=== nios_system_key_debouncer ===
### src/rtl/nios_system_keys_pkg.sv
// Shared constants and helpers for the pushbutton conditioning block.
// Default timing targets 1 ms ticks on a 50 MHz clock.
package nios_system_keys_pkg;

  localparam int DEFAULT_TICK_DIV     = 50000;
  localparam int DEFAULT_STABLE_TICKS = 10;

  // Level a key shows when it is not pressed.
  function automatic logic released_level(input bit active_low);
    return active_low ? 1'b1 : 1'b0;
  endfunction

endpackage

### src/rtl/nios_system_key_debounce_chan.sv
// One debounced key channel: accepts a level change only after it has
// persisted, unbroken, across STABLE_TICKS prescaler ticks.
module nios_system_key_debounce_chan
  import nios_system_keys_pkg::*;
#(
  parameter int STABLE_TICKS = DEFAULT_STABLE_TICKS,
  parameter bit ACTIVE_LOW   = 1'b1
) (
  input  logic clk,
  input  logic reset,
  input  logic tick,
  input  logic sync,
  output logic level,
  output logic press_evt,
  output logic release_evt
);

  localparam logic REL = released_level(ACTIVE_LOW);
  localparam int CW = $clog2(STABLE_TICKS + 1);
  localparam logic [CW-1:0] CLAST = CW'(STABLE_TICKS - 1);

  logic [CW-1:0] cnt;

  // Qualify differing levels tick by tick; any return to stable restarts.
  always_ff @(posedge clk) begin
    if (reset) begin
      level       <= REL;
      cnt         <= '0;
      press_evt   <= 1'b0;
      release_evt <= 1'b0;
    end else begin
      press_evt   <= 1'b0;
      release_evt <= 1'b0;
      if (sync == level) begin
        cnt <= '0;
      end else if (tick) begin
        if (cnt == CLAST) begin
          level <= sync;
          cnt   <= '0;
          if (sync == REL) release_evt <= 1'b1;
          else             press_evt   <= 1'b1;
        end else begin
          cnt <= cnt + 1'b1;
        end
      end
    end
  end

endmodule

### src/rtl/nios_system_key_debouncer.sv
// Pushbutton conditioner for the push-keys PIO: synchroniser, shared
// tick prescaler and one debounce channel per key.
module nios_system_key_debouncer
  import nios_system_keys_pkg::*;
#(
  parameter int NUM_KEYS     = 4,
  parameter int TICK_DIV     = DEFAULT_TICK_DIV,
  parameter int STABLE_TICKS = DEFAULT_STABLE_TICKS,
  parameter bit ACTIVE_LOW   = 1'b1
) (
  input  logic                clk,
  input  logic                reset,
  input  logic [NUM_KEYS-1:0] keys_in,
  output logic [NUM_KEYS-1:0] keys_out,
  output logic [NUM_KEYS-1:0] key_press,
  output logic [NUM_KEYS-1:0] key_release
);

  localparam logic REL = released_level(ACTIVE_LOW);
  localparam int PW = (TICK_DIV > 1) ? $clog2(TICK_DIV) : 1;
  localparam logic [PW-1:0] PLAST = PW'(TICK_DIV - 1);

  logic [NUM_KEYS-1:0] s1;
  logic [NUM_KEYS-1:0] s2;
  logic [PW-1:0]       pcnt;
  logic                tick;

  // Two-flop synchroniser for the asynchronous button levels.
  always_ff @(posedge clk) begin
    if (reset) begin
      s1 <= {NUM_KEYS{REL}};
      s2 <= {NUM_KEYS{REL}};
    end else begin
      s1 <= keys_in;
      s2 <= s1;
    end
  end

  // Free-running prescaler producing the shared debounce tick.
  always_ff @(posedge clk) begin
    if (reset)     pcnt <= '0;
    else if (tick) pcnt <= '0;
    else           pcnt <= pcnt + 1'b1;
  end

  assign tick = (pcnt == PLAST);

  for (genvar i = 0; i < NUM_KEYS; i++) begin : g_chan
    nios_system_key_debounce_chan #(
      .STABLE_TICKS (STABLE_TICKS),
      .ACTIVE_LOW   (ACTIVE_LOW)
    ) u_chan (
      .clk         (clk),
      .reset       (reset),
      .tick        (tick),
      .sync        (s2[i]),
      .level       (keys_out[i]),
      .press_evt   (key_press[i]),
      .release_evt (key_release[i])
    );
  end

endmodule
### config.mk
export PLATFORM = sky130hd
export DESIGN_NAME = nios_system_key_debouncer
export DESIGN_NICKNAME = d
export VERILOG_FILES = /design/src/rtl/nios_system_keys_pkg.sv /design/src/rtl/nios_system_key_debounce_chan.sv /design/src/rtl/nios_system_key_debouncer.sv
export SDC_FILE = /design/constraint.sdc
export NUM_CORES = 1
export LEC_CHECK = 0
export ABC_AREA = 1
export CORE_MARGIN = 3
export CORE_UTILIZATION = 40
export CTS_CLUSTER_SIZE = 16
export DETAILED_ROUTE_END_ITERATION = 6
export PLACE_DENSITY = 0.54
export SKIP_LAST_GASP = 1
export SYNTH_ARGS = -nofsm -noshare
export SYNTH_HDL_FRONTEND = slang
export SYNTH_SLANG_ARGS = --single-unit
### constraint.sdc
create_clock -name clk -period 1.53 [get_ports clk]
set_input_delay 0.459 -clock clk [delete_from_list [all_inputs] [get_ports clk]]
set_output_delay 0.459 -clock clk [all_outputs]
set_load 0.02 [all_outputs]
=== wb_regfile ===
$ cat config.mk
export PLATFORM = sky130hd
export DESIGN_NAME = wb_regfile
export DESIGN_NICKNAME = d
export VERILOG_FILES = /design/src/rtl/wb_regfile_pkg.sv /design/src/rtl/wb_dest_decode.sv /design/src/rtl/wb_regfile.sv
export SDC_FILE = /design/constraint.sdc
export NUM_CORES = 1
export LEC_CHECK = 0
export CELL_PAD_IN_SITES_DETAIL_PLACEMENT = 0
export CELL_PAD_IN_SITES_GLOBAL_PLACEMENT = 1
export CORE_UTILIZATION = 38
export DETAILED_ROUTE_END_ITERATION = 10
export PLACE_DENSITY = 0.77
export SETUP_SLACK_MARGIN = 0.5
export SYNTH_ARGS = -nofsm -noshare
export SYNTH_HDL_FRONTEND = slang
export SYNTH_HIERARCHICAL = 1
export SYNTH_SLANG_ARGS = --single-unit
$ cat constraint.sdc
create_clock -name clock -period 3.5 [get_ports clock]
set_clock_uncertainty 0.1 [all_clocks]
set_input_delay 0.7 -clock clock [delete_from_list [all_inputs] [get_ports clock]]
set_output_delay 0.7 -clock clock [all_outputs]
set_load 0.1 [all_outputs]
$ cat src/rtl/wb_regfile_pkg.sv
// Shared opcode map, run-state encoding and the writing-opcode list.
// Decode-stage hazard logic imports the same list.
package wb_regfile_pkg;

    localparam logic EXEC = 1'b1;

    localparam logic [4:0] OP_NOP   = 5'b00000;
    localparam logic [4:0] OP_HALT  = 5'b00001;
    localparam logic [4:0] OP_LOAD  = 5'b00010;
    localparam logic [4:0] OP_STORE = 5'b00011;
    localparam logic [4:0] OP_SLL   = 5'b00100;
    localparam logic [4:0] OP_SLA   = 5'b00101;
    localparam logic [4:0] OP_SRL   = 5'b00110;
    localparam logic [4:0] OP_SRA   = 5'b00111;
    localparam logic [4:0] OP_ADD   = 5'b01000;
    localparam logic [4:0] OP_ADDI  = 5'b01001;
    localparam logic [4:0] OP_SUB   = 5'b01010;
    localparam logic [4:0] OP_SUBI  = 5'b01011;
    localparam logic [4:0] OP_CMP   = 5'b01100;
    localparam logic [4:0] OP_AND   = 5'b01101;
    localparam logic [4:0] OP_OR    = 5'b01110;
    localparam logic [4:0] OP_XOR   = 5'b01111;
    localparam logic [4:0] OP_LDIH  = 5'b10000;
    localparam logic [4:0] OP_ADDC  = 5'b10001;
    localparam logic [4:0] OP_SUBC  = 5'b10010;
    localparam logic [4:0] OP_JUMP  = 5'b11000;
    localparam logic [4:0] OP_JMPR  = 5'b11001;
    localparam logic [4:0] OP_BZ    = 5'b11010;
    localparam logic [4:0] OP_BNZ   = 5'b11011;
    localparam logic [4:0] OP_BN    = 5'b11100;
    localparam logic [4:0] OP_BNN   = 5'b11101;
    localparam logic [4:0] OP_BC    = 5'b11110;
    localparam logic [4:0] OP_BNC   = 5'b11111;

    // Anything not listed here (branches, CMP, STORE, undefined codes) never writes.
    function automatic logic is_wr_op(input logic [4:0] op);
        logic wr;
        wr = 1'b0;
        case (op)
            OP_LDIH, OP_ADD, OP_ADDI, OP_ADDC, OP_SUB, OP_SUBI, OP_SUBC,
            OP_AND, OP_OR, OP_XOR, OP_SLL, OP_SRL, OP_SLA, OP_SRA,
            OP_LOAD: wr = 1'b1;
            default: wr = 1'b0;
        endcase
        return wr;
    endfunction

endpackage

$ cat src/rtl/wb_dest_decode.sv
// Write-enable and destination field decode for a WB-stage instruction.
module wb_dest_decode
    import wb_regfile_pkg::*;
(
    input  logic [15:0] ir,
    output logic        wr_en,
    output logic [2:0]  dest
);

    assign wr_en = is_wr_op(ir[15:11]);
    assign dest  = ir[10:8];

endmodule

$ cat src/rtl/wb_regfile.sv
// MEM/WB pipeline registers, general register file with write-through reads,
// retired-instruction counter and sticky halt flag.
module wb_regfile
    import wb_regfile_pkg::*;
#(
    parameter int RETIRE_W = 16
) (
    input  logic                clock,
    input  logic                reset,
    input  logic                state,
    input  logic [15:0]         mem_ir,
    input  logic [15:0]         reg_C,
    input  logic [15:0]         d_datain,
    output logic [15:0]         wb_ir,
    output logic [15:0]         reg_C1,
    output logic [15:0]         gr0,
    output logic [15:0]         gr1,
    output logic [15:0]         gr2,
    output logic [15:0]         gr3,
    output logic [15:0]         gr4,
    output logic [15:0]         gr5,
    output logic [15:0]         gr6,
    output logic [15:0]         gr7,
    output logic [RETIRE_W-1:0] retire_cnt,
    output logic                halted
);

    logic        wr_en;
    logic [2:0]  dest;
    logic [15:0] gr_q  [8];
    logic [15:0] gr_rd [8];

    wb_dest_decode u_dest (
        .ir    (wb_ir),
        .wr_en (wr_en),
        .dest  (dest)
    );

    always_ff @(posedge clock or negedge reset) begin
        if (!reset) begin
            wb_ir      <= '0;
            reg_C1     <= '0;
            retire_cnt <= '0;
            halted     <= 1'b0;
            for (int i = 0; i < 8; i++) begin
                gr_q[i] <= '0;
            end
        end else if (state == EXEC) begin
            wb_ir  <= mem_ir;
            reg_C1 <= (mem_ir[15:11] == OP_LOAD) ? d_datain : reg_C;
            // Commit and bookkeeping act on the instruction leaving WB.
            if (wr_en) begin
                gr_q[dest] <= reg_C1;
            end
            if (wb_ir != 16'h0000) begin
                retire_cnt <= retire_cnt + RETIRE_W'(1);
            end
            if (wb_ir[15:11] == OP_HALT) begin
                halted <= 1'b1;
            end
        end
    end

    // Forward the WB result so decode sees it in the same cycle.
    always_comb begin
        for (int i = 0; i < 8; i++) begin
            gr_rd[i] = (wr_en && (dest == 3'(i))) ? reg_C1 : gr_q[i];
        end
    end

    assign gr0 = gr_rd[0];
    assign gr1 = gr_rd[1];
    assign gr2 = gr_rd[2];
    assign gr3 = gr_rd[3];
    assign gr4 = gr_rd[4];
    assign gr5 = gr_rd[5];
    assign gr6 = gr_rd[6];
    assign gr7 = gr_rd[7];

endmodule

=== dac_spi_tx ===
### config.mk
export PLATFORM = sky130hd
export DESIGN_NAME = dac_spi_tx
export DESIGN_NICKNAME = d
export VERILOG_FILES = /design/src/rtl/synth_pkg.sv /design/src/rtl/sclk_tick_gen.sv /design/src/rtl/dac_spi_tx.sv
export SDC_FILE = /design/constraint.sdc
export NUM_CORES = 1
export LEC_CHECK = 0
export ABC_AREA = 1
export CAP_MARGIN = 20
export CORE_ASPECT_RATIO = 0.5
export CORE_UTILIZATION = 59
export CTS_BUF_LIST = sky130_fd_sc_hd__clkbuf_4
export CTS_CLUSTER_DIAMETER = 30
export DETAILED_ROUTE_END_ITERATION = 8
export PLACE_DENSITY = 0.9
export SYNTH_ARGS = -nofsm -noshare
export SYNTH_HDL_FRONTEND = slang
export SYNTH_SLANG_ARGS = --single-unit
export TNS_END_PERCENT = 1
### constraint.sdc
create_clock -name i_clk -period 2.1 [get_ports i_clk]
set_clock_uncertainty 0.2 [all_clocks]
set_input_delay 0.42 -clock i_clk [delete_from_list [all_inputs] [get_ports i_clk]]
set_output_delay 0.42 -clock i_clk [all_outputs]
set_load 0.05 [all_outputs]
### src/rtl/synth_pkg.sv
// Shared types and constants for the synth output path and its DAC serialiser.
package synth_pkg;

  localparam int unsigned FRAME_W   = 24;
  localparam int unsigned SAMPLE_W  = 16;
  localparam int unsigned CMD_W     = FRAME_W - SAMPLE_W;
  // Wide enough for a half-period of up to 255 cycles.
  localparam int unsigned DIV_W     = 8;
  // Wide enough to index every bit of a frame.
  localparam int unsigned BIT_CNT_W = 5;

  localparam logic [CMD_W-1:0] DAC_CMD = 8'h30;

  typedef enum logic [1:0] {
    IDLE,
    SHIFT,
    LDAC
  } dac_state_t;

  // The wire frame is the command byte followed by the sample, MSB first.
  function automatic logic [FRAME_W-1:0] build_frame(input logic [CMD_W-1:0]    cmd,
                                                     input logic [SAMPLE_W-1:0] sample);
    return {cmd, sample};
  endfunction

endpackage

### src/rtl/sclk_tick_gen.sv
// Reloadable down-counter: one-cycle tick at the end of every CLK_DIV-cycle phase while
// enabled; held at the reload value while disabled so each enable starts a fresh phase.
module sclk_tick_gen
  import synth_pkg::*;
#(
  parameter int unsigned CLK_DIV = 2
) (
  input  logic clk,
  input  logic rst,
  input  logic en,
  output logic tick
);

  localparam logic [DIV_W-1:0] Reload = DIV_W'(CLK_DIV - 1);

  logic [DIV_W-1:0] cnt_q, cnt_d;

  // Next count: reload on disable or phase end, otherwise count down.
  always_comb begin
    cnt_d = cnt_q;
    if (!en) begin
      cnt_d = Reload;
    end else if (cnt_q == '0) begin
      cnt_d = Reload;
    end else begin
      cnt_d = cnt_q - DIV_W'(1);
    end
  end

  // Counter register.
  always_ff @(posedge clk or posedge rst) begin
    if (rst) begin
      cnt_q <= Reload;
    end else begin
      cnt_q <= cnt_d;
    end
  end

  assign tick = en && (cnt_q == '0);

endmodule

### src/rtl/dac_spi_tx.sv
// SPI write-frame serialiser for a single-channel DAC: {CMD, sample} MSB first in mode 0,
// then an active-low LDAC strobe. One sample per frame via valid/ready; busy offers are
// dropped and flagged on a sticky overrun output. All outputs come straight from flops.
module dac_spi_tx
  import synth_pkg::*;
#(
  parameter int unsigned       CLK_DIV = 2,
  parameter logic [CMD_W-1:0]  CMD     = DAC_CMD
) (
  input  logic                i_clk,
  input  logic                i_rst,
  input  logic [SAMPLE_W-1:0] i_data,
  input  logic                i_valid,
  output logic                o_ready,
  output logic                o_dac_sclk,
  output logic                o_dac_mosi,
  output logic                o_dac_cs_n,
  output logic                o_dac_ldac_n,
  output logic                o_overrun
);

  localparam logic [BIT_CNT_W-1:0] LastBit = BIT_CNT_W'(FRAME_W - 1);

  dac_state_t           state_q, state_d;
  logic [FRAME_W-1:0]   shreg_q, shreg_d;
  logic [BIT_CNT_W-1:0] bit_cnt_q, bit_cnt_d;
  // 0: SCLK-low half of the current bit, 1: SCLK-high half.
  logic                 phase_q, phase_d;

  logic ready_q, ready_d;
  logic sclk_q, sclk_d;
  logic mosi_q, mosi_d;
  logic cs_n_q, cs_n_d;
  logic ldac_n_q, ldac_n_d;
  logic overrun_q, overrun_d;

  logic accept;
  logic tick_en;
  logic tick;

  assign accept  = i_valid && ready_q;
  // The phase counter runs through SHIFT and LDAC and restarts on every frame.
  assign tick_en = (state_q != IDLE);

  sclk_tick_gen #(
    .CLK_DIV (CLK_DIV)
  ) u_tick (
    .clk  (i_clk),
    .rst  (i_rst),
    .en   (tick_en),
    .tick (tick)
  );

  // Next-state and registered-output logic for the frame FSM.
  always_comb begin
    state_d   = state_q;
    shreg_d   = shreg_q;
    bit_cnt_d = bit_cnt_q;
    phase_d   = phase_q;
    ready_d   = ready_q;
    sclk_d    = sclk_q;
    mosi_d    = mosi_q;
    cs_n_d    = cs_n_q;
    ldac_n_d  = ldac_n_q;
    overrun_d = overrun_q | (i_valid & ~ready_q);

    unique case (state_q)
      IDLE: begin
        ready_d  = 1'b1;
        sclk_d   = 1'b0;
        mosi_d   = 1'b0;
        cs_n_d   = 1'b1;
        ldac_n_d = 1'b1;
        if (accept) begin
          state_d   = SHIFT;
          shreg_d   = build_frame(CMD, i_data);
          bit_cnt_d = LastBit;
          phase_d   = 1'b0;
          ready_d   = 1'b0;
          cs_n_d    = 1'b0;
          mosi_d    = CMD[CMD_W-1];
        end
      end

      SHIFT: begin
        if (tick) begin
          if (!phase_q) begin
            phase_d = 1'b1;
            sclk_d  = 1'b1;
          end else begin
            // Falling SCLK edge: present the next bit or close the frame.
            phase_d = 1'b0;
            sclk_d  = 1'b0;
            if (bit_cnt_q != '0) begin
              shreg_d   = {shreg_q[FRAME_W-2:0], 1'b0};
              bit_cnt_d = bit_cnt_q - BIT_CNT_W'(1);
              mosi_d    = shreg_q[FRAME_W-2];
            end else begin
              state_d  = LDAC;
              mosi_d   = 1'b0;
              cs_n_d   = 1'b1;
              ldac_n_d = 1'b0;
            end
          end
        end
      end

      LDAC: begin
        if (tick) begin
          state_d  = IDLE;
          ldac_n_d = 1'b1;
          ready_d  = 1'b1;
        end
      end

      default: begin
        state_d = IDLE;
      end
    endcase
  end

  // State and output registers; reset abandons any frame in flight without an LDAC pulse.
  always_ff @(posedge i_clk or posedge i_rst) begin
    if (i_rst) begin
      state_q   <= IDLE;
      shreg_q   <= '0;
      bit_cnt_q <= '0;
      phase_q   <= 1'b0;
      ready_q   <= 1'b0;
      sclk_q    <= 1'b0;
      mosi_q    <= 1'b0;
      cs_n_q    <= 1'b1;
      ldac_n_q  <= 1'b1;
      overrun_q <= 1'b0;
    end else begin
      state_q   <= state_d;
      shreg_q   <= shreg_d;
      bit_cnt_q <= bit_cnt_d;
      phase_q   <= phase_d;
      ready_q   <= ready_d;
      sclk_q    <= sclk_d;
      mosi_q    <= mosi_d;
      cs_n_q    <= cs_n_d;
      ldac_n_q  <= ldac_n_d;
      overrun_q <= overrun_d;
    end
  end

  assign o_ready      = ready_q;
  assign o_dac_sclk   = sclk_q;
  assign o_dac_mosi   = mosi_q;
  assign o_dac_cs_n   = cs_n_q;
  assign o_dac_ldac_n = ldac_n_q;
  assign o_overrun    = overrun_q;

endmodule

=== control_sequencer ===
[src/rtl/control_sequencer.sv]
// rtl/control_sequencer.sv - four-step control sequencer for a 4-register ALU datapath
//
// Ports:
//   CLKb    in   1   clock; state and IR update on the rising edge
//   Reset   in   1   synchronous active-high reset
//   Instr   in  10   instruction word {opcode[9:6], Rx[5:4], Ry[3:2]} / imm4 = [3:0]
//   Enw     in   1   instruction valid, sampled only in T0
//   Rin     out  4   one-hot register load enable
//   Rout    out  4   one-hot register bus-drive enable
//   Ain     out  1   ALU A-latch enable
//   Gin     out  1   ALU G-latch enable
//   Gout    out  1   G bus-drive enable
//   FN      out  4   ALU function select
//   ImmOut  out  1   immediate bus-drive enable
//   Imm     out 10   zero-extended imm4 from IR, always driven
//   Done    out  1   final step of the current instruction
//   Step    out  2   current step, 0=T0 .. 3=T3
module control_sequencer (
    input  logic       CLKb,
    input  logic       Reset,
    input  logic [9:0] Instr,
    input  logic       Enw,
    output logic [3:0] Rin,
    output logic [3:0] Rout,
    output logic       Ain,
    output logic       Gin,
    output logic       Gout,
    output logic [3:0] FN,
    output logic       ImmOut,
    output logic [9:0] Imm,
    output logic       Done,
    output logic [1:0] Step
);

    typedef enum logic [1:0] {
        T0 = 2'd0,
        T1 = 2'd1,
        T2 = 2'd2,
        T3 = 2'd3
    } state_t;

    typedef enum logic [2:0] {
        C_BINARY,
        C_IMM,
        C_UNARY,
        C_SHIFT,
        C_LOAD,
        C_ILLEGAL
    } iclass_t;

    state_t     state;
    state_t     state_nxt;
    logic [9:0] ir;
    iclass_t    iclass;

    logic [3:0] op;
    logic [1:0] rx;
    logic [1:0] ry;
    logic [3:0] rx_hot;
    logic [3:0] ry_hot;

    assign op     = ir[9:6];
    assign rx     = ir[5:4];
    assign ry     = ir[3:2];
    assign rx_hot = 4'b0001 << rx;
    assign ry_hot = 4'b0001 << ry;
    assign Imm    = {6'b0, ir[3:0]};
    assign Step   = state;

    always_comb begin
        iclass = C_ILLEGAL;
        case (op)
            4'b0000:                            iclass = C_LOAD;
            4'b0001, 4'b0100, 4'b0101:          iclass = C_UNARY;
            4'b0010, 4'b0011, 4'b0110,
            4'b0111, 4'b1000:                   iclass = C_BINARY;
            4'b1001, 4'b1010, 4'b1011:          iclass = C_SHIFT;
            4'b1100, 4'b1101:                   iclass = C_IMM;
            default:                            iclass = C_ILLEGAL;
        endcase
    end

    always_ff @(posedge CLKb) begin
        if (Reset) begin
            state <= T0;
            ir    <= 10'd0;
        end else begin
            state <= state_nxt;
            // IR is only loaded on an accept so later Instr changes cannot disturb execution
            if (state == T0 && Enw) begin
                ir <= Instr;
            end
        end
    end

    always_comb begin
        state_nxt = state;
        case (state)
            T0: state_nxt = Enw ? T1 : T0;
            T1: state_nxt = (iclass == C_ILLEGAL) ? T0 : T2;
            // shift and load finish in T2 and skip T3
            T2: state_nxt = (iclass == C_SHIFT || iclass == C_LOAD) ? T0 : T3;
            T3: state_nxt = T0;
            default: state_nxt = T0;
        endcase
    end

    always_comb begin
        Rin    = 4'b0000;
        Rout   = 4'b0000;
        Ain    = 1'b0;
        Gin    = 1'b0;
        Gout   = 1'b0;
        FN     = 4'b0000;
        ImmOut = 1'b0;
        Done   = 1'b0;
        case (state)
            T1: begin
                case (iclass)
                    C_BINARY, C_UNARY: begin
                        Rout = ry_hot;
                        Ain  = 1'b1;
                    end
                    C_IMM: begin
                        ImmOut = 1'b1;
                        Ain    = 1'b1;
                    end
                    C_SHIFT: begin
                        Rout = ry_hot;
                        FN   = op;
                        Gin  = 1'b1;
                    end
                    C_LOAD: begin
                        // load passes the immediate through the ALU with FN=0000
                        ImmOut = 1'b1;
                        Gin    = 1'b1;
                    end
                    default: begin
                        Done = 1'b1;
                    end
                endcase
            end
            T2: begin
                case (iclass)
                    C_BINARY, C_IMM: begin
                        Rout = rx_hot;
                        FN   = op;
                        Gin  = 1'b1;
                    end
                    C_UNARY: begin
                        FN  = op;
                        Gin = 1'b1;
                    end
                    C_SHIFT, C_LOAD: begin
                        Gout = 1'b1;
                        Rin  = rx_hot;
                        Done = 1'b1;
                    end
                    default: ;
                endcase
            end
            T3: begin
                if (iclass == C_BINARY || iclass == C_IMM || iclass == C_UNARY) begin
                    Gout = 1'b1;
                    Rin  = rx_hot;
                    Done = 1'b1;
                end
            end
            default: ;
        endcase
    end

endmodule

[config.mk]
export PLATFORM = sky130hd
export DESIGN_NAME = control_sequencer
export DESIGN_NICKNAME = d
export VERILOG_FILES = /design/src/rtl/control_sequencer.sv
export SDC_FILE = /design/constraint.sdc
export NUM_CORES = 1
export LEC_CHECK = 0
export CAP_MARGIN = 25
export CORE_ASPECT_RATIO = 1.25
export CORE_UTILIZATION = 47
export CTS_CLUSTER_SIZE = 14
export DETAILED_ROUTE_END_ITERATION = 10
export GPL_TIMING_DRIVEN = 0
export PLACE_DENSITY = 0.82
export SLEW_MARGIN = 0
export SYNTH_ARGS = -nofsm -noshare
export SYNTH_HDL_FRONTEND = slang
export SYNTH_SLANG_ARGS = --single-unit
[constraint.sdc]
create_clock -name CLKb -period 2.5 [get_ports CLKb]
set_input_delay 0.25 -clock CLKb [delete_from_list [all_inputs] [get_ports CLKb]]
set_output_delay 0.25 -clock CLKb [all_outputs]
set_load 0.02 [all_outputs]
=== countdown_controller_flat ===
===== src/rtl/countdown_controller_if.sv =====
// ============================================================================
// countdown_controller_if : control/display bundle for the countdown controller
// Rev 1.0
// ============================================================================
`default_nettype none

interface countdown_controller_if;
  logic       start;
  logic       cancel;
  logic       pause;
  logic [7:0] init_bcd;
  logic [8:0] seconds;
  logic       busy;
  logic       timeout;

  modport master (
    output start, cancel, pause, init_bcd,
    input  seconds, busy, timeout
  );

  modport slave (
    input  start, cancel, pause, init_bcd,
    output seconds, busy, timeout
  );
endinterface

`default_nettype wire


===== src/rtl/countdown_controller.sv =====
// ============================================================================
// countdown_controller : BCD seconds countdown (0-99) with 1 Hz prescaler
// Rev 1.0
// ============================================================================
`default_nettype none

module countdown_controller #(
  parameter int CYCLES_PER_SEC = 100_000_000
) (
  input  wire logic             clk,
  input  wire logic             reset,
  countdown_controller_if.slave bus
);

  localparam int PW = (CYCLES_PER_SEC > 1) ? $clog2(CYCLES_PER_SEC) : 1;
  localparam logic [PW-1:0] C_PRESC_LAST = PW'(CYCLES_PER_SEC - 1);

  typedef enum logic [0:0] {
    IDLE = 1'b0,
    RUN  = 1'b1
  } state_t;

  state_t        r_state, w_state_nxt;
  logic [PW-1:0] r_presc, w_presc_nxt;
  logic [8:0]    r_seconds, w_seconds_nxt;
  logic          r_busy, w_busy_nxt;
  logic          r_timeout, w_timeout_nxt;

  logic [7:0]    w_load_val;
  logic [7:0]    w_dec_val;

  function automatic logic [3:0] clamp_digit(input logic [3:0] d);
    return (d > 4'd9) ? 4'd9 : d;
  endfunction

  assign w_load_val = {clamp_digit(bus.init_bcd[7:4]), clamp_digit(bus.init_bcd[3:0])};

  // Borrow from tens when ones is 0; a running count is never 00 so tens never wraps.
  assign w_dec_val = (r_seconds[3:0] != 4'd0)
                   ? {r_seconds[7:4], r_seconds[3:0] - 4'd1}
                   : {r_seconds[7:4] - 4'd1, 4'd9};

  always_ff @(posedge clk) begin
    if (reset) begin
      r_state   <= IDLE;
      r_presc   <= '0;
      r_seconds <= 9'h000;
      r_busy    <= 1'b0;
      r_timeout <= 1'b0;
    end else begin
      r_state   <= w_state_nxt;
      r_presc   <= w_presc_nxt;
      r_seconds <= w_seconds_nxt;
      r_busy    <= w_busy_nxt;
      r_timeout <= w_timeout_nxt;
    end
  end

  always_comb begin
    w_state_nxt   = r_state;
    w_presc_nxt   = r_presc;
    w_seconds_nxt = r_seconds;
    w_busy_nxt    = r_busy;
    w_timeout_nxt = 1'b0;

    if (bus.cancel) begin
      w_state_nxt   = IDLE;
      w_seconds_nxt = 9'h000;
      w_busy_nxt    = 1'b0;
    end else if (bus.start) begin
      if (w_load_val == 8'h00) begin
        w_state_nxt   = IDLE;
        w_seconds_nxt = 9'h000;
        w_busy_nxt    = 1'b0;
        w_timeout_nxt = 1'b1;
      end else begin
        w_state_nxt   = RUN;
        w_seconds_nxt = {1'b1, w_load_val};
        w_presc_nxt   = '0;
        w_busy_nxt    = 1'b1;
      end
    end else begin
      case (r_state)
        RUN: begin
          if (!bus.pause) begin
            if (r_presc == C_PRESC_LAST) begin
              w_presc_nxt = '0;
              if (w_dec_val == 8'h00) begin
                w_state_nxt   = IDLE;
                w_seconds_nxt = 9'h000;
                w_busy_nxt    = 1'b0;
                w_timeout_nxt = 1'b1;
              end else begin
                w_seconds_nxt = {1'b1, w_dec_val};
              end
            end else begin
              w_presc_nxt = r_presc + PW'(1);
            end
          end
        end
        default: begin
          w_state_nxt = IDLE;
        end
      endcase
    end
  end

  assign bus.seconds = r_seconds;
  assign bus.busy    = r_busy;
  assign bus.timeout = r_timeout;

endmodule

`default_nettype wire


===== src/flat_wrapper.sv =====
// flat-port wrapper written by rule: the top's interface ports become plain ports
module countdown_controller_flat 
#(
  parameter int CYCLES_PER_SEC = 100_000_000
)
  (clk, reset, bus_start, bus_cancel, bus_pause, bus_init_bcd, bus_seconds, bus_busy, bus_timeout);
  countdown_controller_if bus_i ();
  input  wire logic clk;
  input  wire logic reset;
  input wire logic [$bits(bus_i.start)-1:0] bus_start;
  input wire logic [$bits(bus_i.cancel)-1:0] bus_cancel;
  input wire logic [$bits(bus_i.pause)-1:0] bus_pause;
  input wire logic [$bits(bus_i.init_bcd)-1:0] bus_init_bcd;
  output wire logic [$bits(bus_i.seconds)-1:0] bus_seconds;
  output wire logic [$bits(bus_i.busy)-1:0] bus_busy;
  output wire logic [$bits(bus_i.timeout)-1:0] bus_timeout;
  assign bus_i.start = bus_start;
  assign bus_i.cancel = bus_cancel;
  assign bus_i.pause = bus_pause;
  assign bus_i.init_bcd = bus_init_bcd;
  assign bus_seconds = bus_i.seconds;
  assign bus_busy = bus_i.busy;
  assign bus_timeout = bus_i.timeout;
  countdown_controller #(.CYCLES_PER_SEC(CYCLES_PER_SEC)) u_core (.clk(clk), .reset(reset), .bus(bus_i));
endmodule

===== config.mk =====
export PLATFORM = sky130hd
export DESIGN_NAME = countdown_controller_flat
export DESIGN_NICKNAME = d
export VERILOG_FILES = /design/src/rtl/countdown_controller_if.sv /design/src/rtl/countdown_controller.sv /design/src/flat_wrapper.sv
export SDC_FILE = /design/constraint.sdc
export NUM_CORES = 1
export LEC_CHECK = 0
export CORE_MARGIN = 10
export CORE_UTILIZATION = 53
export CTS_BUF_LIST = sky130_fd_sc_hd__clkbuf_4
export DETAILED_ROUTE_END_ITERATION = 10
export PLACE_DENSITY = 0.76
export SYNTH_ARGS = -nofsm -noshare
export SYNTH_HDL_FRONTEND = slang
export SYNTH_SLANG_ARGS = --single-unit

===== constraint.sdc =====
create_clock -name clk -period 2.45 [get_ports clk]
set_input_delay 0.6125 -clock clk [delete_from_list [all_inputs] [get_ports clk]]
set_output_delay 0.6125 -clock clk [all_outputs]
set_load 0.02 [all_outputs]


==> layout pictures side by side <==
Sequential cells grouped by signal name.
(a)
The bar under the picture is 20 um long. Other sequential cells in the stronger gray, the rest of the logic in the fainter gray.
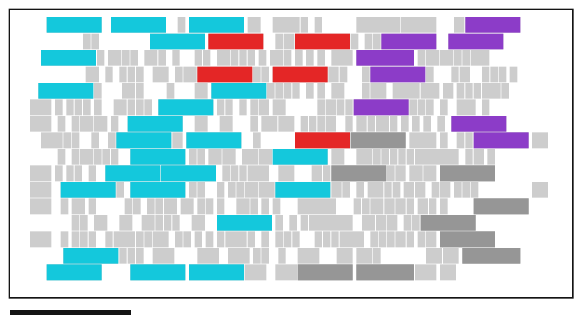
(b)
The bar under the picture is 10 um long. Other cells in gray.
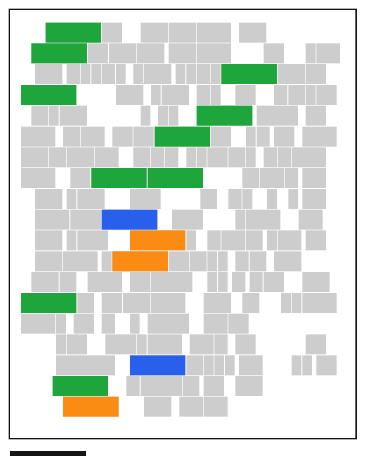
(c)
The bar under the picture is 20 um long. Other sequential cells in the stronger gray, the rest of the logic in the fainter gray.
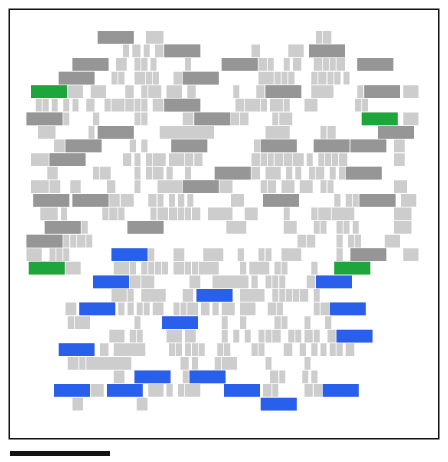
(d)
The bar under the picture is 50 um long. Other sequential cells in the stronger gray, the rest of the logic in the fainter gray.
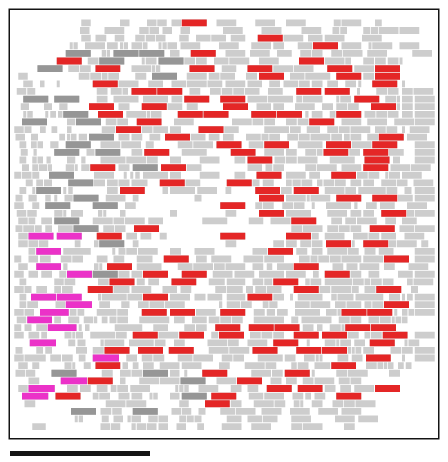
(e)
The bar under the picture is 20 um long. Other sequential cells in the stronger gray, the rest of the logic in the fainter gray.
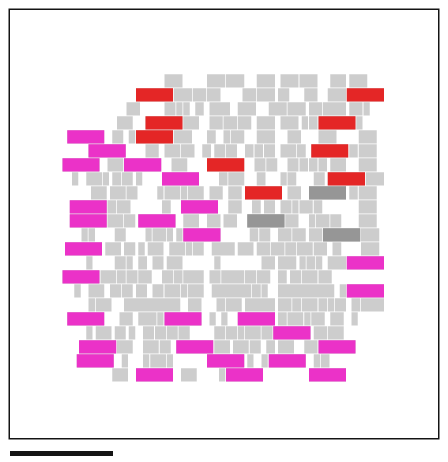
wb_regfile is (d).
control_sequencer is (b).
countdown_controller_flat is (e).
nios_system_key_debouncer is (c).
dac_spi_tx is (a).
The one with the fewest cells is (b).
The one with the most cells is (d).

Figure 1. Signal metal coverage by tile (wb_regfile).
The bar under the picture is 50 um long. The die is cut into 31 by 31 equal tiles; dark blue is low, red is high, scaled to the fullest tile. Values are wire area over tile area, all layers added.
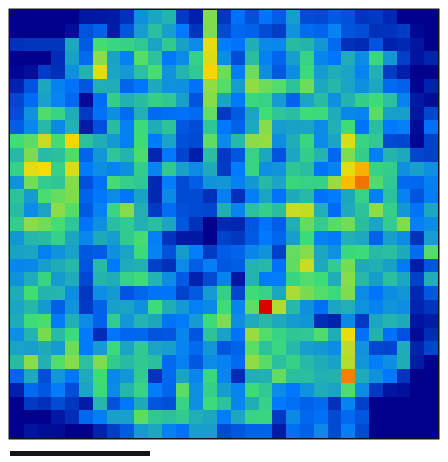
12% of the tiles are over half the peak. The mean over all tiles is 0.17. 5.4% of the tiles are nearly empty. The fullest tile reaches 0.56.
routed wire length: 26.0 mm
Vias: 6657
Wirelength per Cell: 19.9 um
All-Layer GR Usage: 22.1%

==> deck_impl_summary.md, wb_regfile <==
Run Summary

Outcome
  • Status: complete, no violations

Clock tree
  • Clock Sink Count: 177
  • Root Driver: clkbuf_16
  • Bufs on Longest Clock Path: 2

Setup path
  • Crit path DAT: 2.53 ns
  • WP buf/inv: 4
  • CP top delay family: buffers and inverters
  • CP required: between 2 and 3 ns
  • Element type at the critical path start: flip-flop

Synth
  • Logic family by area: multiplexers
  • XOR/XNOR Fraction of Synth Area: 1.52%
  • Seq share, synth: 51.2%
  • Post-synth top cells: 208 x mux2_2, 205 x nand2_1, 177 x dfrtp_1
  • Fa+ha+maj area frac: 0.145%

Final timing
  • Fmax: 0.300 GHz

Place
  • Placed insts: 1236

Global routing
  • Met3 Usage GRT: around 4.6%

Floorplan
  • Die y size: ~150 um

Drt
  • Antenna Nets Post-Route: 0

Final layout
  • Seq Cell Count: 177
  • Most frequent logic cell in the layout: dfrtp_1
  • Max reg flops: between 100 and 150
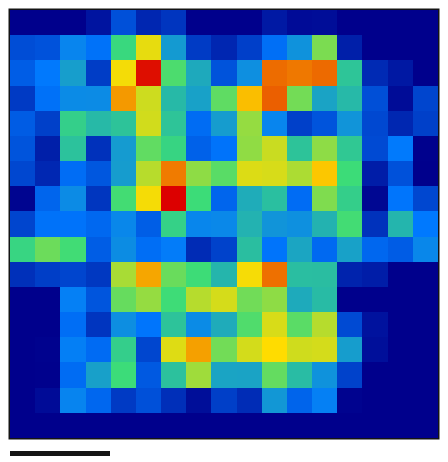
Figure 2: nios_system_key_debouncer, signal metal coverage by tile.
The bar under the picture is 20 um long. The die is cut into 17 by 17 equal tiles; dark blue is low, red is high, scaled to the fullest tile. Values are wire area over tile area, all layers added.
21% of the tiles are nearly empty. The mean over all tiles is 0.099. The fullest tile reaches 0.35. The densest ninth of the die: center. 21% of the tiles are over half the peak.

Figure 3. Placed cells, one color a class (nios_system_key_debouncer).
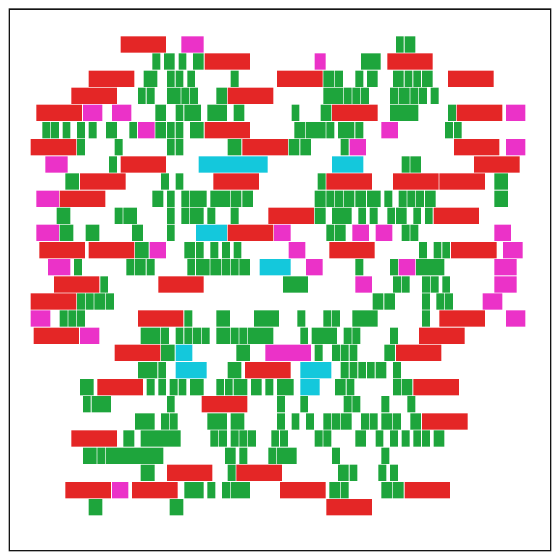
remaining logic cells: in green, cells 285, share of their area 49%. sequential cells: in red, cells 52, share of their area 37%. clock drivers and dummy loads: in cyan, cells 8, share of their area 4.1%. remaining buffers and delay cells: in magenta, cells 31, share of their area 9.7%.

==> deck_impl_summary.md, nios_system_key_debouncer <==
Run Summary

Final layout
  • Share of layout cells above drive strength 1: 16.5%
  • Signal buffers share of area: 9.36%
  • Layout area overhead: 14.2%
  • Sequential portion of the cell area: 35.9%
  • Mi-comb count: 236
  • Nets: 382
  • FF+latch area: roughly 1000 um2
  • Regs by FF count: g_chan.u_chan.cnt (16), pcnt (16)
  • Seq Cell Count: 52

Synth
  • Seq share, synth: 41.0%
  • Top cell area share: 41.0%
  • Net Count, Synth: about 360
  • Mapped Avg Cell Area: 7.20 um2
  • XOR/XNOR Fraction of Synth Area: under 10%
  • Post-synth top cells: 87 x nand2_1, 52 x dfxtp_1, 44 x inv_1
  • Mapped Cells: ~350

Min path
  • Hold Crit Endpoint: s2[1]
  • Hold WC Path Type: reg -> reg

Drt
  • Wirelength per Cell: 10.3 um
  • DR top layer: met4
  • Met2 wire length: 2.02 mm
  • M1 WL: 2.42 mm

Final timing
  • Unrepaired setup endpoints after global routing: true
  • Cycle use final: 95.5%
  • Final setup violation count: 0

Global routing
  • Global route overflow: 0
  • Largest net degree at the start of global routing: 18
  • Met3 Usage GRT: 3.55%

Setup path
  • CP top delay family: flip-flops
  • Reg2reg start: pcnt[1]

Place
  • Port buffer count: 17
  • Post-DP HPWL: roughly 3.4 mm

Clock tree
  • Bufs on Longest Clock Path: 2

Floorplan
  • Die area: roughly 7300 um2

Outcome
  • Status: complete, no violations
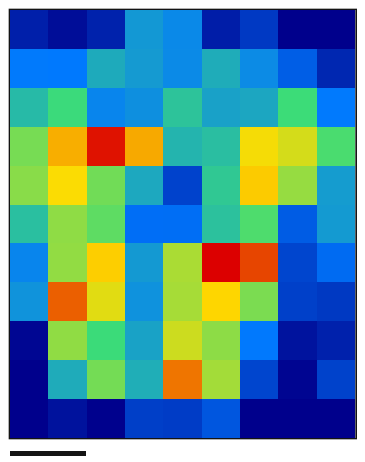
Figure 4: control_sequencer, signal metal coverage by tile.
The bar under the picture is 10 um long. The die is cut into 9 by 11 equal tiles; dark blue is low, red is high, scaled to the fullest tile. Values are wire area over tile area, all layers added.
The fullest tile reaches 0.46. The emptiest ninth of the die: south-east. 32% of the tiles are over half the peak. The densest ninth of the die: west. The mean over all tiles is 0.17. 10% of the tiles are nearly empty.

Figure 5. Signal wires by layer (control_sequencer).
The bar under the picture is 10 um long.
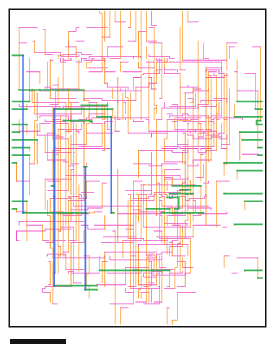
M4: in blue, wire length 97.9 um. M2: in orange, wire length 1350 um. M3: in green, wire length 172 um. M1: in magenta, wire length 980 um.

==> deck_impl_summary.md, control_sequencer <==
Run Summary

Min path
  • Hold depth: 2
  • Hold Crit Start: ir[0]

Synth
  • Yosys Warn Count: 0
  • Ys flop type: dfxtp_1
  • Area reported by Yosys stat: 1100 um2
  • Seq share, synth: 27.4%
  • Post-synth top cells: 18 x nand2_1, 15 x dfxtp_1, 12 x a21oi_1
  • Synth flops: 15
  • Aoi share: 22.4%
  • Multiplexer share: 0.913%
  • Most frequent cell after synthesis: nand2_1

Setup path
  • Crit Path Category: reg -> out
  • Crit Path Max Fanout: 6
  • CP required: 2.25 ns
  • CP Launch Point: Step[0]
  • WP buf/inv: 2
  • End of the critical path: Rin[0]

Final timing
  • Cycle use final: 93.3%
  • Final setup margin: 0.169 ns
  • Fin Setup TNS: 0 ns
  • Hold_ws: roughly 0.46 ns
  • Fmax: 0.429 GHz

Final layout
  • Largest cell class: combinational gates
  • Mi-comb count: 100
  • Seq Cell Count: 15
  • Post-route insts no fill: 212
  • Layout fillers: between 150 and 200
  • Signal inverters: 10
  • Layout area overhead: 43.2%

Floorplan
  • Die area: 2530 um2

Global routing
  • Largest net degree at the start of global routing: 11
  • Met2 usage: a little under two fifths

Outcome
  • Status: complete, no violations

Flow run
  • Max cap viols: 0

Drt
  • Met3 wire len: around 170 um
  • DR top layer: met4
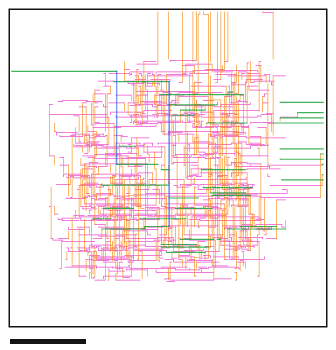
Figure 6: countdown_controller_flat, signal wires by layer.
The bar under the picture is 20 um long.
M2: in orange, wire length 2500 um. M4: in blue, wire length 62.6 um. M3: in green, wire length 383 um. M1: in magenta, wire length 2450 um.

==> deck_impl_summary.md, countdown_controller_flat <==
Run Summary

Clock tree
  • Clock Sink Count: 39
  • CTS tree: done
  • Bufs on Longest Clock Path: 2

Floorplan
  • # IOs: 24

Setup path
  • Element type at the critical path start: input pin
  • Worst reg2reg endpoint: u_core.r_presc[20]
  • Reg2reg start: u_core.r_presc[12]
  • Crit path capture type: flip-flop
  • Crit Path Max Fanout: 4

Final timing
  • Fin Setup TNS: 0 ns
  • Unrepaired setup endpoints after global routing: false
  • Hold Fails Final Rpt: 0

Final layout
  • Layout fillers: 315

Global routing
  • Met3 Usage GRT: 4.98%
  • Antenna violations before repair: 0

Outcome
  • Status: complete, no violations

Synth
  • Top area cell types: dfxtp_1 37%, xnor2_1 5.8%, xor2_1 5.4%
  • Area reported by Yosys stat: 2110 um2
  • Mapped Cells: 245
  • # Cells Yosys: 245
  • Simple Share, Synth: 34.7%
  • Seq share, synth: a little under two fifths

Drt
  • Met3 wire len: 382 um
  • TritonRoute pass-1 iters: 4

Min path
  • Hold Crit Start: u_core.r_presc[26]
Figure 7. Signal metal coverage by tile (dac_spi_tx).
The bar under the picture is 20 um long. The die is cut into 19 by 9 equal tiles; dark blue is low, red is high, scaled to the fullest tile. Values are wire area over tile area, all layers added.
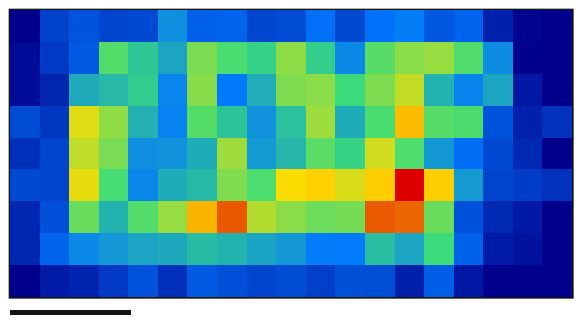
The emptiest ninth of the die: south-east. The mean over all tiles is 0.18. The densest ninth of the die: center. 29% of the tiles are over half the peak. The fullest tile reaches 0.54. 7.6% of the tiles are nearly empty.
Vias: 2161
All-Layer GR Usage: 24.1%
Wirelength per Cell: 12.4 um

==> deck_impl_summary.md, dac_spi_tx <==
Run Summary

Final timing
  • Unrepaired setup endpoints after global routing: false

Final layout
  • Signal buffers share of area: 10.7%
  • Final design utilization: 70.4%
  • Post-route insts no fill: 402

Drt
  • DR top layer: met4
  • Met2 wire length: ~2.4 mm

Flow run
  • OpenROAD warning count: 27

Global routing
  • GR peak layer: met2

Outcome
  • Status: complete, no violations

Setup path
  • End of the critical path: u_tick.cnt_q[7]
  • WP buf/inv: 3

Min path
  • Hold WC Path Type: in -> async

Floorplan
  • Std cell rows: 16

=== maxnet_sequencer ===
Figure 8. Placed cells, one color a class (maxnet_sequencer).
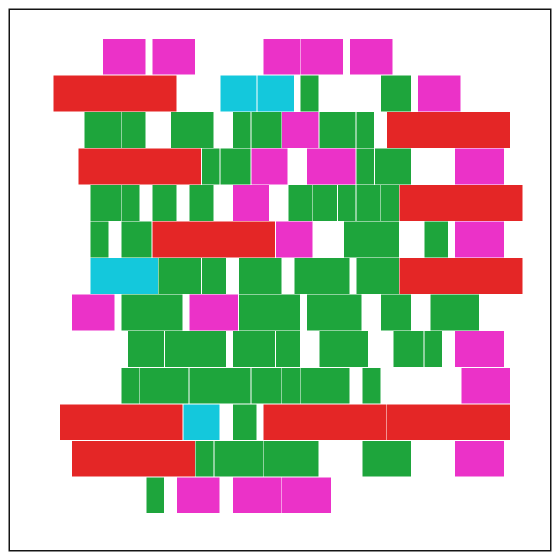

`config.mk`:
```
export PLATFORM = sky130hd
export DESIGN_NAME = maxnet_sequencer
export DESIGN_NICKNAME = d
export VERILOG_FILES = /design/src/rtl/maxnet_sequencer.sv
export SDC_FILE = /design/constraint.sdc
export NUM_CORES = 1
export LEC_CHECK = 0
export CAP_MARGIN = 20
export CORE_MARGIN = 2
export CORE_UTILIZATION = 50
export CTS_CLUSTER_SIZE = 30
export DETAILED_ROUTE_END_ITERATION = 16
export PLACE_DENSITY = 0.92
export SLEW_MARGIN = 20
export SYNTH_ARGS = -nofsm -noshare
export SYNTH_HDL_FRONTEND = slang
export SYNTH_SLANG_ARGS = --single-unit
```
`constraint.sdc`:
```
create_clock -name clk -period 2 [get_ports clk]
set_input_delay 0.3 -clock clk [delete_from_list [all_inputs] [get_ports clk]]
set_output_delay 0.3 -clock clk [all_outputs]
set_load 0.02 [all_outputs]
```
`src/rtl/maxnet_sequencer.sv`:
```
// Control sequencer for the 4-neuron MaxNet winner-take-all datapath.
// Start/busy/done handshake with an iteration cap and a timeout flag.
module maxnet_sequencer #(
    parameter int MAX_ITER    = 16,
    parameter int MULT_CYCLES = 1,
    parameter int ITER_W      = 5
) (
    input  logic              clk,
    input  logic              rst,
    input  logic              start,
    input  logic              single,
    output logic              read,
    output logic              ld_y,
    output logic              slc_y,
    output logic              ld_mult,
    output logic              ld_sum,
    output logic              busy,
    output logic              done,
    output logic              timeout,
    output logic [ITER_W-1:0] iter_count
);
    localparam int CNT_W = (MULT_CYCLES > 1) ? $clog2(MULT_CYCLES) : 1;
    localparam logic [ITER_W-1:0] ITER_MAX  = ITER_W'(MAX_ITER);
    localparam logic [CNT_W-1:0]  WAIT_INIT = CNT_W'(MULT_CYCLES - 1);

    typedef enum logic [3:0] {
        S_IDLE, S_LOAD_X, S_INIT_Y, S_MULT, S_WAIT,
        S_SUM, S_CHECK, S_UPDATE, S_DONE
    } state_t;

    state_t           state, state_nxt;
    logic [CNT_W-1:0] wait_cnt;

    always_ff @(posedge clk or negedge rst) begin
        if (!rst) state <= S_IDLE;
        else      state <= state_nxt;
    end

    always_comb begin
        state_nxt = state;
        case (state)
            S_IDLE, S_DONE: if (start) state_nxt = S_LOAD_X;
            S_LOAD_X:       state_nxt = S_INIT_Y;
            S_INIT_Y:       state_nxt = S_MULT;
            S_MULT:         state_nxt = (MULT_CYCLES == 1) ? S_SUM : S_WAIT;
            S_WAIT:         if (wait_cnt <= CNT_W'(1)) state_nxt = S_SUM;
            S_SUM:          state_nxt = S_CHECK;
            // convergence wins over the cap on the final pass
            S_CHECK: begin
                if (single)                       state_nxt = S_DONE;
                else if (iter_count == ITER_MAX)  state_nxt = S_DONE;
                else                              state_nxt = S_UPDATE;
            end
            S_UPDATE:       state_nxt = S_MULT;
            default:        state_nxt = S_IDLE;
        endcase
    end

    assign read    = (state == S_LOAD_X);
    assign ld_y    = (state == S_INIT_Y) || (state == S_UPDATE);
    assign slc_y   = (state == S_UPDATE);
    assign ld_mult = (state == S_MULT);
    assign ld_sum  = (state == S_SUM);
    assign busy    = (state != S_IDLE) && (state != S_DONE);
    assign done    = (state == S_DONE);

    always_ff @(posedge clk or negedge rst) begin
        if (!rst) begin
            iter_count <= '0;
            timeout    <= 1'b0;
            wait_cnt   <= '0;
        end else begin
            case (state)
                S_IDLE, S_DONE: if (start) begin
                    iter_count <= '0;
                    timeout    <= 1'b0;
                end
                S_MULT:  wait_cnt <= WAIT_INIT;
                S_WAIT:  wait_cnt <= wait_cnt - CNT_W'(1);
                S_SUM:   if (iter_count < ITER_MAX) iter_count <= iter_count + ITER_W'(1);
                S_CHECK: timeout <= !single && (iter_count == ITER_MAX);
                default: ;
            endcase
        end
    end
endmodule

```
=== rb_fifo_param ===
--- src/rtl/rb_fifo_pkg.sv ---
// Shared types and the wrap-increment helper for the ring-buffer FIFO.
package rb_fifo_pkg;

    localparam int PTR_WIDE_W = 32;

    // Wide carriers so the helper works for any pointer width; callers narrow the result.
    typedef logic [PTR_WIDE_W-1:0] ptr_wide_t;
    typedef logic [PTR_WIDE_W:0]   cnt_wide_t;

    // Advance a ring pointer; wraps from depth-1 to 0 by explicit compare so
    // non-power-of-two depths never visit unused slots.
    function automatic ptr_wide_t ptr_next(input ptr_wide_t ptr, input ptr_wide_t depth);
        return (ptr == depth - ptr_wide_t'(1)) ? '0 : ptr + ptr_wide_t'(1);
    endfunction

endpackage

--- src/rtl/rb_fifo_ptr.sv ---
// Wrapping pointer register, used for both head and tail of the ring buffer.
module rb_fifo_ptr
    import rb_fifo_pkg::*;
#(
    parameter int DEPTH = 4,
    parameter int AW    = $clog2(DEPTH)
) (
    input  logic          clock,
    input  logic          reset,
    input  logic          inc,
    output logic [AW-1:0] ptr_o
);

    logic [AW-1:0] ptr_q, ptr_d;

    // Next pointer: hold, or step with wrap at DEPTH-1.
    always_comb begin
        ptr_d = ptr_q;
        if (inc)
            ptr_d = AW'(ptr_next(ptr_wide_t'(ptr_q), ptr_wide_t'(DEPTH)));
    end

    // Pointer register, cleared immediately on reset.
    always_ff @(posedge clock or posedge reset) begin
        if (reset) ptr_q <= '0;
        else       ptr_q <= ptr_d;
    end

    assign ptr_o = ptr_q;

endmodule

--- src/rtl/rb_fifo_param.sv ---
// Parametrised ring-buffer FIFO with first-word fall-through output,
// occupancy count, threshold flags and sticky overflow/underflow errors.
module rb_fifo_param
    import rb_fifo_pkg::*;
#(
    parameter int DW     = 8,
    parameter int DEPTH  = 4,
    parameter int AW     = $clog2(DEPTH),
    parameter int AF_LVL = DEPTH - 1,
    parameter int AE_LVL = 1
) (
    input  logic          clock,
    input  logic          reset,
    input  logic [DW-1:0] dataIn,
    input  logic          push,
    input  logic          pop,
    input  logic          clr_err,
    output logic [DW-1:0] dataOut,
    output logic          full,
    output logic          empty,
    output logic          almost_full,
    output logic          almost_empty,
    output logic [AW:0]   count,
    output logic          overflow,
    output logic          underflow
);

    localparam logic [AW:0] CNT_ONE   = (AW+1)'(1);
    localparam logic [AW:0] CNT_DEPTH = (AW+1)'(DEPTH);
    localparam logic [AW:0] CNT_AF    = (AW+1)'(AF_LVL);
    localparam logic [AW:0] CNT_AE    = (AW+1)'(AE_LVL);

    logic [DW-1:0] mem_q [DEPTH];
    logic [AW-1:0] head, tail;
    logic [AW:0]   count_q, count_d;
    logic          overflow_q, overflow_d;
    logic          underflow_q, underflow_d;
    logic          push_ok, pop_ok;

    // A push on a full FIFO still goes through when a pop frees the head slot
    // in the same cycle; a pop on an empty FIFO never does.
    assign push_ok = push & (~full | pop);
    assign pop_ok  = pop & ~empty;

    rb_fifo_ptr #(.DEPTH(DEPTH), .AW(AW)) u_head (
        .clock (clock),
        .reset (reset),
        .inc   (pop_ok),
        .ptr_o (head)
    );

    rb_fifo_ptr #(.DEPTH(DEPTH), .AW(AW)) u_tail (
        .clock (clock),
        .reset (reset),
        .inc   (push_ok),
        .ptr_o (tail)
    );

    // Storage write; contents are deliberately not reset, count gates visibility.
    always_ff @(posedge clock) begin
        if (push_ok) mem_q[tail] <= dataIn;
    end

    // Occupancy and sticky error next-state; a fresh error beats clr_err.
    always_comb begin
        count_d = count_q;
        case ({push_ok, pop_ok})
            2'b10:   count_d = count_q + CNT_ONE;
            2'b01:   count_d = count_q - CNT_ONE;
            default: count_d = count_q;
        endcase

        overflow_d  = clr_err ? 1'b0 : overflow_q;
        underflow_d = clr_err ? 1'b0 : underflow_q;
        if (push & full & ~pop) overflow_d  = 1'b1;
        if (pop & empty)        underflow_d = 1'b1;
    end

    // Count and error flag registers.
    always_ff @(posedge clock or posedge reset) begin
        if (reset) begin
            count_q     <= '0;
            overflow_q  <= 1'b0;
            underflow_q <= 1'b0;
        end else begin
            count_q     <= count_d;
            overflow_q  <= overflow_d;
            underflow_q <= underflow_d;
        end
    end

    assign dataOut      = mem_q[head];
    assign count        = count_q;
    assign full         = (count_q == CNT_DEPTH);
    assign empty        = (count_q == '0);
    assign almost_full  = (count_q >= CNT_AF);
    assign almost_empty = (count_q <= CNT_AE);
    assign overflow     = overflow_q;
    assign underflow    = underflow_q;

endmodule
--- config.mk ---
export PLATFORM = sky130hd
export DESIGN_NAME = rb_fifo_param
export DESIGN_NICKNAME = d
export VERILOG_FILES = /design/src/rtl/rb_fifo_pkg.sv /design/src/rtl/rb_fifo_ptr.sv /design/src/rtl/rb_fifo_param.sv
export SDC_FILE = /design/constraint.sdc
export NUM_CORES = 1
export LEC_CHECK = 0
export CORE_MARGIN = 5
export CORE_UTILIZATION = 52
export DETAILED_ROUTE_END_ITERATION = 10
export PLACE_DENSITY = 0.81
export RECOVER_POWER = 100
export SLEW_MARGIN = 20
export SYNTH_ARGS = -nofsm -noshare
export SYNTH_HDL_FRONTEND = slang
export SYNTH_SLANG_ARGS = --single-unit
--- constraint.sdc ---
create_clock -name clock -period 2.4 [get_ports clock]
set_input_delay 0.48 -clock clock [delete_from_list [all_inputs] [get_ports clock]]
set_output_delay 0.48 -clock clock [all_outputs]
set_load 0.02 [all_outputs]
=== matrix_determ_nxn ===
`config.mk`:
```
export PLATFORM = sky130hd
export DESIGN_NAME = matrix_determ_nxn
export DESIGN_NICKNAME = d
export VERILOG_FILES = /design/src/rtl/matdet_pkg.sv /design/src/rtl/matdet_perm_gen.sv /design/src/rtl/matrix_determ_nxn.sv
export SDC_FILE = /design/constraint.sdc
export NUM_CORES = 2
export LEC_CHECK = 0
export ABC_CLOCK_PERIOD_IN_PS = 12200
export CAP_MARGIN = 40
export CORE_MARGIN = 2
export CORE_UTILIZATION = 30
export CTS_BUF_LIST = sky130_fd_sc_hd__clkbuf_4
export CTS_CLUSTER_DIAMETER = 60
export DETAILED_ROUTE_END_ITERATION = 8
export PLACE_DENSITY_LB_ADDON = 0.08
export SLEW_MARGIN = 40
export SYNTH_ARGS = -nofsm -noshare
export SYNTH_HDL_FRONTEND = slang
export SYNTH_SLANG_ARGS = --single-unit
```
`constraint.sdc`:
```
create_clock -name clk -period 12.2 [get_ports clk]
set_input_delay 1.83 -clock clk [delete_from_list [all_inputs] [get_ports clk]]
set_output_delay 1.83 -clock clk [all_outputs]
set_load 0.01 [all_outputs]
```
`src/rtl/matdet_pkg.sv`:
```
// Shared types and constants for the permutation-expansion determinant engine.
package matdet_pkg;

    typedef enum logic [2:0] {
        ST_IDLE,
        ST_LOAD,
        ST_TERM,
        ST_STEP,
        ST_DONE
    } matdet_state_e;

    localparam int MATDET_DEF_W     = 8;
    localparam int MATDET_DEF_MAX_N = 5;
    localparam int MATDET_MIN_N     = 1;

    // Legal orders are MATDET_MIN_N..max_n; anything else is reported via err.
    function automatic logic matdet_size_ok(input logic [2:0] n, input int max_n);
        return (int'(n) >= MATDET_MIN_N) && (int'(n) <= max_n);
    endfunction

endpackage

```
`src/rtl/matdet_perm_gen.sv`:
```
// Heap's-algorithm permutation generator: one transposition per step strobe,
// parity flips on every step, identity with even parity after init.
module matdet_perm_gen
    import matdet_pkg::*;
#(
    parameter int MAX_N = MATDET_DEF_MAX_N
) (
    input  logic                 clk,
    input  logic                 rst,
    input  logic                 init_i,
    input  logic                 step_i,
    input  logic [2:0]           n_i,
    output logic [3*MAX_N-1:0]   perm_o,
    output logic                 neg_o,
    output logic                 last_o
);

    logic [2:0] perm_q [MAX_N];
    logic [2:0] perm_d [MAX_N];
    logic [2:0] c_q    [MAX_N];
    logic [2:0] c_d    [MAX_N];
    logic       neg_q, neg_d;
    logic       found;
    logic [2:0] sel;
    logic [2:0] partner;

    always_comb begin
        found = 1'b0;
        sel   = 3'd0;
        // Descending scan so the final hit is the smallest qualifying index.
        for (int i = MAX_N - 1; i >= 1; i--) begin
            if ((3'(i) < n_i) && (c_q[i] < 3'(i))) begin
                found = 1'b1;
                sel   = 3'(i);
            end
        end
        partner = sel[0] ? c_q[sel] : 3'd0;

        perm_d = perm_q;
        c_d    = c_q;
        neg_d  = neg_q;
        if (init_i) begin
            for (int i = 0; i < MAX_N; i++) begin
                perm_d[i] = 3'(i);
                c_d[i]    = 3'd0;
            end
            neg_d = 1'b0;
        end else if (step_i && found) begin
            perm_d[sel]     = perm_q[partner];
            perm_d[partner] = perm_q[sel];
            for (int j = 0; j < MAX_N; j++) begin
                if (3'(j) < sel) begin
                    c_d[j] = 3'd0;
                end
            end
            c_d[sel] = c_q[sel] + 3'd1;
            neg_d    = ~neg_q;
        end
        last_o = ~found;
    end

    always_ff @(posedge clk) begin
        if (rst) begin
            for (int i = 0; i < MAX_N; i++) begin
                perm_q[i] <= 3'd0;
                c_q[i]    <= 3'd0;
            end
            neg_q <= 1'b0;
        end else begin
            perm_q <= perm_d;
            c_q    <= c_d;
            neg_q  <= neg_d;
        end
    end

    generate
        for (genvar gi = 0; gi < MAX_N; gi++) begin : g_perm_out
            assign perm_o[3*gi +: 3] = perm_q[gi];
        end
    endgenerate

    assign neg_o = neg_q;

endmodule

```
`src/rtl/matrix_determ_nxn.sv`:
```
// Exact NxN determinant by signed sum over all permutations, one multiply per
// cycle; results are registered and held while start stays high.
module matrix_determ_nxn
    import matdet_pkg::*;
#(
    parameter int W     = MATDET_DEF_W,
    parameter int MAX_N = MATDET_DEF_MAX_N,
    parameter int ACC_W = MAX_N*W + 7
) (
    input  logic                     clk,
    input  logic                     rst,
    input  logic                     start,
    input  logic [2:0]               size,
    input  logic [MAX_N*MAX_N*W-1:0] matrix,
    output logic                     done,
    output logic [W-1:0]             determinant,
    output logic [ACC_W-1:0]         det_full,
    output logic                     overflow,
    output logic                     err
);

    localparam int NE = MAX_N * MAX_N;
    localparam int IW = $clog2(NE);
    localparam logic signed [ACC_W-1:0] RES_MAX = ACC_W'((64'sd1 <<< (W-1)) - 64'sd1);
    localparam logic signed [ACC_W-1:0] RES_MIN = ~RES_MAX;

    matdet_state_e state_q, state_d;

    logic signed [W-1:0]     elem_in [NE];
    logic signed [W-1:0]     mat_q   [NE];
    logic [2:0]              n_q, n_d;
    logic [2:0]              r_q, r_d;
    logic                    bad_q, bad_d;
    logic signed [ACC_W-1:0] prod_q, prod_d;
    logic signed [ACC_W-1:0] acc_q, acc_d;
    logic signed [ACC_W-1:0] det_q, det_d;
    logic                    done_q, done_d;
    logic                    ovf_q, ovf_d;
    logic                    err_q, err_d;

    logic [3*MAX_N-1:0]      perm_flat;
    logic [2:0]              perm_a [MAX_N];
    logic                    pg_init, pg_step, pg_neg, pg_last;
    logic [2:0]              col;
    logic [IW-1:0]           flat_idx;
    logic signed [W-1:0]     elem;
    logic signed [ACC_W+W-1:0] mult;

    generate
        for (genvar gi = 0; gi < NE; gi++) begin : g_mat
            assign elem_in[gi] = matrix[gi*W +: W];
            always_ff @(posedge clk) begin
                if (state_q == ST_LOAD) begin
                    mat_q[gi] <= elem_in[gi];
                end
            end
        end
        for (genvar gi = 0; gi < MAX_N; gi++) begin : g_perm
            assign perm_a[gi] = perm_flat[3*gi +: 3];
        end
    endgenerate

    assign pg_init = (state_q == ST_LOAD);
    assign pg_step = (state_q == ST_STEP) && start && !pg_last;

    matdet_perm_gen #(.MAX_N(MAX_N)) u_perm (
        .clk    (clk),
        .rst    (rst),
        .init_i (pg_init),
        .step_i (pg_step),
        .n_i    (n_q),
        .perm_o (perm_flat),
        .neg_o  (pg_neg),
        .last_o (pg_last)
    );

    // Element a[r][p(r)] for the row currently being folded into the product.
    assign col      = perm_a[r_q];
    assign flat_idx = IW'(r_q) * IW'(MAX_N) + IW'(col);
    assign elem     = mat_q[flat_idx];
    assign mult     = (ACC_W+W)'(prod_q) * (ACC_W+W)'(elem);

    always_comb begin
        state_d = state_q;
        n_d     = n_q;
        r_d     = r_q;
        bad_d   = bad_q;
        prod_d  = prod_q;
        acc_d   = acc_q;
        det_d   = det_q;
        done_d  = done_q;
        ovf_d   = ovf_q;
        err_d   = err_q;

        case (state_q)
            ST_IDLE: begin
                if (start) begin
                    state_d = ST_LOAD;
                end
            end
            ST_LOAD: begin
                n_d     = size;
                r_d     = 3'd0;
                prod_d  = '0;
                acc_d   = '0;
                det_d   = '0;
                done_d  = 1'b0;
                ovf_d   = 1'b0;
                err_d   = 1'b0;
                bad_d   = !matdet_size_ok(size, MAX_N);
                state_d = bad_d ? ST_DONE : ST_TERM;
            end
            ST_TERM: begin
                prod_d = (r_q == 3'd0) ? ACC_W'(elem) : mult[ACC_W-1:0];
                if (r_q == n_q - 3'd1) begin
                    r_d     = 3'd0;
                    state_d = ST_STEP;
                end else begin
                    r_d = r_q + 3'd1;
                end
            end
            ST_STEP: begin
                acc_d   = pg_neg ? (acc_q - prod_q) : (acc_q + prod_q);
                state_d = pg_last ? ST_DONE : ST_TERM;
            end
            ST_DONE: begin
                if (start) begin
                    done_d = 1'b1;
                    det_d  = acc_q;
                    ovf_d  = (acc_q > RES_MAX) || (acc_q < RES_MIN);
                    err_d  = bad_q;
                end else begin
                    done_d  = 1'b0;
                    state_d = ST_IDLE;
                end
            end
            default: state_d = ST_IDLE;
        endcase

        // Dropping start mid-computation discards the operation entirely.
        if (!start && ((state_q == ST_LOAD) || (state_q == ST_TERM) || (state_q == ST_STEP))) begin
            state_d = ST_IDLE;
            done_d  = 1'b0;
            det_d   = '0;
            ovf_d   = 1'b0;
            err_d   = 1'b0;
        end
    end

    always_ff @(posedge clk) begin
        if (rst) begin
            state_q <= ST_IDLE;
            n_q     <= 3'd0;
            r_q     <= 3'd0;
            bad_q   <= 1'b0;
            prod_q  <= '0;
            acc_q   <= '0;
            det_q   <= '0;
            done_q  <= 1'b0;
            ovf_q   <= 1'b0;
            err_q   <= 1'b0;
        end else begin
            state_q <= state_d;
            n_q     <= n_d;
            r_q     <= r_d;
            bad_q   <= bad_d;
            prod_q  <= prod_d;
            acc_q   <= acc_d;
            det_q   <= det_d;
            done_q  <= done_d;
            ovf_q   <= ovf_d;
            err_q   <= err_d;
        end
    end

    assign done        = done_q;
    assign det_full    = det_q;
    assign determinant = det_q[W-1:0];
    assign overflow    = ovf_q;
    assign err         = err_q;

endmodule

```
Figure 9. Track usage over the die (matrix_determ_nxn).
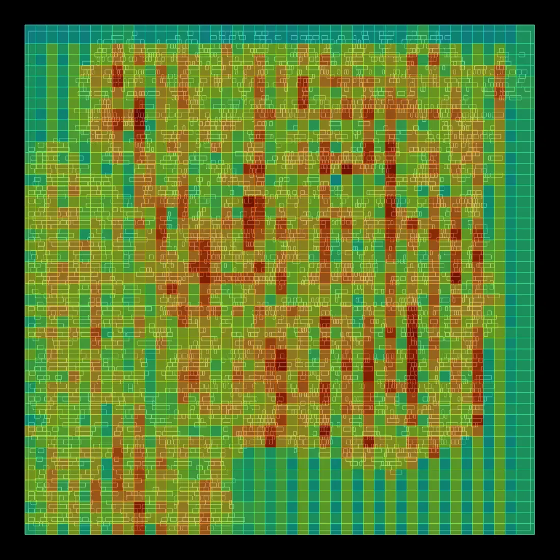
final design utilization: 35.5%
met2 usage: 29.9%

Figure 10. Sequential cells grouped by signal name (matrix_determ_nxn).
The bar under the picture is 100 um long. Other sequential cells in the stronger gray, the rest of the logic in the fainter gray.
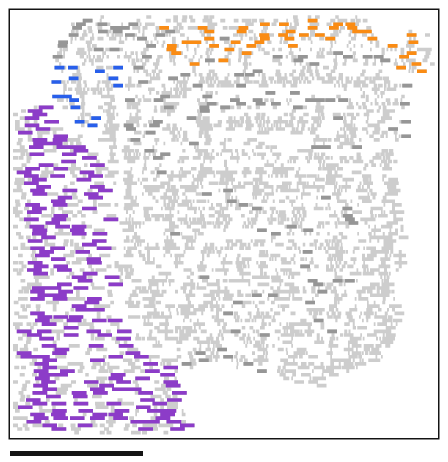
u_perm.perm_o: in blue, flops 15, where north-west. det_full: in orange, flops 47. mat_q: in purple, flops 200.
Another 122 sequential cells are not colored.
seq pwr: 1.46 mW
sequential portion of the cell area: 27.2%
FF+latch area: 9690 um2

==> deck_impl_summary.md, matrix_determ_nxn <==
Run Summary

Clock tree
  • Bufs on Longest Clock Path: 3
  • PostCTS Resize Cnt: 0
  • Clock Sink Count: ~380
  • CTS Hold Buffers Added: 0
  • Root Driver: clkbuf_4
  • Post-CTS Setup Repair Bufs: 0

Final timing
  • Final setup margin: 2.16 ns
  • Cycle use final: 82.3%
  • Fmax: 0.0996 GHz
  • Fin Setup TNS: 0 ns
  • Hold Fails Final Rpt: 0

Synth
  • # Cells Yosys: 3184
  • Multiplexer share: 5.55%

Setup path
  • Slowest stage delay, CP: 0.75 ns
  • Register-to-Register Path Depth: 29
  • Element type at the critical path start: flip-flop
  • CP required: 13.02 ns
  • Most used cell, CP: fa_1
  • Crit path depth: 29

Final layout
  • Largest cell class: combinational gates
  • # clk buffers: roughly 170
  • Signal buffers share of area: approximately 8.1%
  • Max reg flops: 200
  • Most frequent logic cell in the layout: inv_1

Global routing
  • All-Layer GR Usage: about 18%

Floorplan
  • Std cell rows: 116

Power
  • Internal power: between 2 and 3 mW
  • Part of the power in combinational logic: 37.2%
  • Static leakage: 14.6 nW
  • Clock power frac: 28.5%

Drt
  • Antenna Nets Post-Route: 0
  • Wirelength per Cell: 19.5 um

Flow run
  • Max cap viols: 0

Outcome
  • Status: complete, no violations
Figure 11. Signal wires by layer (maxnet_sequencer).
The bar under the picture is 10 um long.
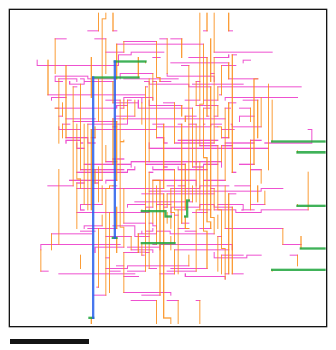
M1: in magenta, wire length 692 um. M3: in green, wire length 44.4 um. M4: in blue, wire length 53.0 um. M2: in orange, wire length 783 um.
routed wire length: 1.57 mm
Wirelength per Cell: 14.8 um

Notes on Figure 8 above:
sequential cells: in red, cells 10, share of their area 29%. clock drivers and dummy loads: in cyan, cells 4, share of their area 4.2%. remaining logic cells: in green, cells 56, share of their area 45%. remaining buffers and delay cells: in magenta, cells 21, share of their area 22%.
area of the core: 1270 um2
sequential portion of the cell area: 28.4%
std cell rows: 13
final design utilization: 69.3%

==> deck_impl_summary.md, maxnet_sequencer <==
Run Summary

Synth
  • Top area cell types: dfrtp_1 38%, mux2i_1 6.1%, nand4bb_1 5.2%
  • # Cells Yosys: roughly 70
  • Fa+ha+maj area frac: 3.82%

Flow run
  • Max cap viols: 0

Final layout
  • Layout area overhead: 34.2%

Place
  • Placed insts: 102
  • Post-place setup slack: 0.165 ns

Clock tree
  • Post-CTS Setup Repair Bufs: 0

Final timing
  • Fmax: ~0.54 GHz
  • Unrepaired setup endpoints after global routing: false
  • Fin Setup TNS: 0 ns

Floorplan
  • Die y size: 40.2 um

Global routing
  • First-pass GRT wire length: 2.40 mm
  • Met3 Usage GRT: roughly 3.3%

Outcome
  • Status: complete, no violations

Setup path
  • CP required: roughly 1.7 ns
  • Crit Path Max Fanout: 7
Figure 12. Signal metal coverage by tile (rb_fifo_param).
The bar under the picture is 20 um long. The die is cut into 14 by 14 equal tiles; dark blue is low, red is high, scaled to the fullest tile. Values are wire area over tile area, all layers added.
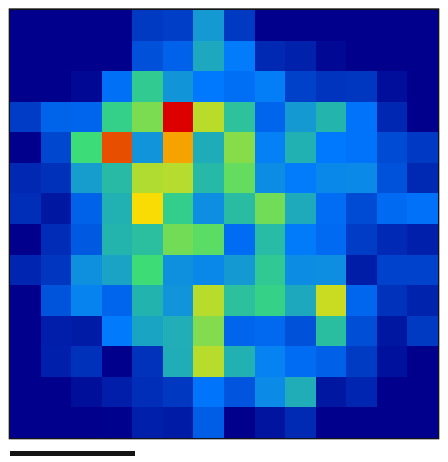
The densest ninth of the die: center. The mean over all tiles is 0.10. 9.7% of the tiles are over half the peak.
Wirelength per Cell: 15.6 um
routed wire length: 2.95 mm

==> deck_impl_summary.md, rb_fifo_param <==
Run Summary

Final layout
  • Mi-comb count: 49
  • Comb area: 514 um2
  • Combinational share of cell area: 23.9%

Drt
  • Met3 wire len: 146 um
  • Vias: 978
  • Antenna Nets Post-Route: 0
  • Met2 wire length: 1.64 mm

Synth
  • Seq share, synth: 67.0%
  • Net Count, Synth: between 100 and 150
  • Number of enable flip-flop cells: 32
  • Synth Cell Area: 1770 um2
  • Fa+ha+maj area frac: 7.78%
  • Mapped Cells: approximately 110
  • # Cells Yosys: 105

Clock tree
  • CTS tree: done
  • Clock Sink Count: 41

Power
  • Highest-power group: combinational logic
  • Sequential fraction of design power: 42.2%
  • Worst vdd ir: 0.519 mV

Final timing
  • Shortest clock period the worst path allows after layout: 2.27 ns
  • Slew Limit Fails: 0
  • Hold_ws: ~0.53 ns
  • Fin Setup TNS: 0 ns

Outcome
  • Status: complete, no violations

Place
  • Final Wtd Congestion: 0.791
  • Placed insts: approximately 180

Floorplan
  • Area of the core: 3310 um2

Global routing
  • All-Layer GR Usage: around 16%

Setup path
  • WP buf/inv: 2

Flow run
  • OpenROAD warning count: 32

=== input_conditioner ===
--- src/rtl/cond_pkg.sv ---
// Shared types and constants for the board input conditioner.
package cond_pkg;
  typedef enum logic {S_IDLE, S_COUNT} db_state_t;

  localparam int DEBOUNCE_CYCLES_SIM = 4;
  // stop, debug and step lanes that sit above the slide switches
  localparam int N_CTRL_LANES = 3;
endpackage

--- src/rtl/debounce_cell.sv ---
// One input lane: 2-FF synchroniser followed by a counting debounce FSM
// that only moves the registered level after DEBOUNCE_CYCLES stable samples.
module debounce_cell
  import cond_pkg::*;
#(
  parameter int DEBOUNCE_CYCLES = 1_000_000
) (
  input  logic clk_board,
  input  logic rst_n,
  input  logic raw,
  output logic level
);
  localparam int CNT_W = (DEBOUNCE_CYCLES > 1) ? $clog2(DEBOUNCE_CYCLES) : 1;
  localparam logic [CNT_W-1:0] CNT_LAST = CNT_W'(DEBOUNCE_CYCLES - 1);
  localparam logic [CNT_W-1:0] CNT_ONE  = CNT_W'(1);

  logic            s1_q, s2_q;
  db_state_t       state_q, state_d;
  logic [CNT_W-1:0] cnt_q, cnt_d;
  logic            level_q, level_d;

  always_comb begin
    state_d = state_q;
    cnt_d   = cnt_q;
    level_d = level_q;
    case (state_q)
      S_IDLE: begin
        cnt_d = '0;
        if (s2_q != level_q) begin
          state_d = S_COUNT;
          cnt_d   = CNT_ONE;
        end
      end
      S_COUNT: begin
        // Any reversal abandons the count; the next change starts again from 1.
        if (s2_q == level_q) begin
          state_d = S_IDLE;
          cnt_d   = '0;
        end else if (cnt_q == CNT_LAST) begin
          level_d = s2_q;
          state_d = S_IDLE;
          cnt_d   = '0;
        end else begin
          cnt_d = cnt_q + CNT_ONE;
        end
      end
      default: begin
        state_d = S_IDLE;
        cnt_d   = '0;
      end
    endcase
  end

  always_ff @(posedge clk_board or negedge rst_n) begin
    if (!rst_n) begin
      s1_q    <= 1'b0;
      s2_q    <= 1'b0;
      state_q <= S_IDLE;
      cnt_q   <= '0;
      level_q <= 1'b0;
    end else begin
      s1_q    <= raw;
      s2_q    <= s1_q;
      state_q <= state_d;
      cnt_q   <= cnt_d;
      level_q <= level_d;
    end
  end

  assign level = level_q;
endmodule

--- src/rtl/input_conditioner.sv ---
// Conditions raw board buttons/switches: every lane is synchronised and
// debounced independently, and the step button also yields a 1-cycle pulse.
module input_conditioner
  import cond_pkg::*;
#(
  parameter int N_SW            = 10,
  parameter int DEBOUNCE_CYCLES = 1_000_000
) (
  input  logic            clk_board,
  input  logic            rst_n,
  input  logic            stop_raw,
  input  logic            debug_raw,
  input  logic            step_raw,
  input  logic [N_SW-1:0] sw_raw,
  output logic            stop,
  output logic            Debug_DM,
  output logic [N_SW-1:0] switch_in,
  output logic            step_pulse
);
  localparam int N_LANES   = N_SW + N_CTRL_LANES;
  localparam int STOP_IDX  = N_SW;
  localparam int DEBUG_IDX = N_SW + 1;
  localparam int STEP_IDX  = N_SW + 2;

  logic [N_LANES-1:0] raw_vec;
  logic [N_LANES-1:0] lvl_vec;

  assign raw_vec = {step_raw, debug_raw, stop_raw, sw_raw};

  genvar gi;
  generate
    for (gi = 0; gi < N_LANES; gi++) begin : g_lane
      debounce_cell #(
        .DEBOUNCE_CYCLES(DEBOUNCE_CYCLES)
      ) u_cell (
        .clk_board(clk_board),
        .rst_n    (rst_n),
        .raw      (raw_vec[gi]),
        .level    (lvl_vec[gi])
      );
    end
  endgenerate

  logic step_lvl;
  logic step_lvl_q, step_lvl_d;
  logic step_pulse_q, step_pulse_d;

  assign step_lvl = lvl_vec[STEP_IDX];

  always_comb begin
    step_lvl_d   = step_lvl;
    step_pulse_d = step_lvl & ~step_lvl_q;
  end

  always_ff @(posedge clk_board or negedge rst_n) begin
    if (!rst_n) begin
      step_lvl_q   <= 1'b0;
      step_pulse_q <= 1'b0;
    end else begin
      step_lvl_q   <= step_lvl_d;
      step_pulse_q <= step_pulse_d;
    end
  end

  assign stop       = lvl_vec[STOP_IDX];
  assign Debug_DM   = lvl_vec[DEBUG_IDX];
  assign switch_in  = lvl_vec[N_SW-1:0];
  assign step_pulse = step_pulse_q;
endmodule

--- config.mk ---
export PLATFORM = sky130hd
export DESIGN_NAME = input_conditioner
export DESIGN_NICKNAME = d
export VERILOG_FILES = /design/src/rtl/cond_pkg.sv /design/src/rtl/debounce_cell.sv /design/src/rtl/input_conditioner.sv
export SDC_FILE = /design/constraint.sdc
export NUM_CORES = 1
export LEC_CHECK = 0
export ABC_AREA = 1
export CORE_MARGIN = 2
export CORE_UTILIZATION = 45
export CTS_BUF_LIST = sky130_fd_sc_hd__clkbuf_8
export CTS_CLUSTER_DIAMETER = 200
export DETAILED_ROUTE_END_ITERATION = 8
export HOLD_SLACK_MARGIN = 0.05
export MAX_ROUTING_LAYER = met4
export SYNTH_ARGS = -nofsm -noshare
export SYNTH_HDL_FRONTEND = slang
export SYNTH_SLANG_ARGS = --single-unit
--- constraint.sdc ---
create_clock -name clk_board -period 1.75 [get_ports clk_board]
set_input_delay 0.35 -clock clk_board [delete_from_list [all_inputs] [get_ports clk_board]]
set_output_delay 0.35 -clock clk_board [all_outputs]
set_load 0.05 [all_outputs]
=== ct_merge_arb ===
### src/rtl/ct_merge_arb.sv
// Round-robin merge arbiter: NI flow-tagged ready/valid streams share one output.
// The grant is held from a packet's first beat through its eop beat; the datapath is purely combinational.
module ct_merge_arb #(
    parameter int NI = 2,
    parameter int WO = 8,
    parameter int WF = 4
) (
    input  logic             clk,
    input  logic             reset,
    input  logic [NI*WO-1:0] i_data,
    input  logic [NI-1:0]    i_valid,
    input  logic [NI-1:0]    i_eop,
    input  logic [NI*WF-1:0] i_flow,
    output logic [NI-1:0]    o_ready,
    output logic [WO-1:0]    o_data,
    output logic             o_valid,
    output logic             o_eop,
    output logic [WF-1:0]    o_flow,
    input  logic             i_ready
);

    localparam int GW = (NI > 1) ? $clog2(NI) : 1;
    localparam logic [GW-1:0] LAST_RST = GW'(NI - 1);

    typedef enum logic {
        ST_IDLE,
        ST_LOCKED
    } state_t;

    state_t          r_state, w_state_next;
    logic [GW-1:0]   r_gnt, w_gnt_next;
    logic [GW-1:0]   r_last, w_last_next;

    logic [GW-1:0]   w_rr_sel;
    logic            w_rr_hit;
    int              w_rr_best;
    logic [GW-1:0]   w_sel;
    logic            w_has_sel;
    logic            w_sel_valid;
    logic            w_sel_eop;
    logic [WO-1:0]   w_sel_data;
    logic [WF-1:0]   w_sel_flow;
    logic            w_xfer;

    // Pick the valid input at the smallest rotational distance after the last winner.
    always_comb begin
        w_rr_sel  = '0;
        w_rr_hit  = 1'b0;
        w_rr_best = NI;
        for (int k = 0; k < NI; k++) begin
            if (i_valid[k] && (((k - int'(r_last) - 1 + 2 * NI) % NI) < w_rr_best)) begin
                w_rr_best = (k - int'(r_last) - 1 + 2 * NI) % NI;
                w_rr_sel  = GW'(k);
                w_rr_hit  = 1'b1;
            end
        end
    end

    assign w_has_sel = (r_state == ST_LOCKED) || w_rr_hit;
    assign w_sel     = (r_state == ST_LOCKED) ? r_gnt : w_rr_sel;

    always_comb begin
        w_sel_valid = 1'b0;
        w_sel_eop   = 1'b0;
        w_sel_data  = '0;
        w_sel_flow  = '0;
        for (int k = 0; k < NI; k++) begin
            if (w_sel == GW'(k)) begin
                w_sel_valid = i_valid[k];
                w_sel_eop   = i_eop[k];
                w_sel_data  = i_data[k*WO +: WO];
                w_sel_flow  = i_flow[k*WF +: WF];
            end
        end
    end

    assign o_valid = w_has_sel && w_sel_valid;
    assign o_data  = o_valid ? w_sel_data : '0;
    assign o_flow  = o_valid ? w_sel_flow : '0;
    assign o_eop   = o_valid ? w_sel_eop  : 1'b0;
    assign w_xfer  = o_valid && i_ready;

    // While locked, ready stays asserted to the owner even across its valid bubbles.
    generate
        for (genvar gi = 0; gi < NI; gi++) begin : g_ready
            assign o_ready[gi] = w_has_sel && (w_sel == GW'(gi)) && i_ready
                                 && ((r_state == ST_LOCKED) || i_valid[gi]);
        end
    endgenerate

    always_comb begin
        w_state_next = r_state;
        w_gnt_next   = r_gnt;
        w_last_next  = r_last;
        case (r_state)
            ST_IDLE: begin
                if (o_valid) begin
                    if (w_xfer && w_sel_eop) begin
                        w_last_next = w_sel;
                    end else begin
                        w_state_next = ST_LOCKED;
                        w_gnt_next   = w_sel;
                    end
                end
            end
            ST_LOCKED: begin
                if (w_xfer && w_sel_eop) begin
                    w_state_next = ST_IDLE;
                    w_last_next  = r_gnt;
                end
            end
            default: w_state_next = ST_IDLE;
        endcase
    end

    always_ff @(posedge clk or posedge reset) begin
        if (reset) begin
            r_state <= ST_IDLE;
            r_gnt   <= '0;
            r_last  <= LAST_RST;
        end else begin
            r_state <= w_state_next;
            r_gnt   <= w_gnt_next;
            r_last  <= w_last_next;
        end
    end

endmodule

### config.mk
export PLATFORM = sky130hd
export DESIGN_NAME = ct_merge_arb
export DESIGN_NICKNAME = d
export VERILOG_FILES = /design/src/rtl/ct_merge_arb.sv
export SDC_FILE = /design/constraint.sdc
export NUM_CORES = 1
export LEC_CHECK = 0
export CAP_MARGIN = 20
export CORE_MARGIN = 2
export CORE_UTILIZATION = 27
export CTS_BUF_LIST = sky130_fd_sc_hd__clkbuf_8
export CTS_CLUSTER_SIZE = 20
export DETAILED_ROUTE_END_ITERATION = 10
export MAX_ROUTING_LAYER = met4
export PLACE_DENSITY = 0.81
export REMOVE_ABC_BUFFERS = 1
export SLEW_MARGIN = 0
export SYNTH_ARGS = -nofsm -noshare
export SYNTH_HDL_FRONTEND = slang
export SYNTH_SLANG_ARGS = --single-unit
export TNS_END_PERCENT = 10
### constraint.sdc
create_clock -name clk -period 1.9 [get_ports clk]
set_clock_uncertainty 0.1 [all_clocks]
set_input_delay 0.19 -clock clk [delete_from_list [all_inputs] [get_ports clk]]
set_output_delay 0.19 -clock clk [all_outputs]
set_load 0.005 [all_outputs]
=== move_gen_sched_flat ===
**src/rtl/move_gen_sched_if.sv**
```systemverilog
// Signal bundle between move_gen_sched, its search requesters, all_moves and the result consumer.
// master is the scheduler's view; slave is the surrounding environment's view.
interface move_gen_sched_if #(
   parameter int unsigned PIECE_WIDTH        = 4,
   parameter int unsigned MAX_POSITIONS      = 64,
   parameter int unsigned NUM_REQ            = 2,
   parameter int unsigned BOARD_WIDTH        = PIECE_WIDTH * 64,
   parameter int unsigned MAX_POSITIONS_LOG2 = $clog2(MAX_POSITIONS),
   parameter int unsigned REQ_ID_WIDTH       = $clog2(NUM_REQ)
);
   logic [NUM_REQ-1:0]             req_valid;
   logic [NUM_REQ*BOARD_WIDTH-1:0] req_board;
   logic [NUM_REQ-1:0]             req_white_to_move;
   logic [NUM_REQ*4-1:0]           req_castle_mask;
   logic [NUM_REQ*4-1:0]           req_en_passant_col;
   logic [NUM_REQ-1:0]             req_ready;

   logic                          gen_board_valid;
   logic [BOARD_WIDTH-1:0]        gen_board;
   logic                          gen_white_to_move;
   logic [3:0]                    gen_castle_mask;
   logic [3:0]                    gen_en_passant_col;
   logic [MAX_POSITIONS_LOG2-1:0] gen_move_index;
   logic                          gen_clear_moves;
   logic                          gen_moves_ready;
   logic [MAX_POSITIONS_LOG2-1:0] gen_move_count;
   logic [BOARD_WIDTH-1:0]        gen_board_out;
   logic                          gen_white_to_move_out;
   logic [3:0]                    gen_castle_mask_out;
   logic [3:0]                    gen_en_passant_col_out;

   logic                          out_valid;
   logic                          out_ready;
   logic [REQ_ID_WIDTH-1:0]       out_id;
   logic [MAX_POSITIONS_LOG2-1:0] out_index;
   logic                          out_last;
   logic                          out_empty;
   logic [BOARD_WIDTH-1:0]        out_board;
   logic                          out_white_to_move;
   logic [3:0]                    out_castle_mask;
   logic [3:0]                    out_en_passant_col;
   logic                          busy;

   modport master (
      input  req_valid, req_board, req_white_to_move, req_castle_mask, req_en_passant_col,
      output req_ready,
      output gen_board_valid, gen_board, gen_white_to_move, gen_castle_mask, gen_en_passant_col,
      output gen_move_index, gen_clear_moves,
      input  gen_moves_ready, gen_move_count, gen_board_out, gen_white_to_move_out,
      input  gen_castle_mask_out, gen_en_passant_col_out,
      output out_valid, out_id, out_index, out_last, out_empty, out_board,
      output out_white_to_move, out_castle_mask, out_en_passant_col,
      input  out_ready,
      output busy
   );

   modport slave (
      output req_valid, req_board, req_white_to_move, req_castle_mask, req_en_passant_col,
      input  req_ready,
      input  gen_board_valid, gen_board, gen_white_to_move, gen_castle_mask, gen_en_passant_col,
      input  gen_move_index, gen_clear_moves,
      output gen_moves_ready, gen_move_count, gen_board_out, gen_white_to_move_out,
      output gen_castle_mask_out, gen_en_passant_col_out,
      input  out_valid, out_id, out_index, out_last, out_empty, out_board,
      input  out_white_to_move, out_castle_mask, out_en_passant_col,
      output out_ready,
      input  busy
   );
endinterface

```
**src/rtl/move_gen_sched.sv**
```systemverilog
// Round-robin scheduler sharing one all_moves generator among NUM_REQ searchers:
// load a root position, walk the generated-move RAM by index and stream each result out.
module move_gen_sched #(
   parameter int unsigned PIECE_WIDTH        = 4,
   parameter int unsigned MAX_POSITIONS      = 64,
   parameter int unsigned NUM_REQ            = 2,
   parameter int unsigned BOARD_WIDTH        = PIECE_WIDTH * 64,
   parameter int unsigned MAX_POSITIONS_LOG2 = $clog2(MAX_POSITIONS),
   parameter int unsigned REQ_ID_WIDTH       = $clog2(NUM_REQ)
) (
   input logic              clk,
   input logic              reset,
   move_gen_sched_if.master bus
);
   localparam int unsigned MPL = MAX_POSITIONS_LOG2;

   typedef enum logic [3:0] {
      S_IDLE, S_LOAD, S_GO, S_WAIT, S_FETCH, S_CAPTURE, S_PRESENT, S_CLEAR, S_SETTLE
   } state_e;

   state_e                  state_q, state_d;
   logic [REQ_ID_WIDTH-1:0] rr_q, rr_d, gid_q, gid_d;
   logic [MPL-1:0]          k_q, k_d, move_index_q, move_index_d;
   logic [NUM_REQ-1:0]      req_ready_q, req_ready_d;
   logic [BOARD_WIDTH-1:0]  gen_board_q, gen_board_d;
   logic                    gen_wtm_q, gen_wtm_d;
   logic [3:0]              gen_castle_q, gen_castle_d, gen_ep_q, gen_ep_d;
   logic                    out_valid_q, out_valid_d, out_last_q, out_last_d;
   logic                    out_empty_q, out_empty_d, out_wtm_q, out_wtm_d;
   logic [REQ_ID_WIDTH-1:0] out_id_q, out_id_d;
   logic [MPL-1:0]          out_index_q, out_index_d;
   logic [BOARD_WIDTH-1:0]  out_board_q, out_board_d;
   logic [3:0]              out_castle_q, out_castle_d, out_ep_q, out_ep_d;

   logic                    grant_found;
   logic [REQ_ID_WIDTH-1:0] grant_id;

   // Search upward from rr+1 so the previous winner is considered last.
   always_comb begin
      int unsigned idx;
      idx         = 0;
      grant_found = 1'b0;
      grant_id    = '0;
      for (int unsigned i = 1; i <= NUM_REQ; i++) begin
         idx = (32'(rr_q) + i) % NUM_REQ;
         if (!grant_found && bus.req_valid[idx]) begin
            grant_found = 1'b1;
            grant_id    = REQ_ID_WIDTH'(idx);
         end
      end
   end

   always_comb begin
      state_d      = state_q;
      rr_d         = rr_q;
      gid_d        = gid_q;
      k_d          = k_q;
      move_index_d = move_index_q;
      req_ready_d  = '0;
      gen_board_d  = gen_board_q;
      gen_wtm_d    = gen_wtm_q;
      gen_castle_d = gen_castle_q;
      gen_ep_d     = gen_ep_q;
      out_valid_d  = out_valid_q;
      out_last_d   = out_last_q;
      out_empty_d  = out_empty_q;
      out_id_d     = out_id_q;
      out_index_d  = out_index_q;
      out_board_d  = out_board_q;
      out_wtm_d    = out_wtm_q;
      out_castle_d = out_castle_q;
      out_ep_d     = out_ep_q;
      case (state_q)
         S_IDLE: if (grant_found) begin
            gen_board_d           = bus.req_board[grant_id*BOARD_WIDTH +: BOARD_WIDTH];
            gen_wtm_d             = bus.req_white_to_move[grant_id];
            gen_castle_d          = bus.req_castle_mask[grant_id*4 +: 4];
            gen_ep_d              = bus.req_en_passant_col[grant_id*4 +: 4];
            gid_d                 = grant_id;
            rr_d                  = grant_id;
            req_ready_d[grant_id] = 1'b1;
            state_d               = S_LOAD;
         end
         S_LOAD: state_d = S_GO;
         S_GO:   state_d = S_WAIT;
         S_WAIT: if (bus.gen_moves_ready) begin
            k_d = '0;
            if (bus.gen_move_count == '0) begin
               out_empty_d = 1'b1;
               out_last_d  = 1'b1;
               out_index_d = '0;
               out_id_d    = gid_q;
               out_valid_d = 1'b1;
               state_d     = S_PRESENT;
            end else begin
               move_index_d = '0;
               state_d      = S_FETCH;
            end
         end
         // all_moves RAM has one cycle of read latency: index in FETCH, data in CAPTURE.
         S_FETCH: state_d = S_CAPTURE;
         S_CAPTURE: begin
            out_board_d  = bus.gen_board_out;
            out_wtm_d    = bus.gen_white_to_move_out;
            out_castle_d = bus.gen_castle_mask_out;
            out_ep_d     = bus.gen_en_passant_col_out;
            out_index_d  = k_q;
            out_id_d     = gid_q;
            out_empty_d  = 1'b0;
            out_last_d   = (k_q == bus.gen_move_count - 1'b1);
            out_valid_d  = 1'b1;
            state_d      = S_PRESENT;
         end
         S_PRESENT: if (out_valid_q && bus.out_ready) begin
            out_valid_d = 1'b0;
            if (out_last_q) begin
               state_d = S_CLEAR;
            end else begin
               k_d          = k_q + 1'b1;
               move_index_d = k_q + 1'b1;
               state_d      = S_FETCH;
            end
         end
         S_CLEAR:  state_d = S_SETTLE;
         S_SETTLE: if (!bus.gen_moves_ready) state_d = S_IDLE;
         default:  state_d = S_IDLE;
      endcase
   end

   always_ff @(posedge clk) begin
      if (!reset) begin
         state_q      <= S_IDLE;
         rr_q         <= REQ_ID_WIDTH'(NUM_REQ - 1);
         gid_q        <= '0;
         k_q          <= '0;
         move_index_q <= '0;
         req_ready_q  <= '0;
         gen_board_q  <= '0;
         gen_wtm_q    <= 1'b0;
         gen_castle_q <= '0;
         gen_ep_q     <= '0;
         out_valid_q  <= 1'b0;
         out_last_q   <= 1'b0;
         out_empty_q  <= 1'b0;
         out_id_q     <= '0;
         out_index_q  <= '0;
         out_board_q  <= '0;
         out_wtm_q    <= 1'b0;
         out_castle_q <= '0;
         out_ep_q     <= '0;
      end else begin
         state_q      <= state_d;
         rr_q         <= rr_d;
         gid_q        <= gid_d;
         k_q          <= k_d;
         move_index_q <= move_index_d;
         req_ready_q  <= req_ready_d;
         gen_board_q  <= gen_board_d;
         gen_wtm_q    <= gen_wtm_d;
         gen_castle_q <= gen_castle_d;
         gen_ep_q     <= gen_ep_d;
         out_valid_q  <= out_valid_d;
         out_last_q   <= out_last_d;
         out_empty_q  <= out_empty_d;
         out_id_q     <= out_id_d;
         out_index_q  <= out_index_d;
         out_board_q  <= out_board_d;
         out_wtm_q    <= out_wtm_d;
         out_castle_q <= out_castle_d;
         out_ep_q     <= out_ep_d;
      end
   end

   assign bus.req_ready          = req_ready_q;
   assign bus.gen_board_valid    = (state_q == S_GO);
   assign bus.gen_clear_moves    = (state_q == S_CLEAR);
   assign bus.gen_board          = gen_board_q;
   assign bus.gen_white_to_move  = gen_wtm_q;
   assign bus.gen_castle_mask    = gen_castle_q;
   assign bus.gen_en_passant_col = gen_ep_q;
   assign bus.gen_move_index     = move_index_q;
   assign bus.out_valid          = out_valid_q;
   assign bus.out_id             = out_id_q;
   assign bus.out_index          = out_index_q;
   assign bus.out_last           = out_last_q;
   assign bus.out_empty          = out_empty_q;
   assign bus.out_board          = out_board_q;
   assign bus.out_white_to_move  = out_wtm_q;
   assign bus.out_castle_mask    = out_castle_q;
   assign bus.out_en_passant_col = out_ep_q;
   assign bus.busy               = (state_q != S_IDLE);
endmodule

```
**src/flat_wrapper.sv**
```systemverilog
// flat-port wrapper written by rule: the top's interface ports become plain ports
module move_gen_sched_flat 
#(
   parameter int unsigned PIECE_WIDTH        = 4,
   parameter int unsigned MAX_POSITIONS      = 64,
   parameter int unsigned NUM_REQ            = 2,
   parameter int unsigned BOARD_WIDTH        = PIECE_WIDTH * 64,
   parameter int unsigned MAX_POSITIONS_LOG2 = $clog2(MAX_POSITIONS),
   parameter int unsigned REQ_ID_WIDTH       = $clog2(NUM_REQ)
)
  (clk, reset, bus_req_valid, bus_req_board, bus_req_white_to_move, bus_req_castle_mask, bus_req_en_passant_col, bus_req_ready, bus_gen_board_valid, bus_gen_board, bus_gen_white_to_move, bus_gen_castle_mask, bus_gen_en_passant_col, bus_gen_move_index, bus_gen_clear_moves, bus_gen_moves_ready, bus_gen_move_count, bus_gen_board_out, bus_gen_white_to_move_out, bus_gen_castle_mask_out, bus_gen_en_passant_col_out, bus_out_valid, bus_out_id, bus_out_index, bus_out_last, bus_out_empty, bus_out_board, bus_out_white_to_move, bus_out_castle_mask, bus_out_en_passant_col, bus_out_ready, bus_busy);
  move_gen_sched_if #(.PIECE_WIDTH(PIECE_WIDTH), .MAX_POSITIONS(MAX_POSITIONS), .NUM_REQ(NUM_REQ), .BOARD_WIDTH(BOARD_WIDTH), .MAX_POSITIONS_LOG2(MAX_POSITIONS_LOG2), .REQ_ID_WIDTH(REQ_ID_WIDTH)) bus_i ();
  input logic clk;
  input logic reset;
  input wire logic [$bits(bus_i.req_valid)-1:0] bus_req_valid;
  input wire logic [$bits(bus_i.req_board)-1:0] bus_req_board;
  input wire logic [$bits(bus_i.req_white_to_move)-1:0] bus_req_white_to_move;
  input wire logic [$bits(bus_i.req_castle_mask)-1:0] bus_req_castle_mask;
  input wire logic [$bits(bus_i.req_en_passant_col)-1:0] bus_req_en_passant_col;
  output wire logic [$bits(bus_i.req_ready)-1:0] bus_req_ready;
  output wire logic [$bits(bus_i.gen_board_valid)-1:0] bus_gen_board_valid;
  output wire logic [$bits(bus_i.gen_board)-1:0] bus_gen_board;
  output wire logic [$bits(bus_i.gen_white_to_move)-1:0] bus_gen_white_to_move;
  output wire logic [$bits(bus_i.gen_castle_mask)-1:0] bus_gen_castle_mask;
  output wire logic [$bits(bus_i.gen_en_passant_col)-1:0] bus_gen_en_passant_col;
  output wire logic [$bits(bus_i.gen_move_index)-1:0] bus_gen_move_index;
  output wire logic [$bits(bus_i.gen_clear_moves)-1:0] bus_gen_clear_moves;
  input wire logic [$bits(bus_i.gen_moves_ready)-1:0] bus_gen_moves_ready;
  input wire logic [$bits(bus_i.gen_move_count)-1:0] bus_gen_move_count;
  input wire logic [$bits(bus_i.gen_board_out)-1:0] bus_gen_board_out;
  input wire logic [$bits(bus_i.gen_white_to_move_out)-1:0] bus_gen_white_to_move_out;
  input wire logic [$bits(bus_i.gen_castle_mask_out)-1:0] bus_gen_castle_mask_out;
  input wire logic [$bits(bus_i.gen_en_passant_col_out)-1:0] bus_gen_en_passant_col_out;
  output wire logic [$bits(bus_i.out_valid)-1:0] bus_out_valid;
  output wire logic [$bits(bus_i.out_id)-1:0] bus_out_id;
  output wire logic [$bits(bus_i.out_index)-1:0] bus_out_index;
  output wire logic [$bits(bus_i.out_last)-1:0] bus_out_last;
  output wire logic [$bits(bus_i.out_empty)-1:0] bus_out_empty;
  output wire logic [$bits(bus_i.out_board)-1:0] bus_out_board;
  output wire logic [$bits(bus_i.out_white_to_move)-1:0] bus_out_white_to_move;
  output wire logic [$bits(bus_i.out_castle_mask)-1:0] bus_out_castle_mask;
  output wire logic [$bits(bus_i.out_en_passant_col)-1:0] bus_out_en_passant_col;
  input wire logic [$bits(bus_i.out_ready)-1:0] bus_out_ready;
  output wire logic [$bits(bus_i.busy)-1:0] bus_busy;
  assign bus_i.req_valid = bus_req_valid;
  assign bus_i.req_board = bus_req_board;
  assign bus_i.req_white_to_move = bus_req_white_to_move;
  assign bus_i.req_castle_mask = bus_req_castle_mask;
  assign bus_i.req_en_passant_col = bus_req_en_passant_col;
  assign bus_req_ready = bus_i.req_ready;
  assign bus_gen_board_valid = bus_i.gen_board_valid;
  assign bus_gen_board = bus_i.gen_board;
  assign bus_gen_white_to_move = bus_i.gen_white_to_move;
  assign bus_gen_castle_mask = bus_i.gen_castle_mask;
  assign bus_gen_en_passant_col = bus_i.gen_en_passant_col;
  assign bus_gen_move_index = bus_i.gen_move_index;
  assign bus_gen_clear_moves = bus_i.gen_clear_moves;
  assign bus_i.gen_moves_ready = bus_gen_moves_ready;
  assign bus_i.gen_move_count = bus_gen_move_count;
  assign bus_i.gen_board_out = bus_gen_board_out;
  assign bus_i.gen_white_to_move_out = bus_gen_white_to_move_out;
  assign bus_i.gen_castle_mask_out = bus_gen_castle_mask_out;
  assign bus_i.gen_en_passant_col_out = bus_gen_en_passant_col_out;
  assign bus_out_valid = bus_i.out_valid;
  assign bus_out_id = bus_i.out_id;
  assign bus_out_index = bus_i.out_index;
  assign bus_out_last = bus_i.out_last;
  assign bus_out_empty = bus_i.out_empty;
  assign bus_out_board = bus_i.out_board;
  assign bus_out_white_to_move = bus_i.out_white_to_move;
  assign bus_out_castle_mask = bus_i.out_castle_mask;
  assign bus_out_en_passant_col = bus_i.out_en_passant_col;
  assign bus_i.out_ready = bus_out_ready;
  assign bus_busy = bus_i.busy;
  move_gen_sched #(.PIECE_WIDTH(PIECE_WIDTH), .MAX_POSITIONS(MAX_POSITIONS), .NUM_REQ(NUM_REQ), .BOARD_WIDTH(BOARD_WIDTH), .MAX_POSITIONS_LOG2(MAX_POSITIONS_LOG2), .REQ_ID_WIDTH(REQ_ID_WIDTH)) u_core (.clk(clk), .reset(reset), .bus(bus_i));
endmodule
```
**config.mk**
```make
export PLATFORM = sky130hd
export DESIGN_NAME = move_gen_sched_flat
export DESIGN_NICKNAME = d
export VERILOG_FILES = /design/src/rtl/move_gen_sched_if.sv /design/src/rtl/move_gen_sched.sv /design/src/flat_wrapper.sv
export SDC_FILE = /design/constraint.sdc
export NUM_CORES = 1
export LEC_CHECK = 0
export CAP_MARGIN = 20
export CORE_AREA = 3 3 535 537
export DETAILED_ROUTE_END_ITERATION = 10
export DIE_AREA = 0 0 538 540
export PLACE_DENSITY = 0.3
export SKIP_LAST_GASP = 1
export SLEW_MARGIN = 0
export SYNTH_ARGS = -nofsm -noshare
export SYNTH_HDL_FRONTEND = slang
export SYNTH_SLANG_ARGS = --single-unit
```
**constraint.sdc**
```tcl
create_clock -name clk -period 3.6 [get_ports clk]
set_clock_uncertainty 0.2 [all_clocks]
set_input_delay 0.36 -clock clk [delete_from_list [all_inputs] [get_ports clk]]
set_output_delay 0.36 -clock clk [all_outputs]
set_load 0.1 [all_outputs]
```
=== mkgauss_seq ===
### src/rtl/mkgauss_seq.sv
// Handshaked Falcon discrete Gaussian sampler: sums g CDT samples, each drawn from two
// 64-bit PRNG words, with the table scan spread over several cycles.
module mkgauss_seq #(
  parameter int unsigned CMP_PER_CYC = 2,
  parameter int unsigned VAL_W       = 32
) (
  input  logic             clk,
  input  logic             rst,
  input  logic [3:0]       cfg_logn,
  input  logic             r_valid,
  output logic             r_ready,
  input  logic [63:0]      r_word,
  output logic             val_valid,
  input  logic             val_ready,
  output logic [VAL_W-1:0] val,
  output logic             busy
);

  localparam int unsigned TBL_LAST = 26;
  localparam int unsigned K_W      = 6;
  localparam int unsigned G_W      = 11;

  typedef enum logic [2:0] {
    IDLE = 3'd0,
    W0   = 3'd1,
    W1   = 3'd2,
    SCAN = 3'd3,
    ACC  = 3'd4,
    OUT  = 3'd5
  } state_t;

  // Falcon gauss_1024_12289 cumulative distribution table.
  function automatic logic [63:0] cdt(input logic [K_W-1:0] idx);
    logic [63:0] t;
    case (idx)
      6'd0:    t = 64'd1283868770400643928;
      6'd1:    t = 64'd6416574995475331444;
      6'd2:    t = 64'd4078260278032692663;
      6'd3:    t = 64'd2353523259288686585;
      6'd4:    t = 64'd1227179971273316331;
      6'd5:    t = 64'd575931623374121527;
      6'd6:    t = 64'd242543240509105209;
      6'd7:    t = 64'd91437049221049666;
      6'd8:    t = 64'd30799446349977173;
      6'd9:    t = 64'd9255276791179340;
      6'd10:   t = 64'd2478152334826140;
      6'd11:   t = 64'd590642893610164;
      6'd12:   t = 64'd125206034929641;
      6'd13:   t = 64'd23590435911403;
      6'd14:   t = 64'd3948334035941;
      6'd15:   t = 64'd586753615614;
      6'd16:   t = 64'd77391054539;
      6'd17:   t = 64'd9056793210;
      6'd18:   t = 64'd940121950;
      6'd19:   t = 64'd86539696;
      6'd20:   t = 64'd7062824;
      6'd21:   t = 64'd510971;
      6'd22:   t = 64'd32764;
      6'd23:   t = 64'd1862;
      6'd24:   t = 64'd93;
      6'd25:   t = 64'd4;
      default: t = 64'd0;
    endcase
    return t;
  endfunction

  state_t             state_q, state_d;
  logic [G_W-1:0]     g_q, g_d, g_new;
  logic [G_W-1:0]     iter_q, iter_d, iter_inc;
  logic [VAL_W-1:0]   acc_q, acc_d, v_ext;
  logic               neg_q, neg_d;
  logic               f_q, f_d;
  logic [63:0]        r2_q, r2_d;
  logic [K_W-1:0]     v_q, v_d;
  logic [K_W-1:0]     k_q, k_d, kk;
  logic               hit;
  logic [VAL_W-1:0]   val_q, val_d;
  logic               val_valid_q, val_valid_d;
  logic               r_ready_q, r_ready_d;
  logic               busy_q, busy_d;
  logic               xfer_in;
  logic               xfer_out;

  assign xfer_in  = r_valid && r_ready_q;
  assign xfer_out = val_valid_q && val_ready;

  // Next-state, datapath and registered-output logic.
  always_comb begin
    state_d     = state_q;
    g_d         = g_q;
    iter_d      = iter_q;
    acc_d       = acc_q;
    neg_d       = neg_q;
    f_d         = f_q;
    r2_d        = r2_q;
    v_d         = v_q;
    k_d         = k_q;
    val_d       = val_q;
    val_valid_d = val_valid_q;
    kk          = '0;
    hit         = 1'b0;
    iter_inc    = iter_q + G_W'(1);
    v_ext       = VAL_W'(v_q);
    g_new       = G_W'(1);
    if (cfg_logn >= 4'd1 && cfg_logn <= 4'd10) begin
      g_new = G_W'(1) << (4'd10 - cfg_logn);
    end

    unique case (state_q)
      IDLE: begin
        if (xfer_in) begin
          g_d     = g_new;
          acc_d   = '0;
          iter_d  = '0;
          neg_d   = r_word[63];
          f_d     = ({1'b0, r_word[62:0]} < cdt(K_W'(0)));
          state_d = W1;
        end
      end
      W0: begin
        if (xfer_in) begin
          neg_d   = r_word[63];
          f_d     = ({1'b0, r_word[62:0]} < cdt(K_W'(0)));
          state_d = W1;
        end
      end
      W1: begin
        if (xfer_in) begin
          r2_d    = {1'b0, r_word[62:0]};
          v_d     = '0;
          k_d     = K_W'(1);
          state_d = SCAN;
        end
      end
      SCAN: begin
        // First table hit wins; a hit on the first word suppresses all later ones.
        for (int unsigned j = 0; j < CMP_PER_CYC; j++) begin
          kk  = k_q + K_W'(j);
          hit = (r2_q >= cdt(kk));
          if (hit && !f_d) begin
            v_d = kk;
          end
          f_d = f_d | hit;
        end
        k_d = k_q + K_W'(CMP_PER_CYC);
        if (int'(k_q) + int'(CMP_PER_CYC) > int'(TBL_LAST)) begin
          state_d = ACC;
        end
      end
      ACC: begin
        acc_d  = neg_q ? (acc_q - v_ext) : (acc_q + v_ext);
        iter_d = iter_inc;
        if (iter_inc == g_q) begin
          val_d       = acc_d;
          val_valid_d = 1'b1;
          state_d     = OUT;
        end else begin
          state_d = W0;
        end
      end
      OUT: begin
        if (xfer_out) begin
          val_valid_d = 1'b0;
          state_d     = IDLE;
        end
      end
      default: state_d = IDLE;
    endcase

    r_ready_d = (state_d == IDLE) || (state_d == W0) || (state_d == W1);
    busy_d    = (state_d != IDLE);
  end

  // State and datapath registers.
  always_ff @(posedge clk) begin
    if (rst) begin
      state_q     <= IDLE;
      g_q         <= G_W'(1);
      iter_q      <= '0;
      acc_q       <= '0;
      neg_q       <= 1'b0;
      f_q         <= 1'b0;
      r2_q        <= '0;
      v_q         <= '0;
      k_q         <= '0;
      val_q       <= '0;
      val_valid_q <= 1'b0;
      r_ready_q   <= 1'b0;
      busy_q      <= 1'b0;
    end else begin
      state_q     <= state_d;
      g_q         <= g_d;
      iter_q      <= iter_d;
      acc_q       <= acc_d;
      neg_q       <= neg_d;
      f_q         <= f_d;
      r2_q        <= r2_d;
      v_q         <= v_d;
      k_q         <= k_d;
      val_q       <= val_d;
      val_valid_q <= val_valid_d;
      r_ready_q   <= r_ready_d;
      busy_q      <= busy_d;
    end
  end

  assign r_ready   = r_ready_q;
  assign val_valid = val_valid_q;
  assign val       = val_q;
  assign busy      = busy_q;

endmodule

### config.mk
export PLATFORM = sky130hd
export DESIGN_NAME = mkgauss_seq
export DESIGN_NICKNAME = d
export VERILOG_FILES = /design/src/rtl/mkgauss_seq.sv
export SDC_FILE = /design/constraint.sdc
export NUM_CORES = 1
export LEC_CHECK = 0
export CAP_MARGIN = 10
export CORE_UTILIZATION = 42
export CTS_CLUSTER_SIZE = 40
export DETAILED_ROUTE_END_ITERATION = 6
export HOLD_SLACK_MARGIN = 0.08
export PLACE_DENSITY_LB_ADDON = 0.05
export SLEW_MARGIN = 20
export SYNTH_ARGS = -nofsm -noshare
export SYNTH_HDL_FRONTEND = slang
export SYNTH_SLANG_ARGS = --single-unit
### constraint.sdc
create_clock -name clk -period 15.5 [get_ports clk]
set_clock_uncertainty 0.2 [all_clocks]
set_input_delay 3.875 -clock clk [delete_from_list [all_inputs] [get_ports clk]]
set_output_delay 3.875 -clock clk [all_outputs]
set_load 0.05 [all_outputs]
Figure 13. Placed cells, one color a class (input_conditioner).
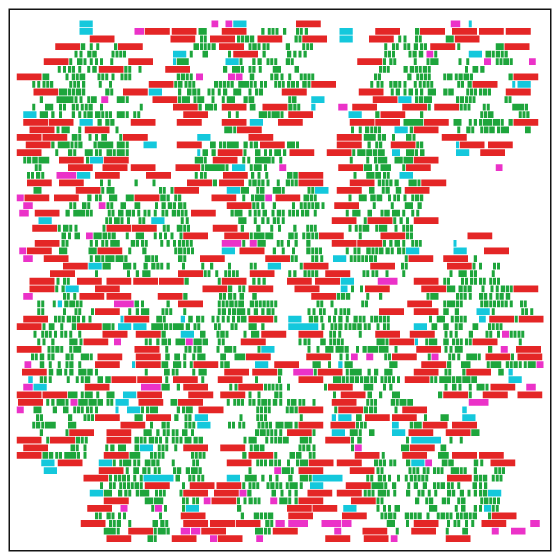
clock drivers and dummy loads: in cyan, cells 93, share of their area 6.4%. sequential cells: in red, cells 314, share of their area 44%. remaining buffers and delay cells: in magenta, cells 65, share of their area 3.6%. remaining logic cells: in green, cells 1766, share of their area 46%.

==> deck_impl_summary.md, input_conditioner <==
Run Summary

Synth
  • Top cell area share: approximately half
  • XOR/XNOR Fraction of Synth Area: 6.74%
  • Net Count, Synth: approximately 2100
  • Seq share, synth: about half
  • Number of enable flip-flop cells: 0
  • Cell taking the most area after synthesis: dfrtp_1

Power
  • Switching share of power: 23.9%
  • Sequential fraction of design power: 48.9%

Setup path
  • WP buf/inv: 1
  • CP Launch Point: g_lane[2].u_cell.level

Final layout
  • Most frequent logic cell in the layout: nor2_1
  • Final design utilization: 51.9%
  • Combinational share of cell area: between 30% and 40%
  • Signal buffers share of area: roughly 3.5%
  • Antenna Cells: 0

Global routing
  • Vias in the first global route: 12600
  • First-pass GRT wire length: 56.2 mm
  • All-Layer GR Usage: 17.8%
  • GR peak layer: met2

Flow run
  • OpenROAD warning count: 26

Place
  • Final Wtd Congestion: 0.887

Outcome
  • Status: complete, no violations

Clock tree
  • CTS Hold Buffers Added: 1

Drt
  • Wirelength per Cell: 11.4 um
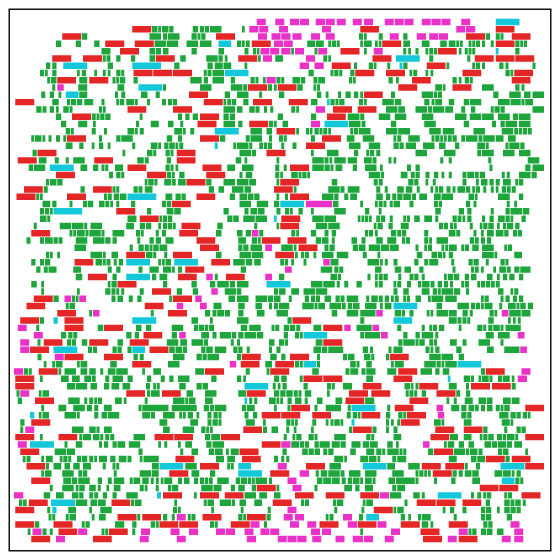
Figure 14: mkgauss_seq, placed cells, one color a class.
remaining buffers and delay cells: in magenta, cells 133, share of their area 7.0%. sequential cells: in red, cells 232, share of their area 25%. remaining logic cells: in green, cells 1858, share of their area 63%. clock drivers and dummy loads: in cyan, cells 50, share of their area 5.1%.
sequential portion of the cell area: 24.3%
Design Area, Final: 19100 um2
final design utilization: 48.9%
area of the core: 39000 um2

==> deck_impl_summary.md, mkgauss_seq <==
Run Summary

Setup path
  • Register-to-Register Path Depth: 18

Final layout
  • Combinational share of cell area: 59.9%
  • Most frequent logic cell in the layout: nand2_1
  • Seq Cell Count: 232

Power
  • Tot Pwr: approximately 1.4 mW
  • Logic power comb: 0.111 mW
  • Part of the power in combinational logic: 7.9%
  • Seq pwr: 0.614 mW
  • Psw: 0.349 mW
  • Sequential fraction of design power: between 40% and 50%
  • Worst vdd ir: 0.0756 mV

Final timing
  • Worst-margin pin slew: approximately 1.2 ns
  • Final setup margin: 8.17 ns
  • Shortest clock period the worst path allows after layout: 7.33 ns

Drt
  • DR top layer: met5
  • DR vias/cell: 6.07
  • Met2 wire length: approximately 27 mm
  • DRC: 0

Synth
  • Fa+ha+maj area frac: 14.4%
  • Mapped Cells: 2242
  • Synth flops: 232
  • Async set-reset flop share out of synthesis: 0%

Place
  • Placed insts: approximately 2700
  • Post-DP Area: 18100 um2
  • Post-place setup slack: around 7.6 ns

Floorplan
  • # IOs: 107
  • Die area: 40700 um2

Clock tree
  • Root Driver: clkbuf_16
  • Post-CTS Setup Repair Bufs: 0
  • H-tree Lvls: 1

Global routing
  • Met3 Usage GRT: 3.21%
  • GR peak layer: met2
  • Global route overflow: 0
  • Largest net degree at the start of global routing: 96

Outcome
  • Status: complete, no violations
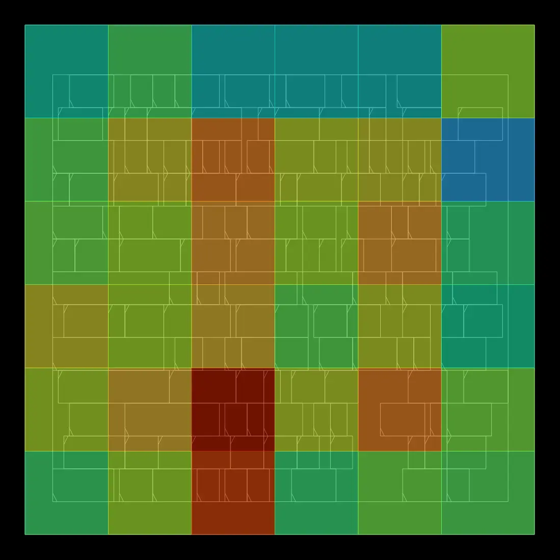
Figure 15: ct_merge_arb, track usage over the die.
met2 usage: 36.3%
GR peak layer: met2
final design utilization: 82.6%

Figure 16. Signal wires by layer (ct_merge_arb).
The bar under the picture is 10 um long.
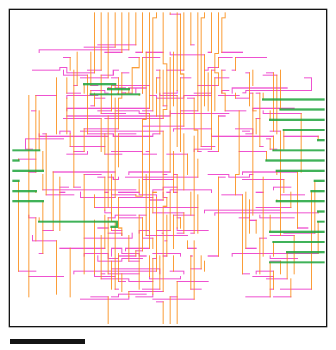
M2: in orange, wire length 1020 um. M1: in magenta, wire length 747 um. M3: in green, wire length 124 um.
Vias: 732
All-Layer GR Usage: 20.8%
routed wire length: 1.89 mm
Wirelength per Cell: 12.5 um

==> deck_impl_summary.md, ct_merge_arb <==
Run Summary

Setup path
  • Crit path capture type: output pin
  • Most used cell, CP: buf_6
  • CP required: 1.61 ns

Outcome
  • Status: complete, but fails checks
  • Violated checks: negative setup slack

Floorplan
  • Std cell rows: 13
  • # IOs: 47
  • N_taps: 15

Synth
  • Synth flops: 3
  • Async set-reset flop share out of synthesis: 100%
  • Post-synth top cells: 27 x nand2_1, 12 x a21oi_1, 3 x inv_1, 3 x nor2_1

Clock tree
  • Root Driver: clkbuf_8
  • Clock slew at reported path FFs: 0.03 ns
  • CTS Hold Buffers Added: 0

Drt
  • TritonRoute pass-1 iters: 4
  • DR top layer: met3
  • M1 WL: 746 um
  • Met3 wire len: 124 um

Final layout
  • Signal buffers share of area: 53.0%
  • Design Area, Final: around 1100 um2
  • Mi-comb count: roughly 55
  • Largest cell class: non-clock buffers
  • Antenna Cells: 0
  • Comb area: 359 um2
  • Post-route insts no fill: about 150

Power
  • Part of the power in combinational logic: between 70% and 80%
  • Psw: 0.538 mW
  • Logic power comb: 1.10 mW
  • Highest-power group: combinational logic
  • Seq pwr: 0.116 mW

Final timing
  • Fin Setup TNS: -0.247 ns
  • Final setup violation count: 7
  • Final setup margin: -0.0746 ns
  • Hold_ws: 0.0381 ns
Figure 17. Track usage over the die (move_gen_sched_flat).
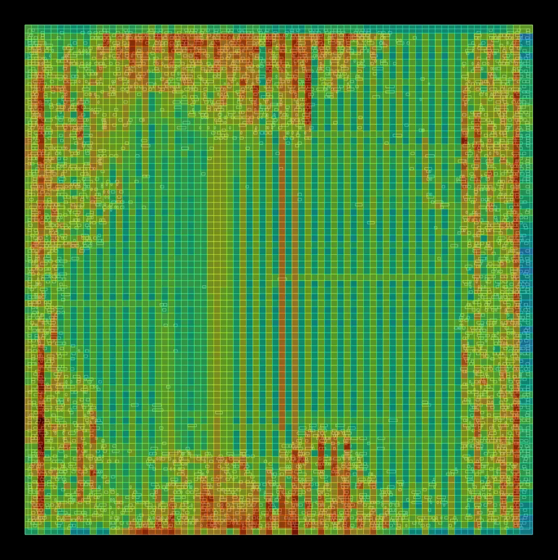
GR Layer Usage met1: 12.2%
met2 usage: 22.6%
All-Layer GR Usage: 12.1%
final design utilization: 17.1%

==> deck_impl_summary.md, move_gen_sched_flat <==
Run Summary

Global routing
  • Vias in the first global route: approximately 28000

Synth
  • Cell taking the most area after synthesis: dfxtp_1
  • Synth flops: 560
  • XOR/XNOR Fraction of Synth Area: 0.450%
  • Fa+ha+maj area frac: 0.161%
  • Mapped Avg Cell Area: 8.29 um2
  • Logic family by area: simple AND/OR/NAND/NOR gates

Outcome
  • Status: complete, no violations

Power
  • Seq pwr: 7.02 mW
  • Part of the power in combinational logic: 33.5%
  • Clock network power: 8.55 mW
  • Clock power frac: 36.5%
  • Sequential fraction of design power: 30.0%
  • Internal power: 14.3 mW
  • Tot Pwr: 23.4 mW
  • Static leakage: around 19 nW

Clock tree
  • H-tree Lvls: 3
  • CTS Hold Buffers Added: 393

Final layout
  • Layout fillers: 31900
  • FF+latch area: 11200 um2
  • Share of layout cells above drive strength 1: 6.56%
  • Most frequent logic cell in the layout: clkdlybuf4s50_1

Drt
  • TritonRoute pass-1 iters: 5
  • Antenna Nets Post-Route: 0
  • Number of DRC markers in iteration 0: 1123
  • DR top layer: met5

Place
  • Post-place setup slack: about 0.8 ns
  • Post-DP HPWL: about 150 mm
  • Port buffer count: 1357

Setup path
  • Crit path DAT: about 3.8 ns
  • Crit Path Max Fanout: between 50 and 60
  • Crit path capture type: flip-flop
  • Element type at the critical path start: flip-flop

Floorplan
  • N_taps: 3743
  • Area of the core: 282000 um2

Final timing
  • Final setup margin: 0.314 ns
  • Hold_ws: 0.0927 ns

Flow run
  • Max cap viols: 0

=== countdown_timer ===
Figure 18. Placed cells, one color a class (countdown_timer).
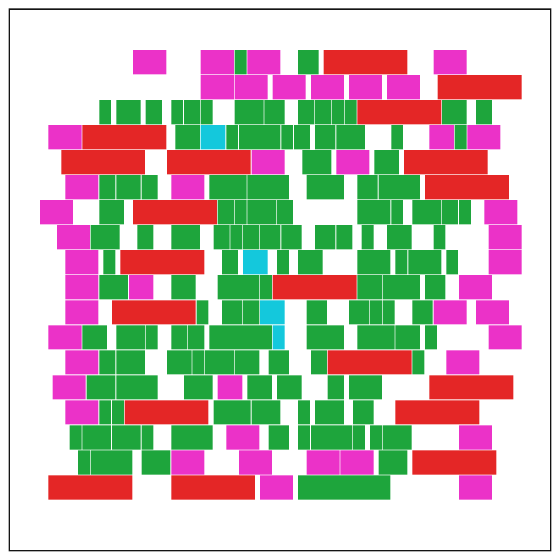
Figure 19. Track usage over the die (countdown_timer).
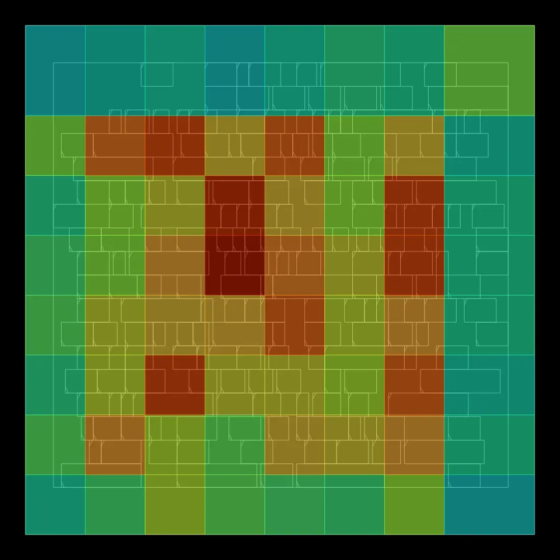
--- config.mk ---
export PLATFORM = sky130hd
export DESIGN_NAME = countdown_timer
export DESIGN_NICKNAME = d
export VERILOG_FILES = /design/src/rtl/countdown_timer.sv
export SDC_FILE = /design/constraint.sdc
export NUM_CORES = 1
export LEC_CHECK = 0
export ABC_CLOCK_PERIOD_IN_PS = 3500
export CORE_MARGIN = 3
export CORE_UTILIZATION = 51
export CTS_CLUSTER_DIAMETER = 60
export DETAILED_ROUTE_END_ITERATION = 8
export HOLD_SLACK_MARGIN = 0.1
export PLACE_DENSITY = 0.85
export REMOVE_ABC_BUFFERS = 1
export SYNTH_ARGS = -nofsm -noshare
export SYNTH_HDL_FRONTEND = slang
export SYNTH_SLANG_ARGS = --single-unit
--- constraint.sdc ---
create_clock -name clk -period 3.5 [get_ports clk]
set_input_delay 0.7 -clock clk [delete_from_list [all_inputs] [get_ports clk]]
set_output_delay 0.7 -clock clk [all_outputs]
set_load 0.01 [all_outputs]
--- src/rtl/countdown_timer.sv ---
// BCD MM:SS countdown timer with IDLE/RUN/PAUSE/DONE control and a one-cycle expire pulse.
// Digits and flags are registered; control inputs are single-cycle pulses.
module countdown_timer #(
    parameter int unsigned MIN_TENS_MAX = 9
) (
    input  logic       clk,
    input  logic       rst,
    input  logic       tick,
    input  logic       start,
    input  logic       stop,
    input  logic       clear,
    input  logic       load,
    input  logic [3:0] ld_m1,
    input  logic [3:0] ld_m0,
    input  logic [3:0] ld_s1,
    input  logic [3:0] ld_s0,
    output logic [3:0] m1,
    output logic [3:0] m0,
    output logic [3:0] s1,
    output logic [3:0] s0,
    output logic       running,
    output logic       done,
    output logic       expire
);

    localparam logic [3:0] M1Max = 4'(MIN_TENS_MAX);

    typedef enum logic [1:0] {StIdle, StRun, StPause, StDone} state_e;

    state_e     state_q, state_d;
    logic [3:0] m1_q, m1_d, m0_q, m0_d, s1_q, s1_d, s0_q, s0_d;
    logic       expire_q, expire_d;
    logic       is_zero, is_one;

    function automatic logic [3:0] clamp(input logic [3:0] v, input logic [3:0] lim);
        return (v > lim) ? lim : v;
    endfunction

    assign is_zero = (m1_q == 4'd0) && (m0_q == 4'd0) && (s1_q == 4'd0) && (s0_q == 4'd0);
    assign is_one  = (m1_q == 4'd0) && (m0_q == 4'd0) && (s1_q == 4'd0) && (s0_q == 4'd1);

    always_comb begin
        state_d  = state_q;
        m1_d     = m1_q;
        m0_d     = m0_q;
        s1_d     = s1_q;
        s0_d     = s0_q;
        expire_d = 1'b0;
        if (clear) begin
            m1_d    = 4'd0;
            m0_d    = 4'd0;
            s1_d    = 4'd0;
            s0_d    = 4'd0;
            state_d = StIdle;
        end else if (load && (state_q != StRun)) begin
            m1_d    = clamp(ld_m1, M1Max);
            m0_d    = clamp(ld_m0, 4'd9);
            s1_d    = clamp(ld_s1, 4'd5);
            s0_d    = clamp(ld_s0, 4'd9);
            state_d = StIdle;
        end else begin
            case (state_q)
                // stop outranks start, so a coincident pair leaves the timer parked
                StIdle, StPause: begin
                    if (!stop && start && !is_zero) state_d = StRun;
                end
                StRun: begin
                    if (tick) begin
                        if (s0_q != 4'd0) begin
                            s0_d = s0_q - 4'd1;
                        end else begin
                            s0_d = 4'd9;
                            if (s1_q != 4'd0) begin
                                s1_d = s1_q - 4'd1;
                            end else begin
                                s1_d = 4'd5;
                                if (m0_q != 4'd0) begin
                                    m0_d = m0_q - 4'd1;
                                end else begin
                                    m0_d = 4'd9;
                                    m1_d = m1_q - 4'd1;
                                end
                            end
                        end
                    end
                    // Reaching 00:00 wins over a coincident stop
                    if (tick && is_one) begin
                        state_d  = StDone;
                        expire_d = 1'b1;
                    end else if (stop) begin
                        state_d = StPause;
                    end
                end
                StDone: ;
                default: state_d = StIdle;
            endcase
        end
    end

    always_ff @(posedge clk or negedge rst) begin
        if (!rst) begin
            state_q  <= StIdle;
            m1_q     <= 4'd0;
            m0_q     <= 4'd0;
            s1_q     <= 4'd0;
            s0_q     <= 4'd0;
            expire_q <= 1'b0;
        end else begin
            state_q  <= state_d;
            m1_q     <= m1_d;
            m0_q     <= m0_d;
            s1_q     <= s1_d;
            s0_q     <= s0_d;
            expire_q <= expire_d;
        end
    end

    assign m1      = m1_q;
    assign m0      = m0_q;
    assign s1      = s1_q;
    assign s0      = s0_q;
    assign running = (state_q == StRun);
    assign done    = (state_q == StDone);
    assign expire  = expire_q;

endmodule

==> deck_impl_summary.md <==
Run Summary

Outcome
  • Status: complete, no violations

Setup path
  • Crit path max-delay cell type: clkdlybuf4s50_1
  • End of the critical path: running
  • Crit path depth: 3
  • WP buf/inv: 2

Final timing
  • Worst-margin pin slew: 0.918 ns
  • Hold Fails Final Rpt: 0
  • Fin Setup TNS: 0 ns
  • Worst Skew: between 0.005 and 0.006 ns
  • Shortest clock period the worst path allows after layout: 2.40 ns
  • Unrepaired setup endpoints after global routing: false

Synth
  • Mapped Cells: 156
  • Aoi share: 22.5%
  • Simple Share, Synth: 26.5%
  • Post-synth top cells: 19 x dfrtp_1, 17 x inv_1, 12 x nor2_1
  • Logic family by area: simple AND/OR/NAND/NOR gates

Final layout
  • # clk buffers: 4
  • Layout area overhead: 31.6%
  • Mi-comb count: 113
  • Combinational share of cell area: 44.4%

Clock tree
  • CTS Hold Buffers Added: 0

Global routing
  • Global route overflow: 0
## Picture notes: Figure 18
clock drivers and dummy loads: in cyan, cells 4, share of their area 1.4%. remaining buffers and delay cells: in magenta, cells 44, share of their area 24%. remaining logic cells: in green, cells 130, share of their area 49%. sequential cells: in red, cells 19, share of their area 26%.
Design Area, Final: 1860 um2
final design utilization: 72.6%
std cell rows: 18

## Picture notes: Figure 19
GR peak layer: met2
All-Layer GR Usage: 22.7%
met3 Usage GRT: 2.85%
met2 usage: 40.4%



## Gallery

Track usage over the die.
panel A
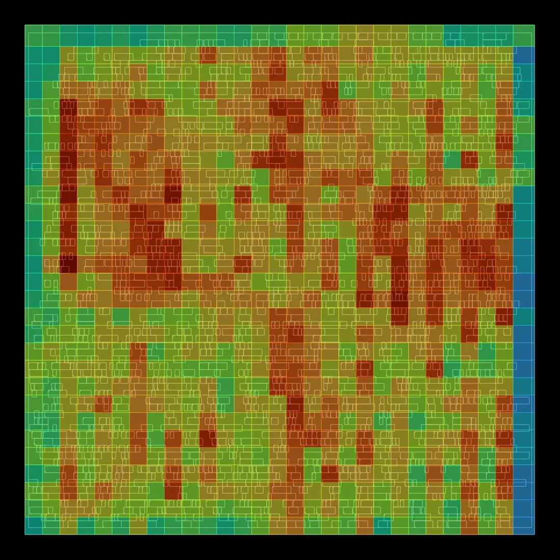
panel B
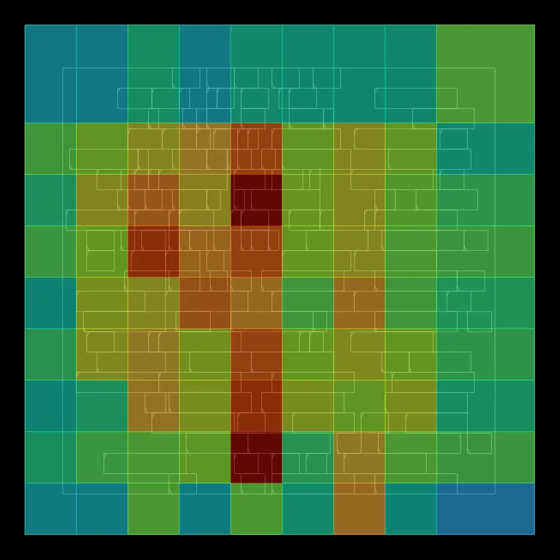
panel C
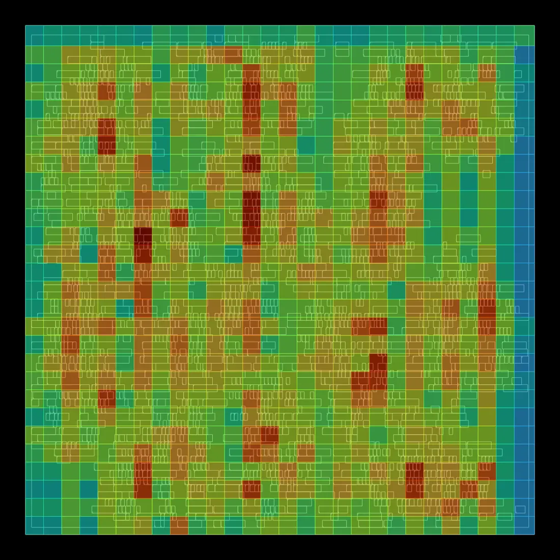
panel D
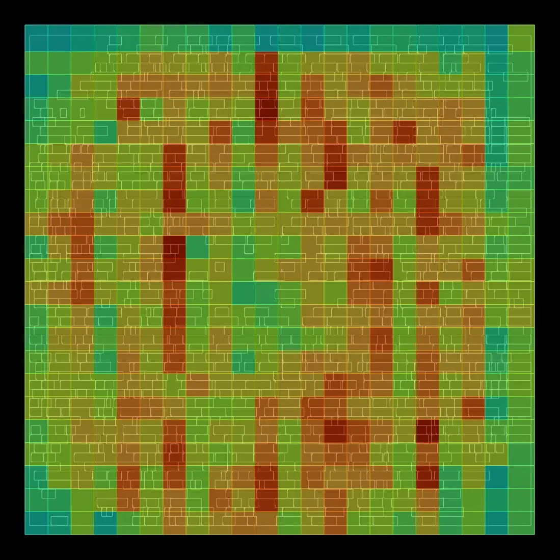
panel E
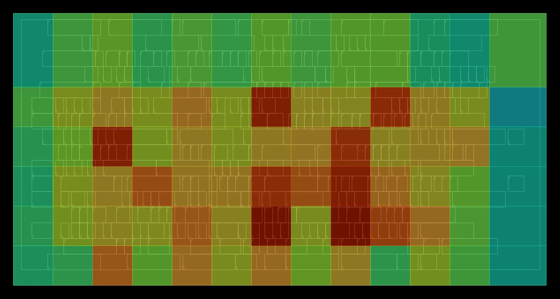
panel F
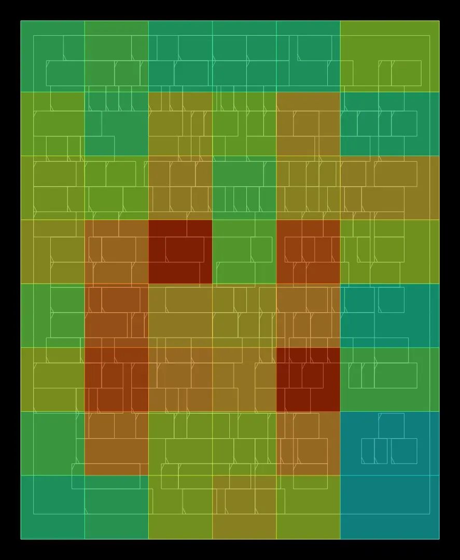
wb_regfile -> panel D
dac_spi_tx -> panel E
control_sequencer -> panel F
input_conditioner -> panel C
mkgauss_seq -> panel A
rb_fifo_param -> panel B
- highest track usage: panel A


==> screenshots <==
Signal metal coverage by tile.
shot_01.png
The bar under the picture is 10 um long. The die is cut into 8 by 8 equal tiles; dark blue is low, red is high, scaled to the fullest tile. Values are wire area over tile area, all layers added.
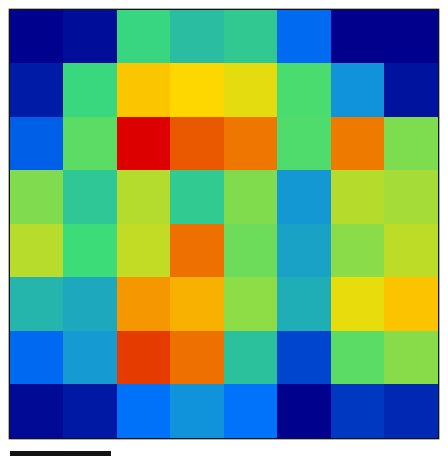
shot_02.png
The bar under the picture is 50 um long. The die is cut into 39 by 39 equal tiles; dark blue is low, red is high, scaled to the fullest tile. Values are wire area over tile area, all layers added.
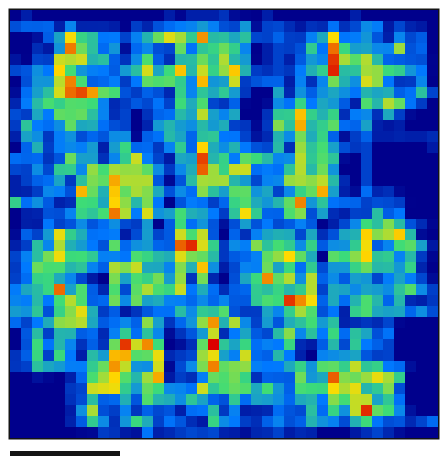
shot_03.png
The bar under the picture is 200 um long. The die is cut into 27 by 27 equal tiles; dark blue is low, red is high, scaled to the fullest tile. Values are wire area over tile area, all layers added.
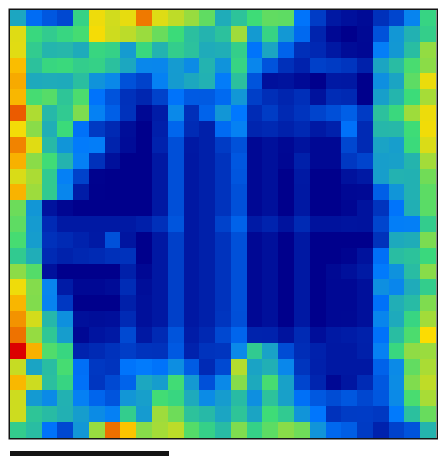
shot_04.png
The bar under the picture is 20 um long. The die is cut into 12 by 12 equal tiles; dark blue is low, red is high, scaled to the fullest tile. Values are wire area over tile area, all layers added.
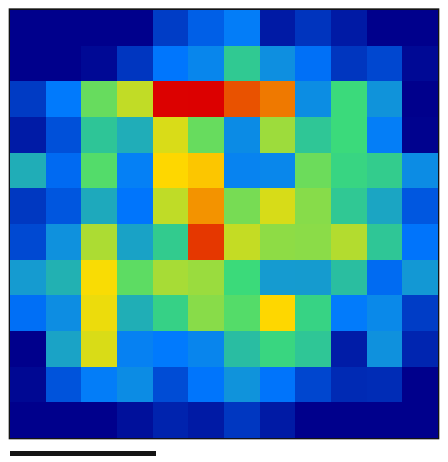
shot_05.png
The bar under the picture is 10 um long. The die is cut into 8 by 8 equal tiles; dark blue is low, red is high, scaled to the fullest tile. Values are wire area over tile area, all layers added.
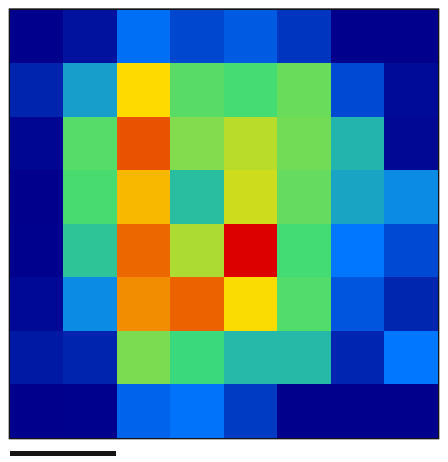
shot_06.png
The bar under the picture is 50 um long. The die is cut into 20 by 20 equal tiles; dark blue is low, red is high, scaled to the fullest tile. Values are wire area over tile area, all layers added.
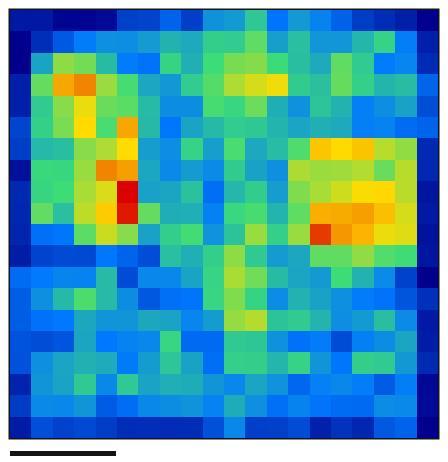
shot_03.png is move_gen_sched_flat.
shot_01.png is ct_merge_arb.
shot_06.png is mkgauss_seq.
shot_02.png is input_conditioner.
shot_04.png is countdown_timer.
shot_05.png is maxnet_sequencer.

Key to shot_01.png:
The mean over all tiles is 0.17. 50% of the tiles are over half the peak. The fullest tile reaches 0.36. 6.2% of the tiles are nearly empty.

Power is estimated from default activity; no workload was simulated.
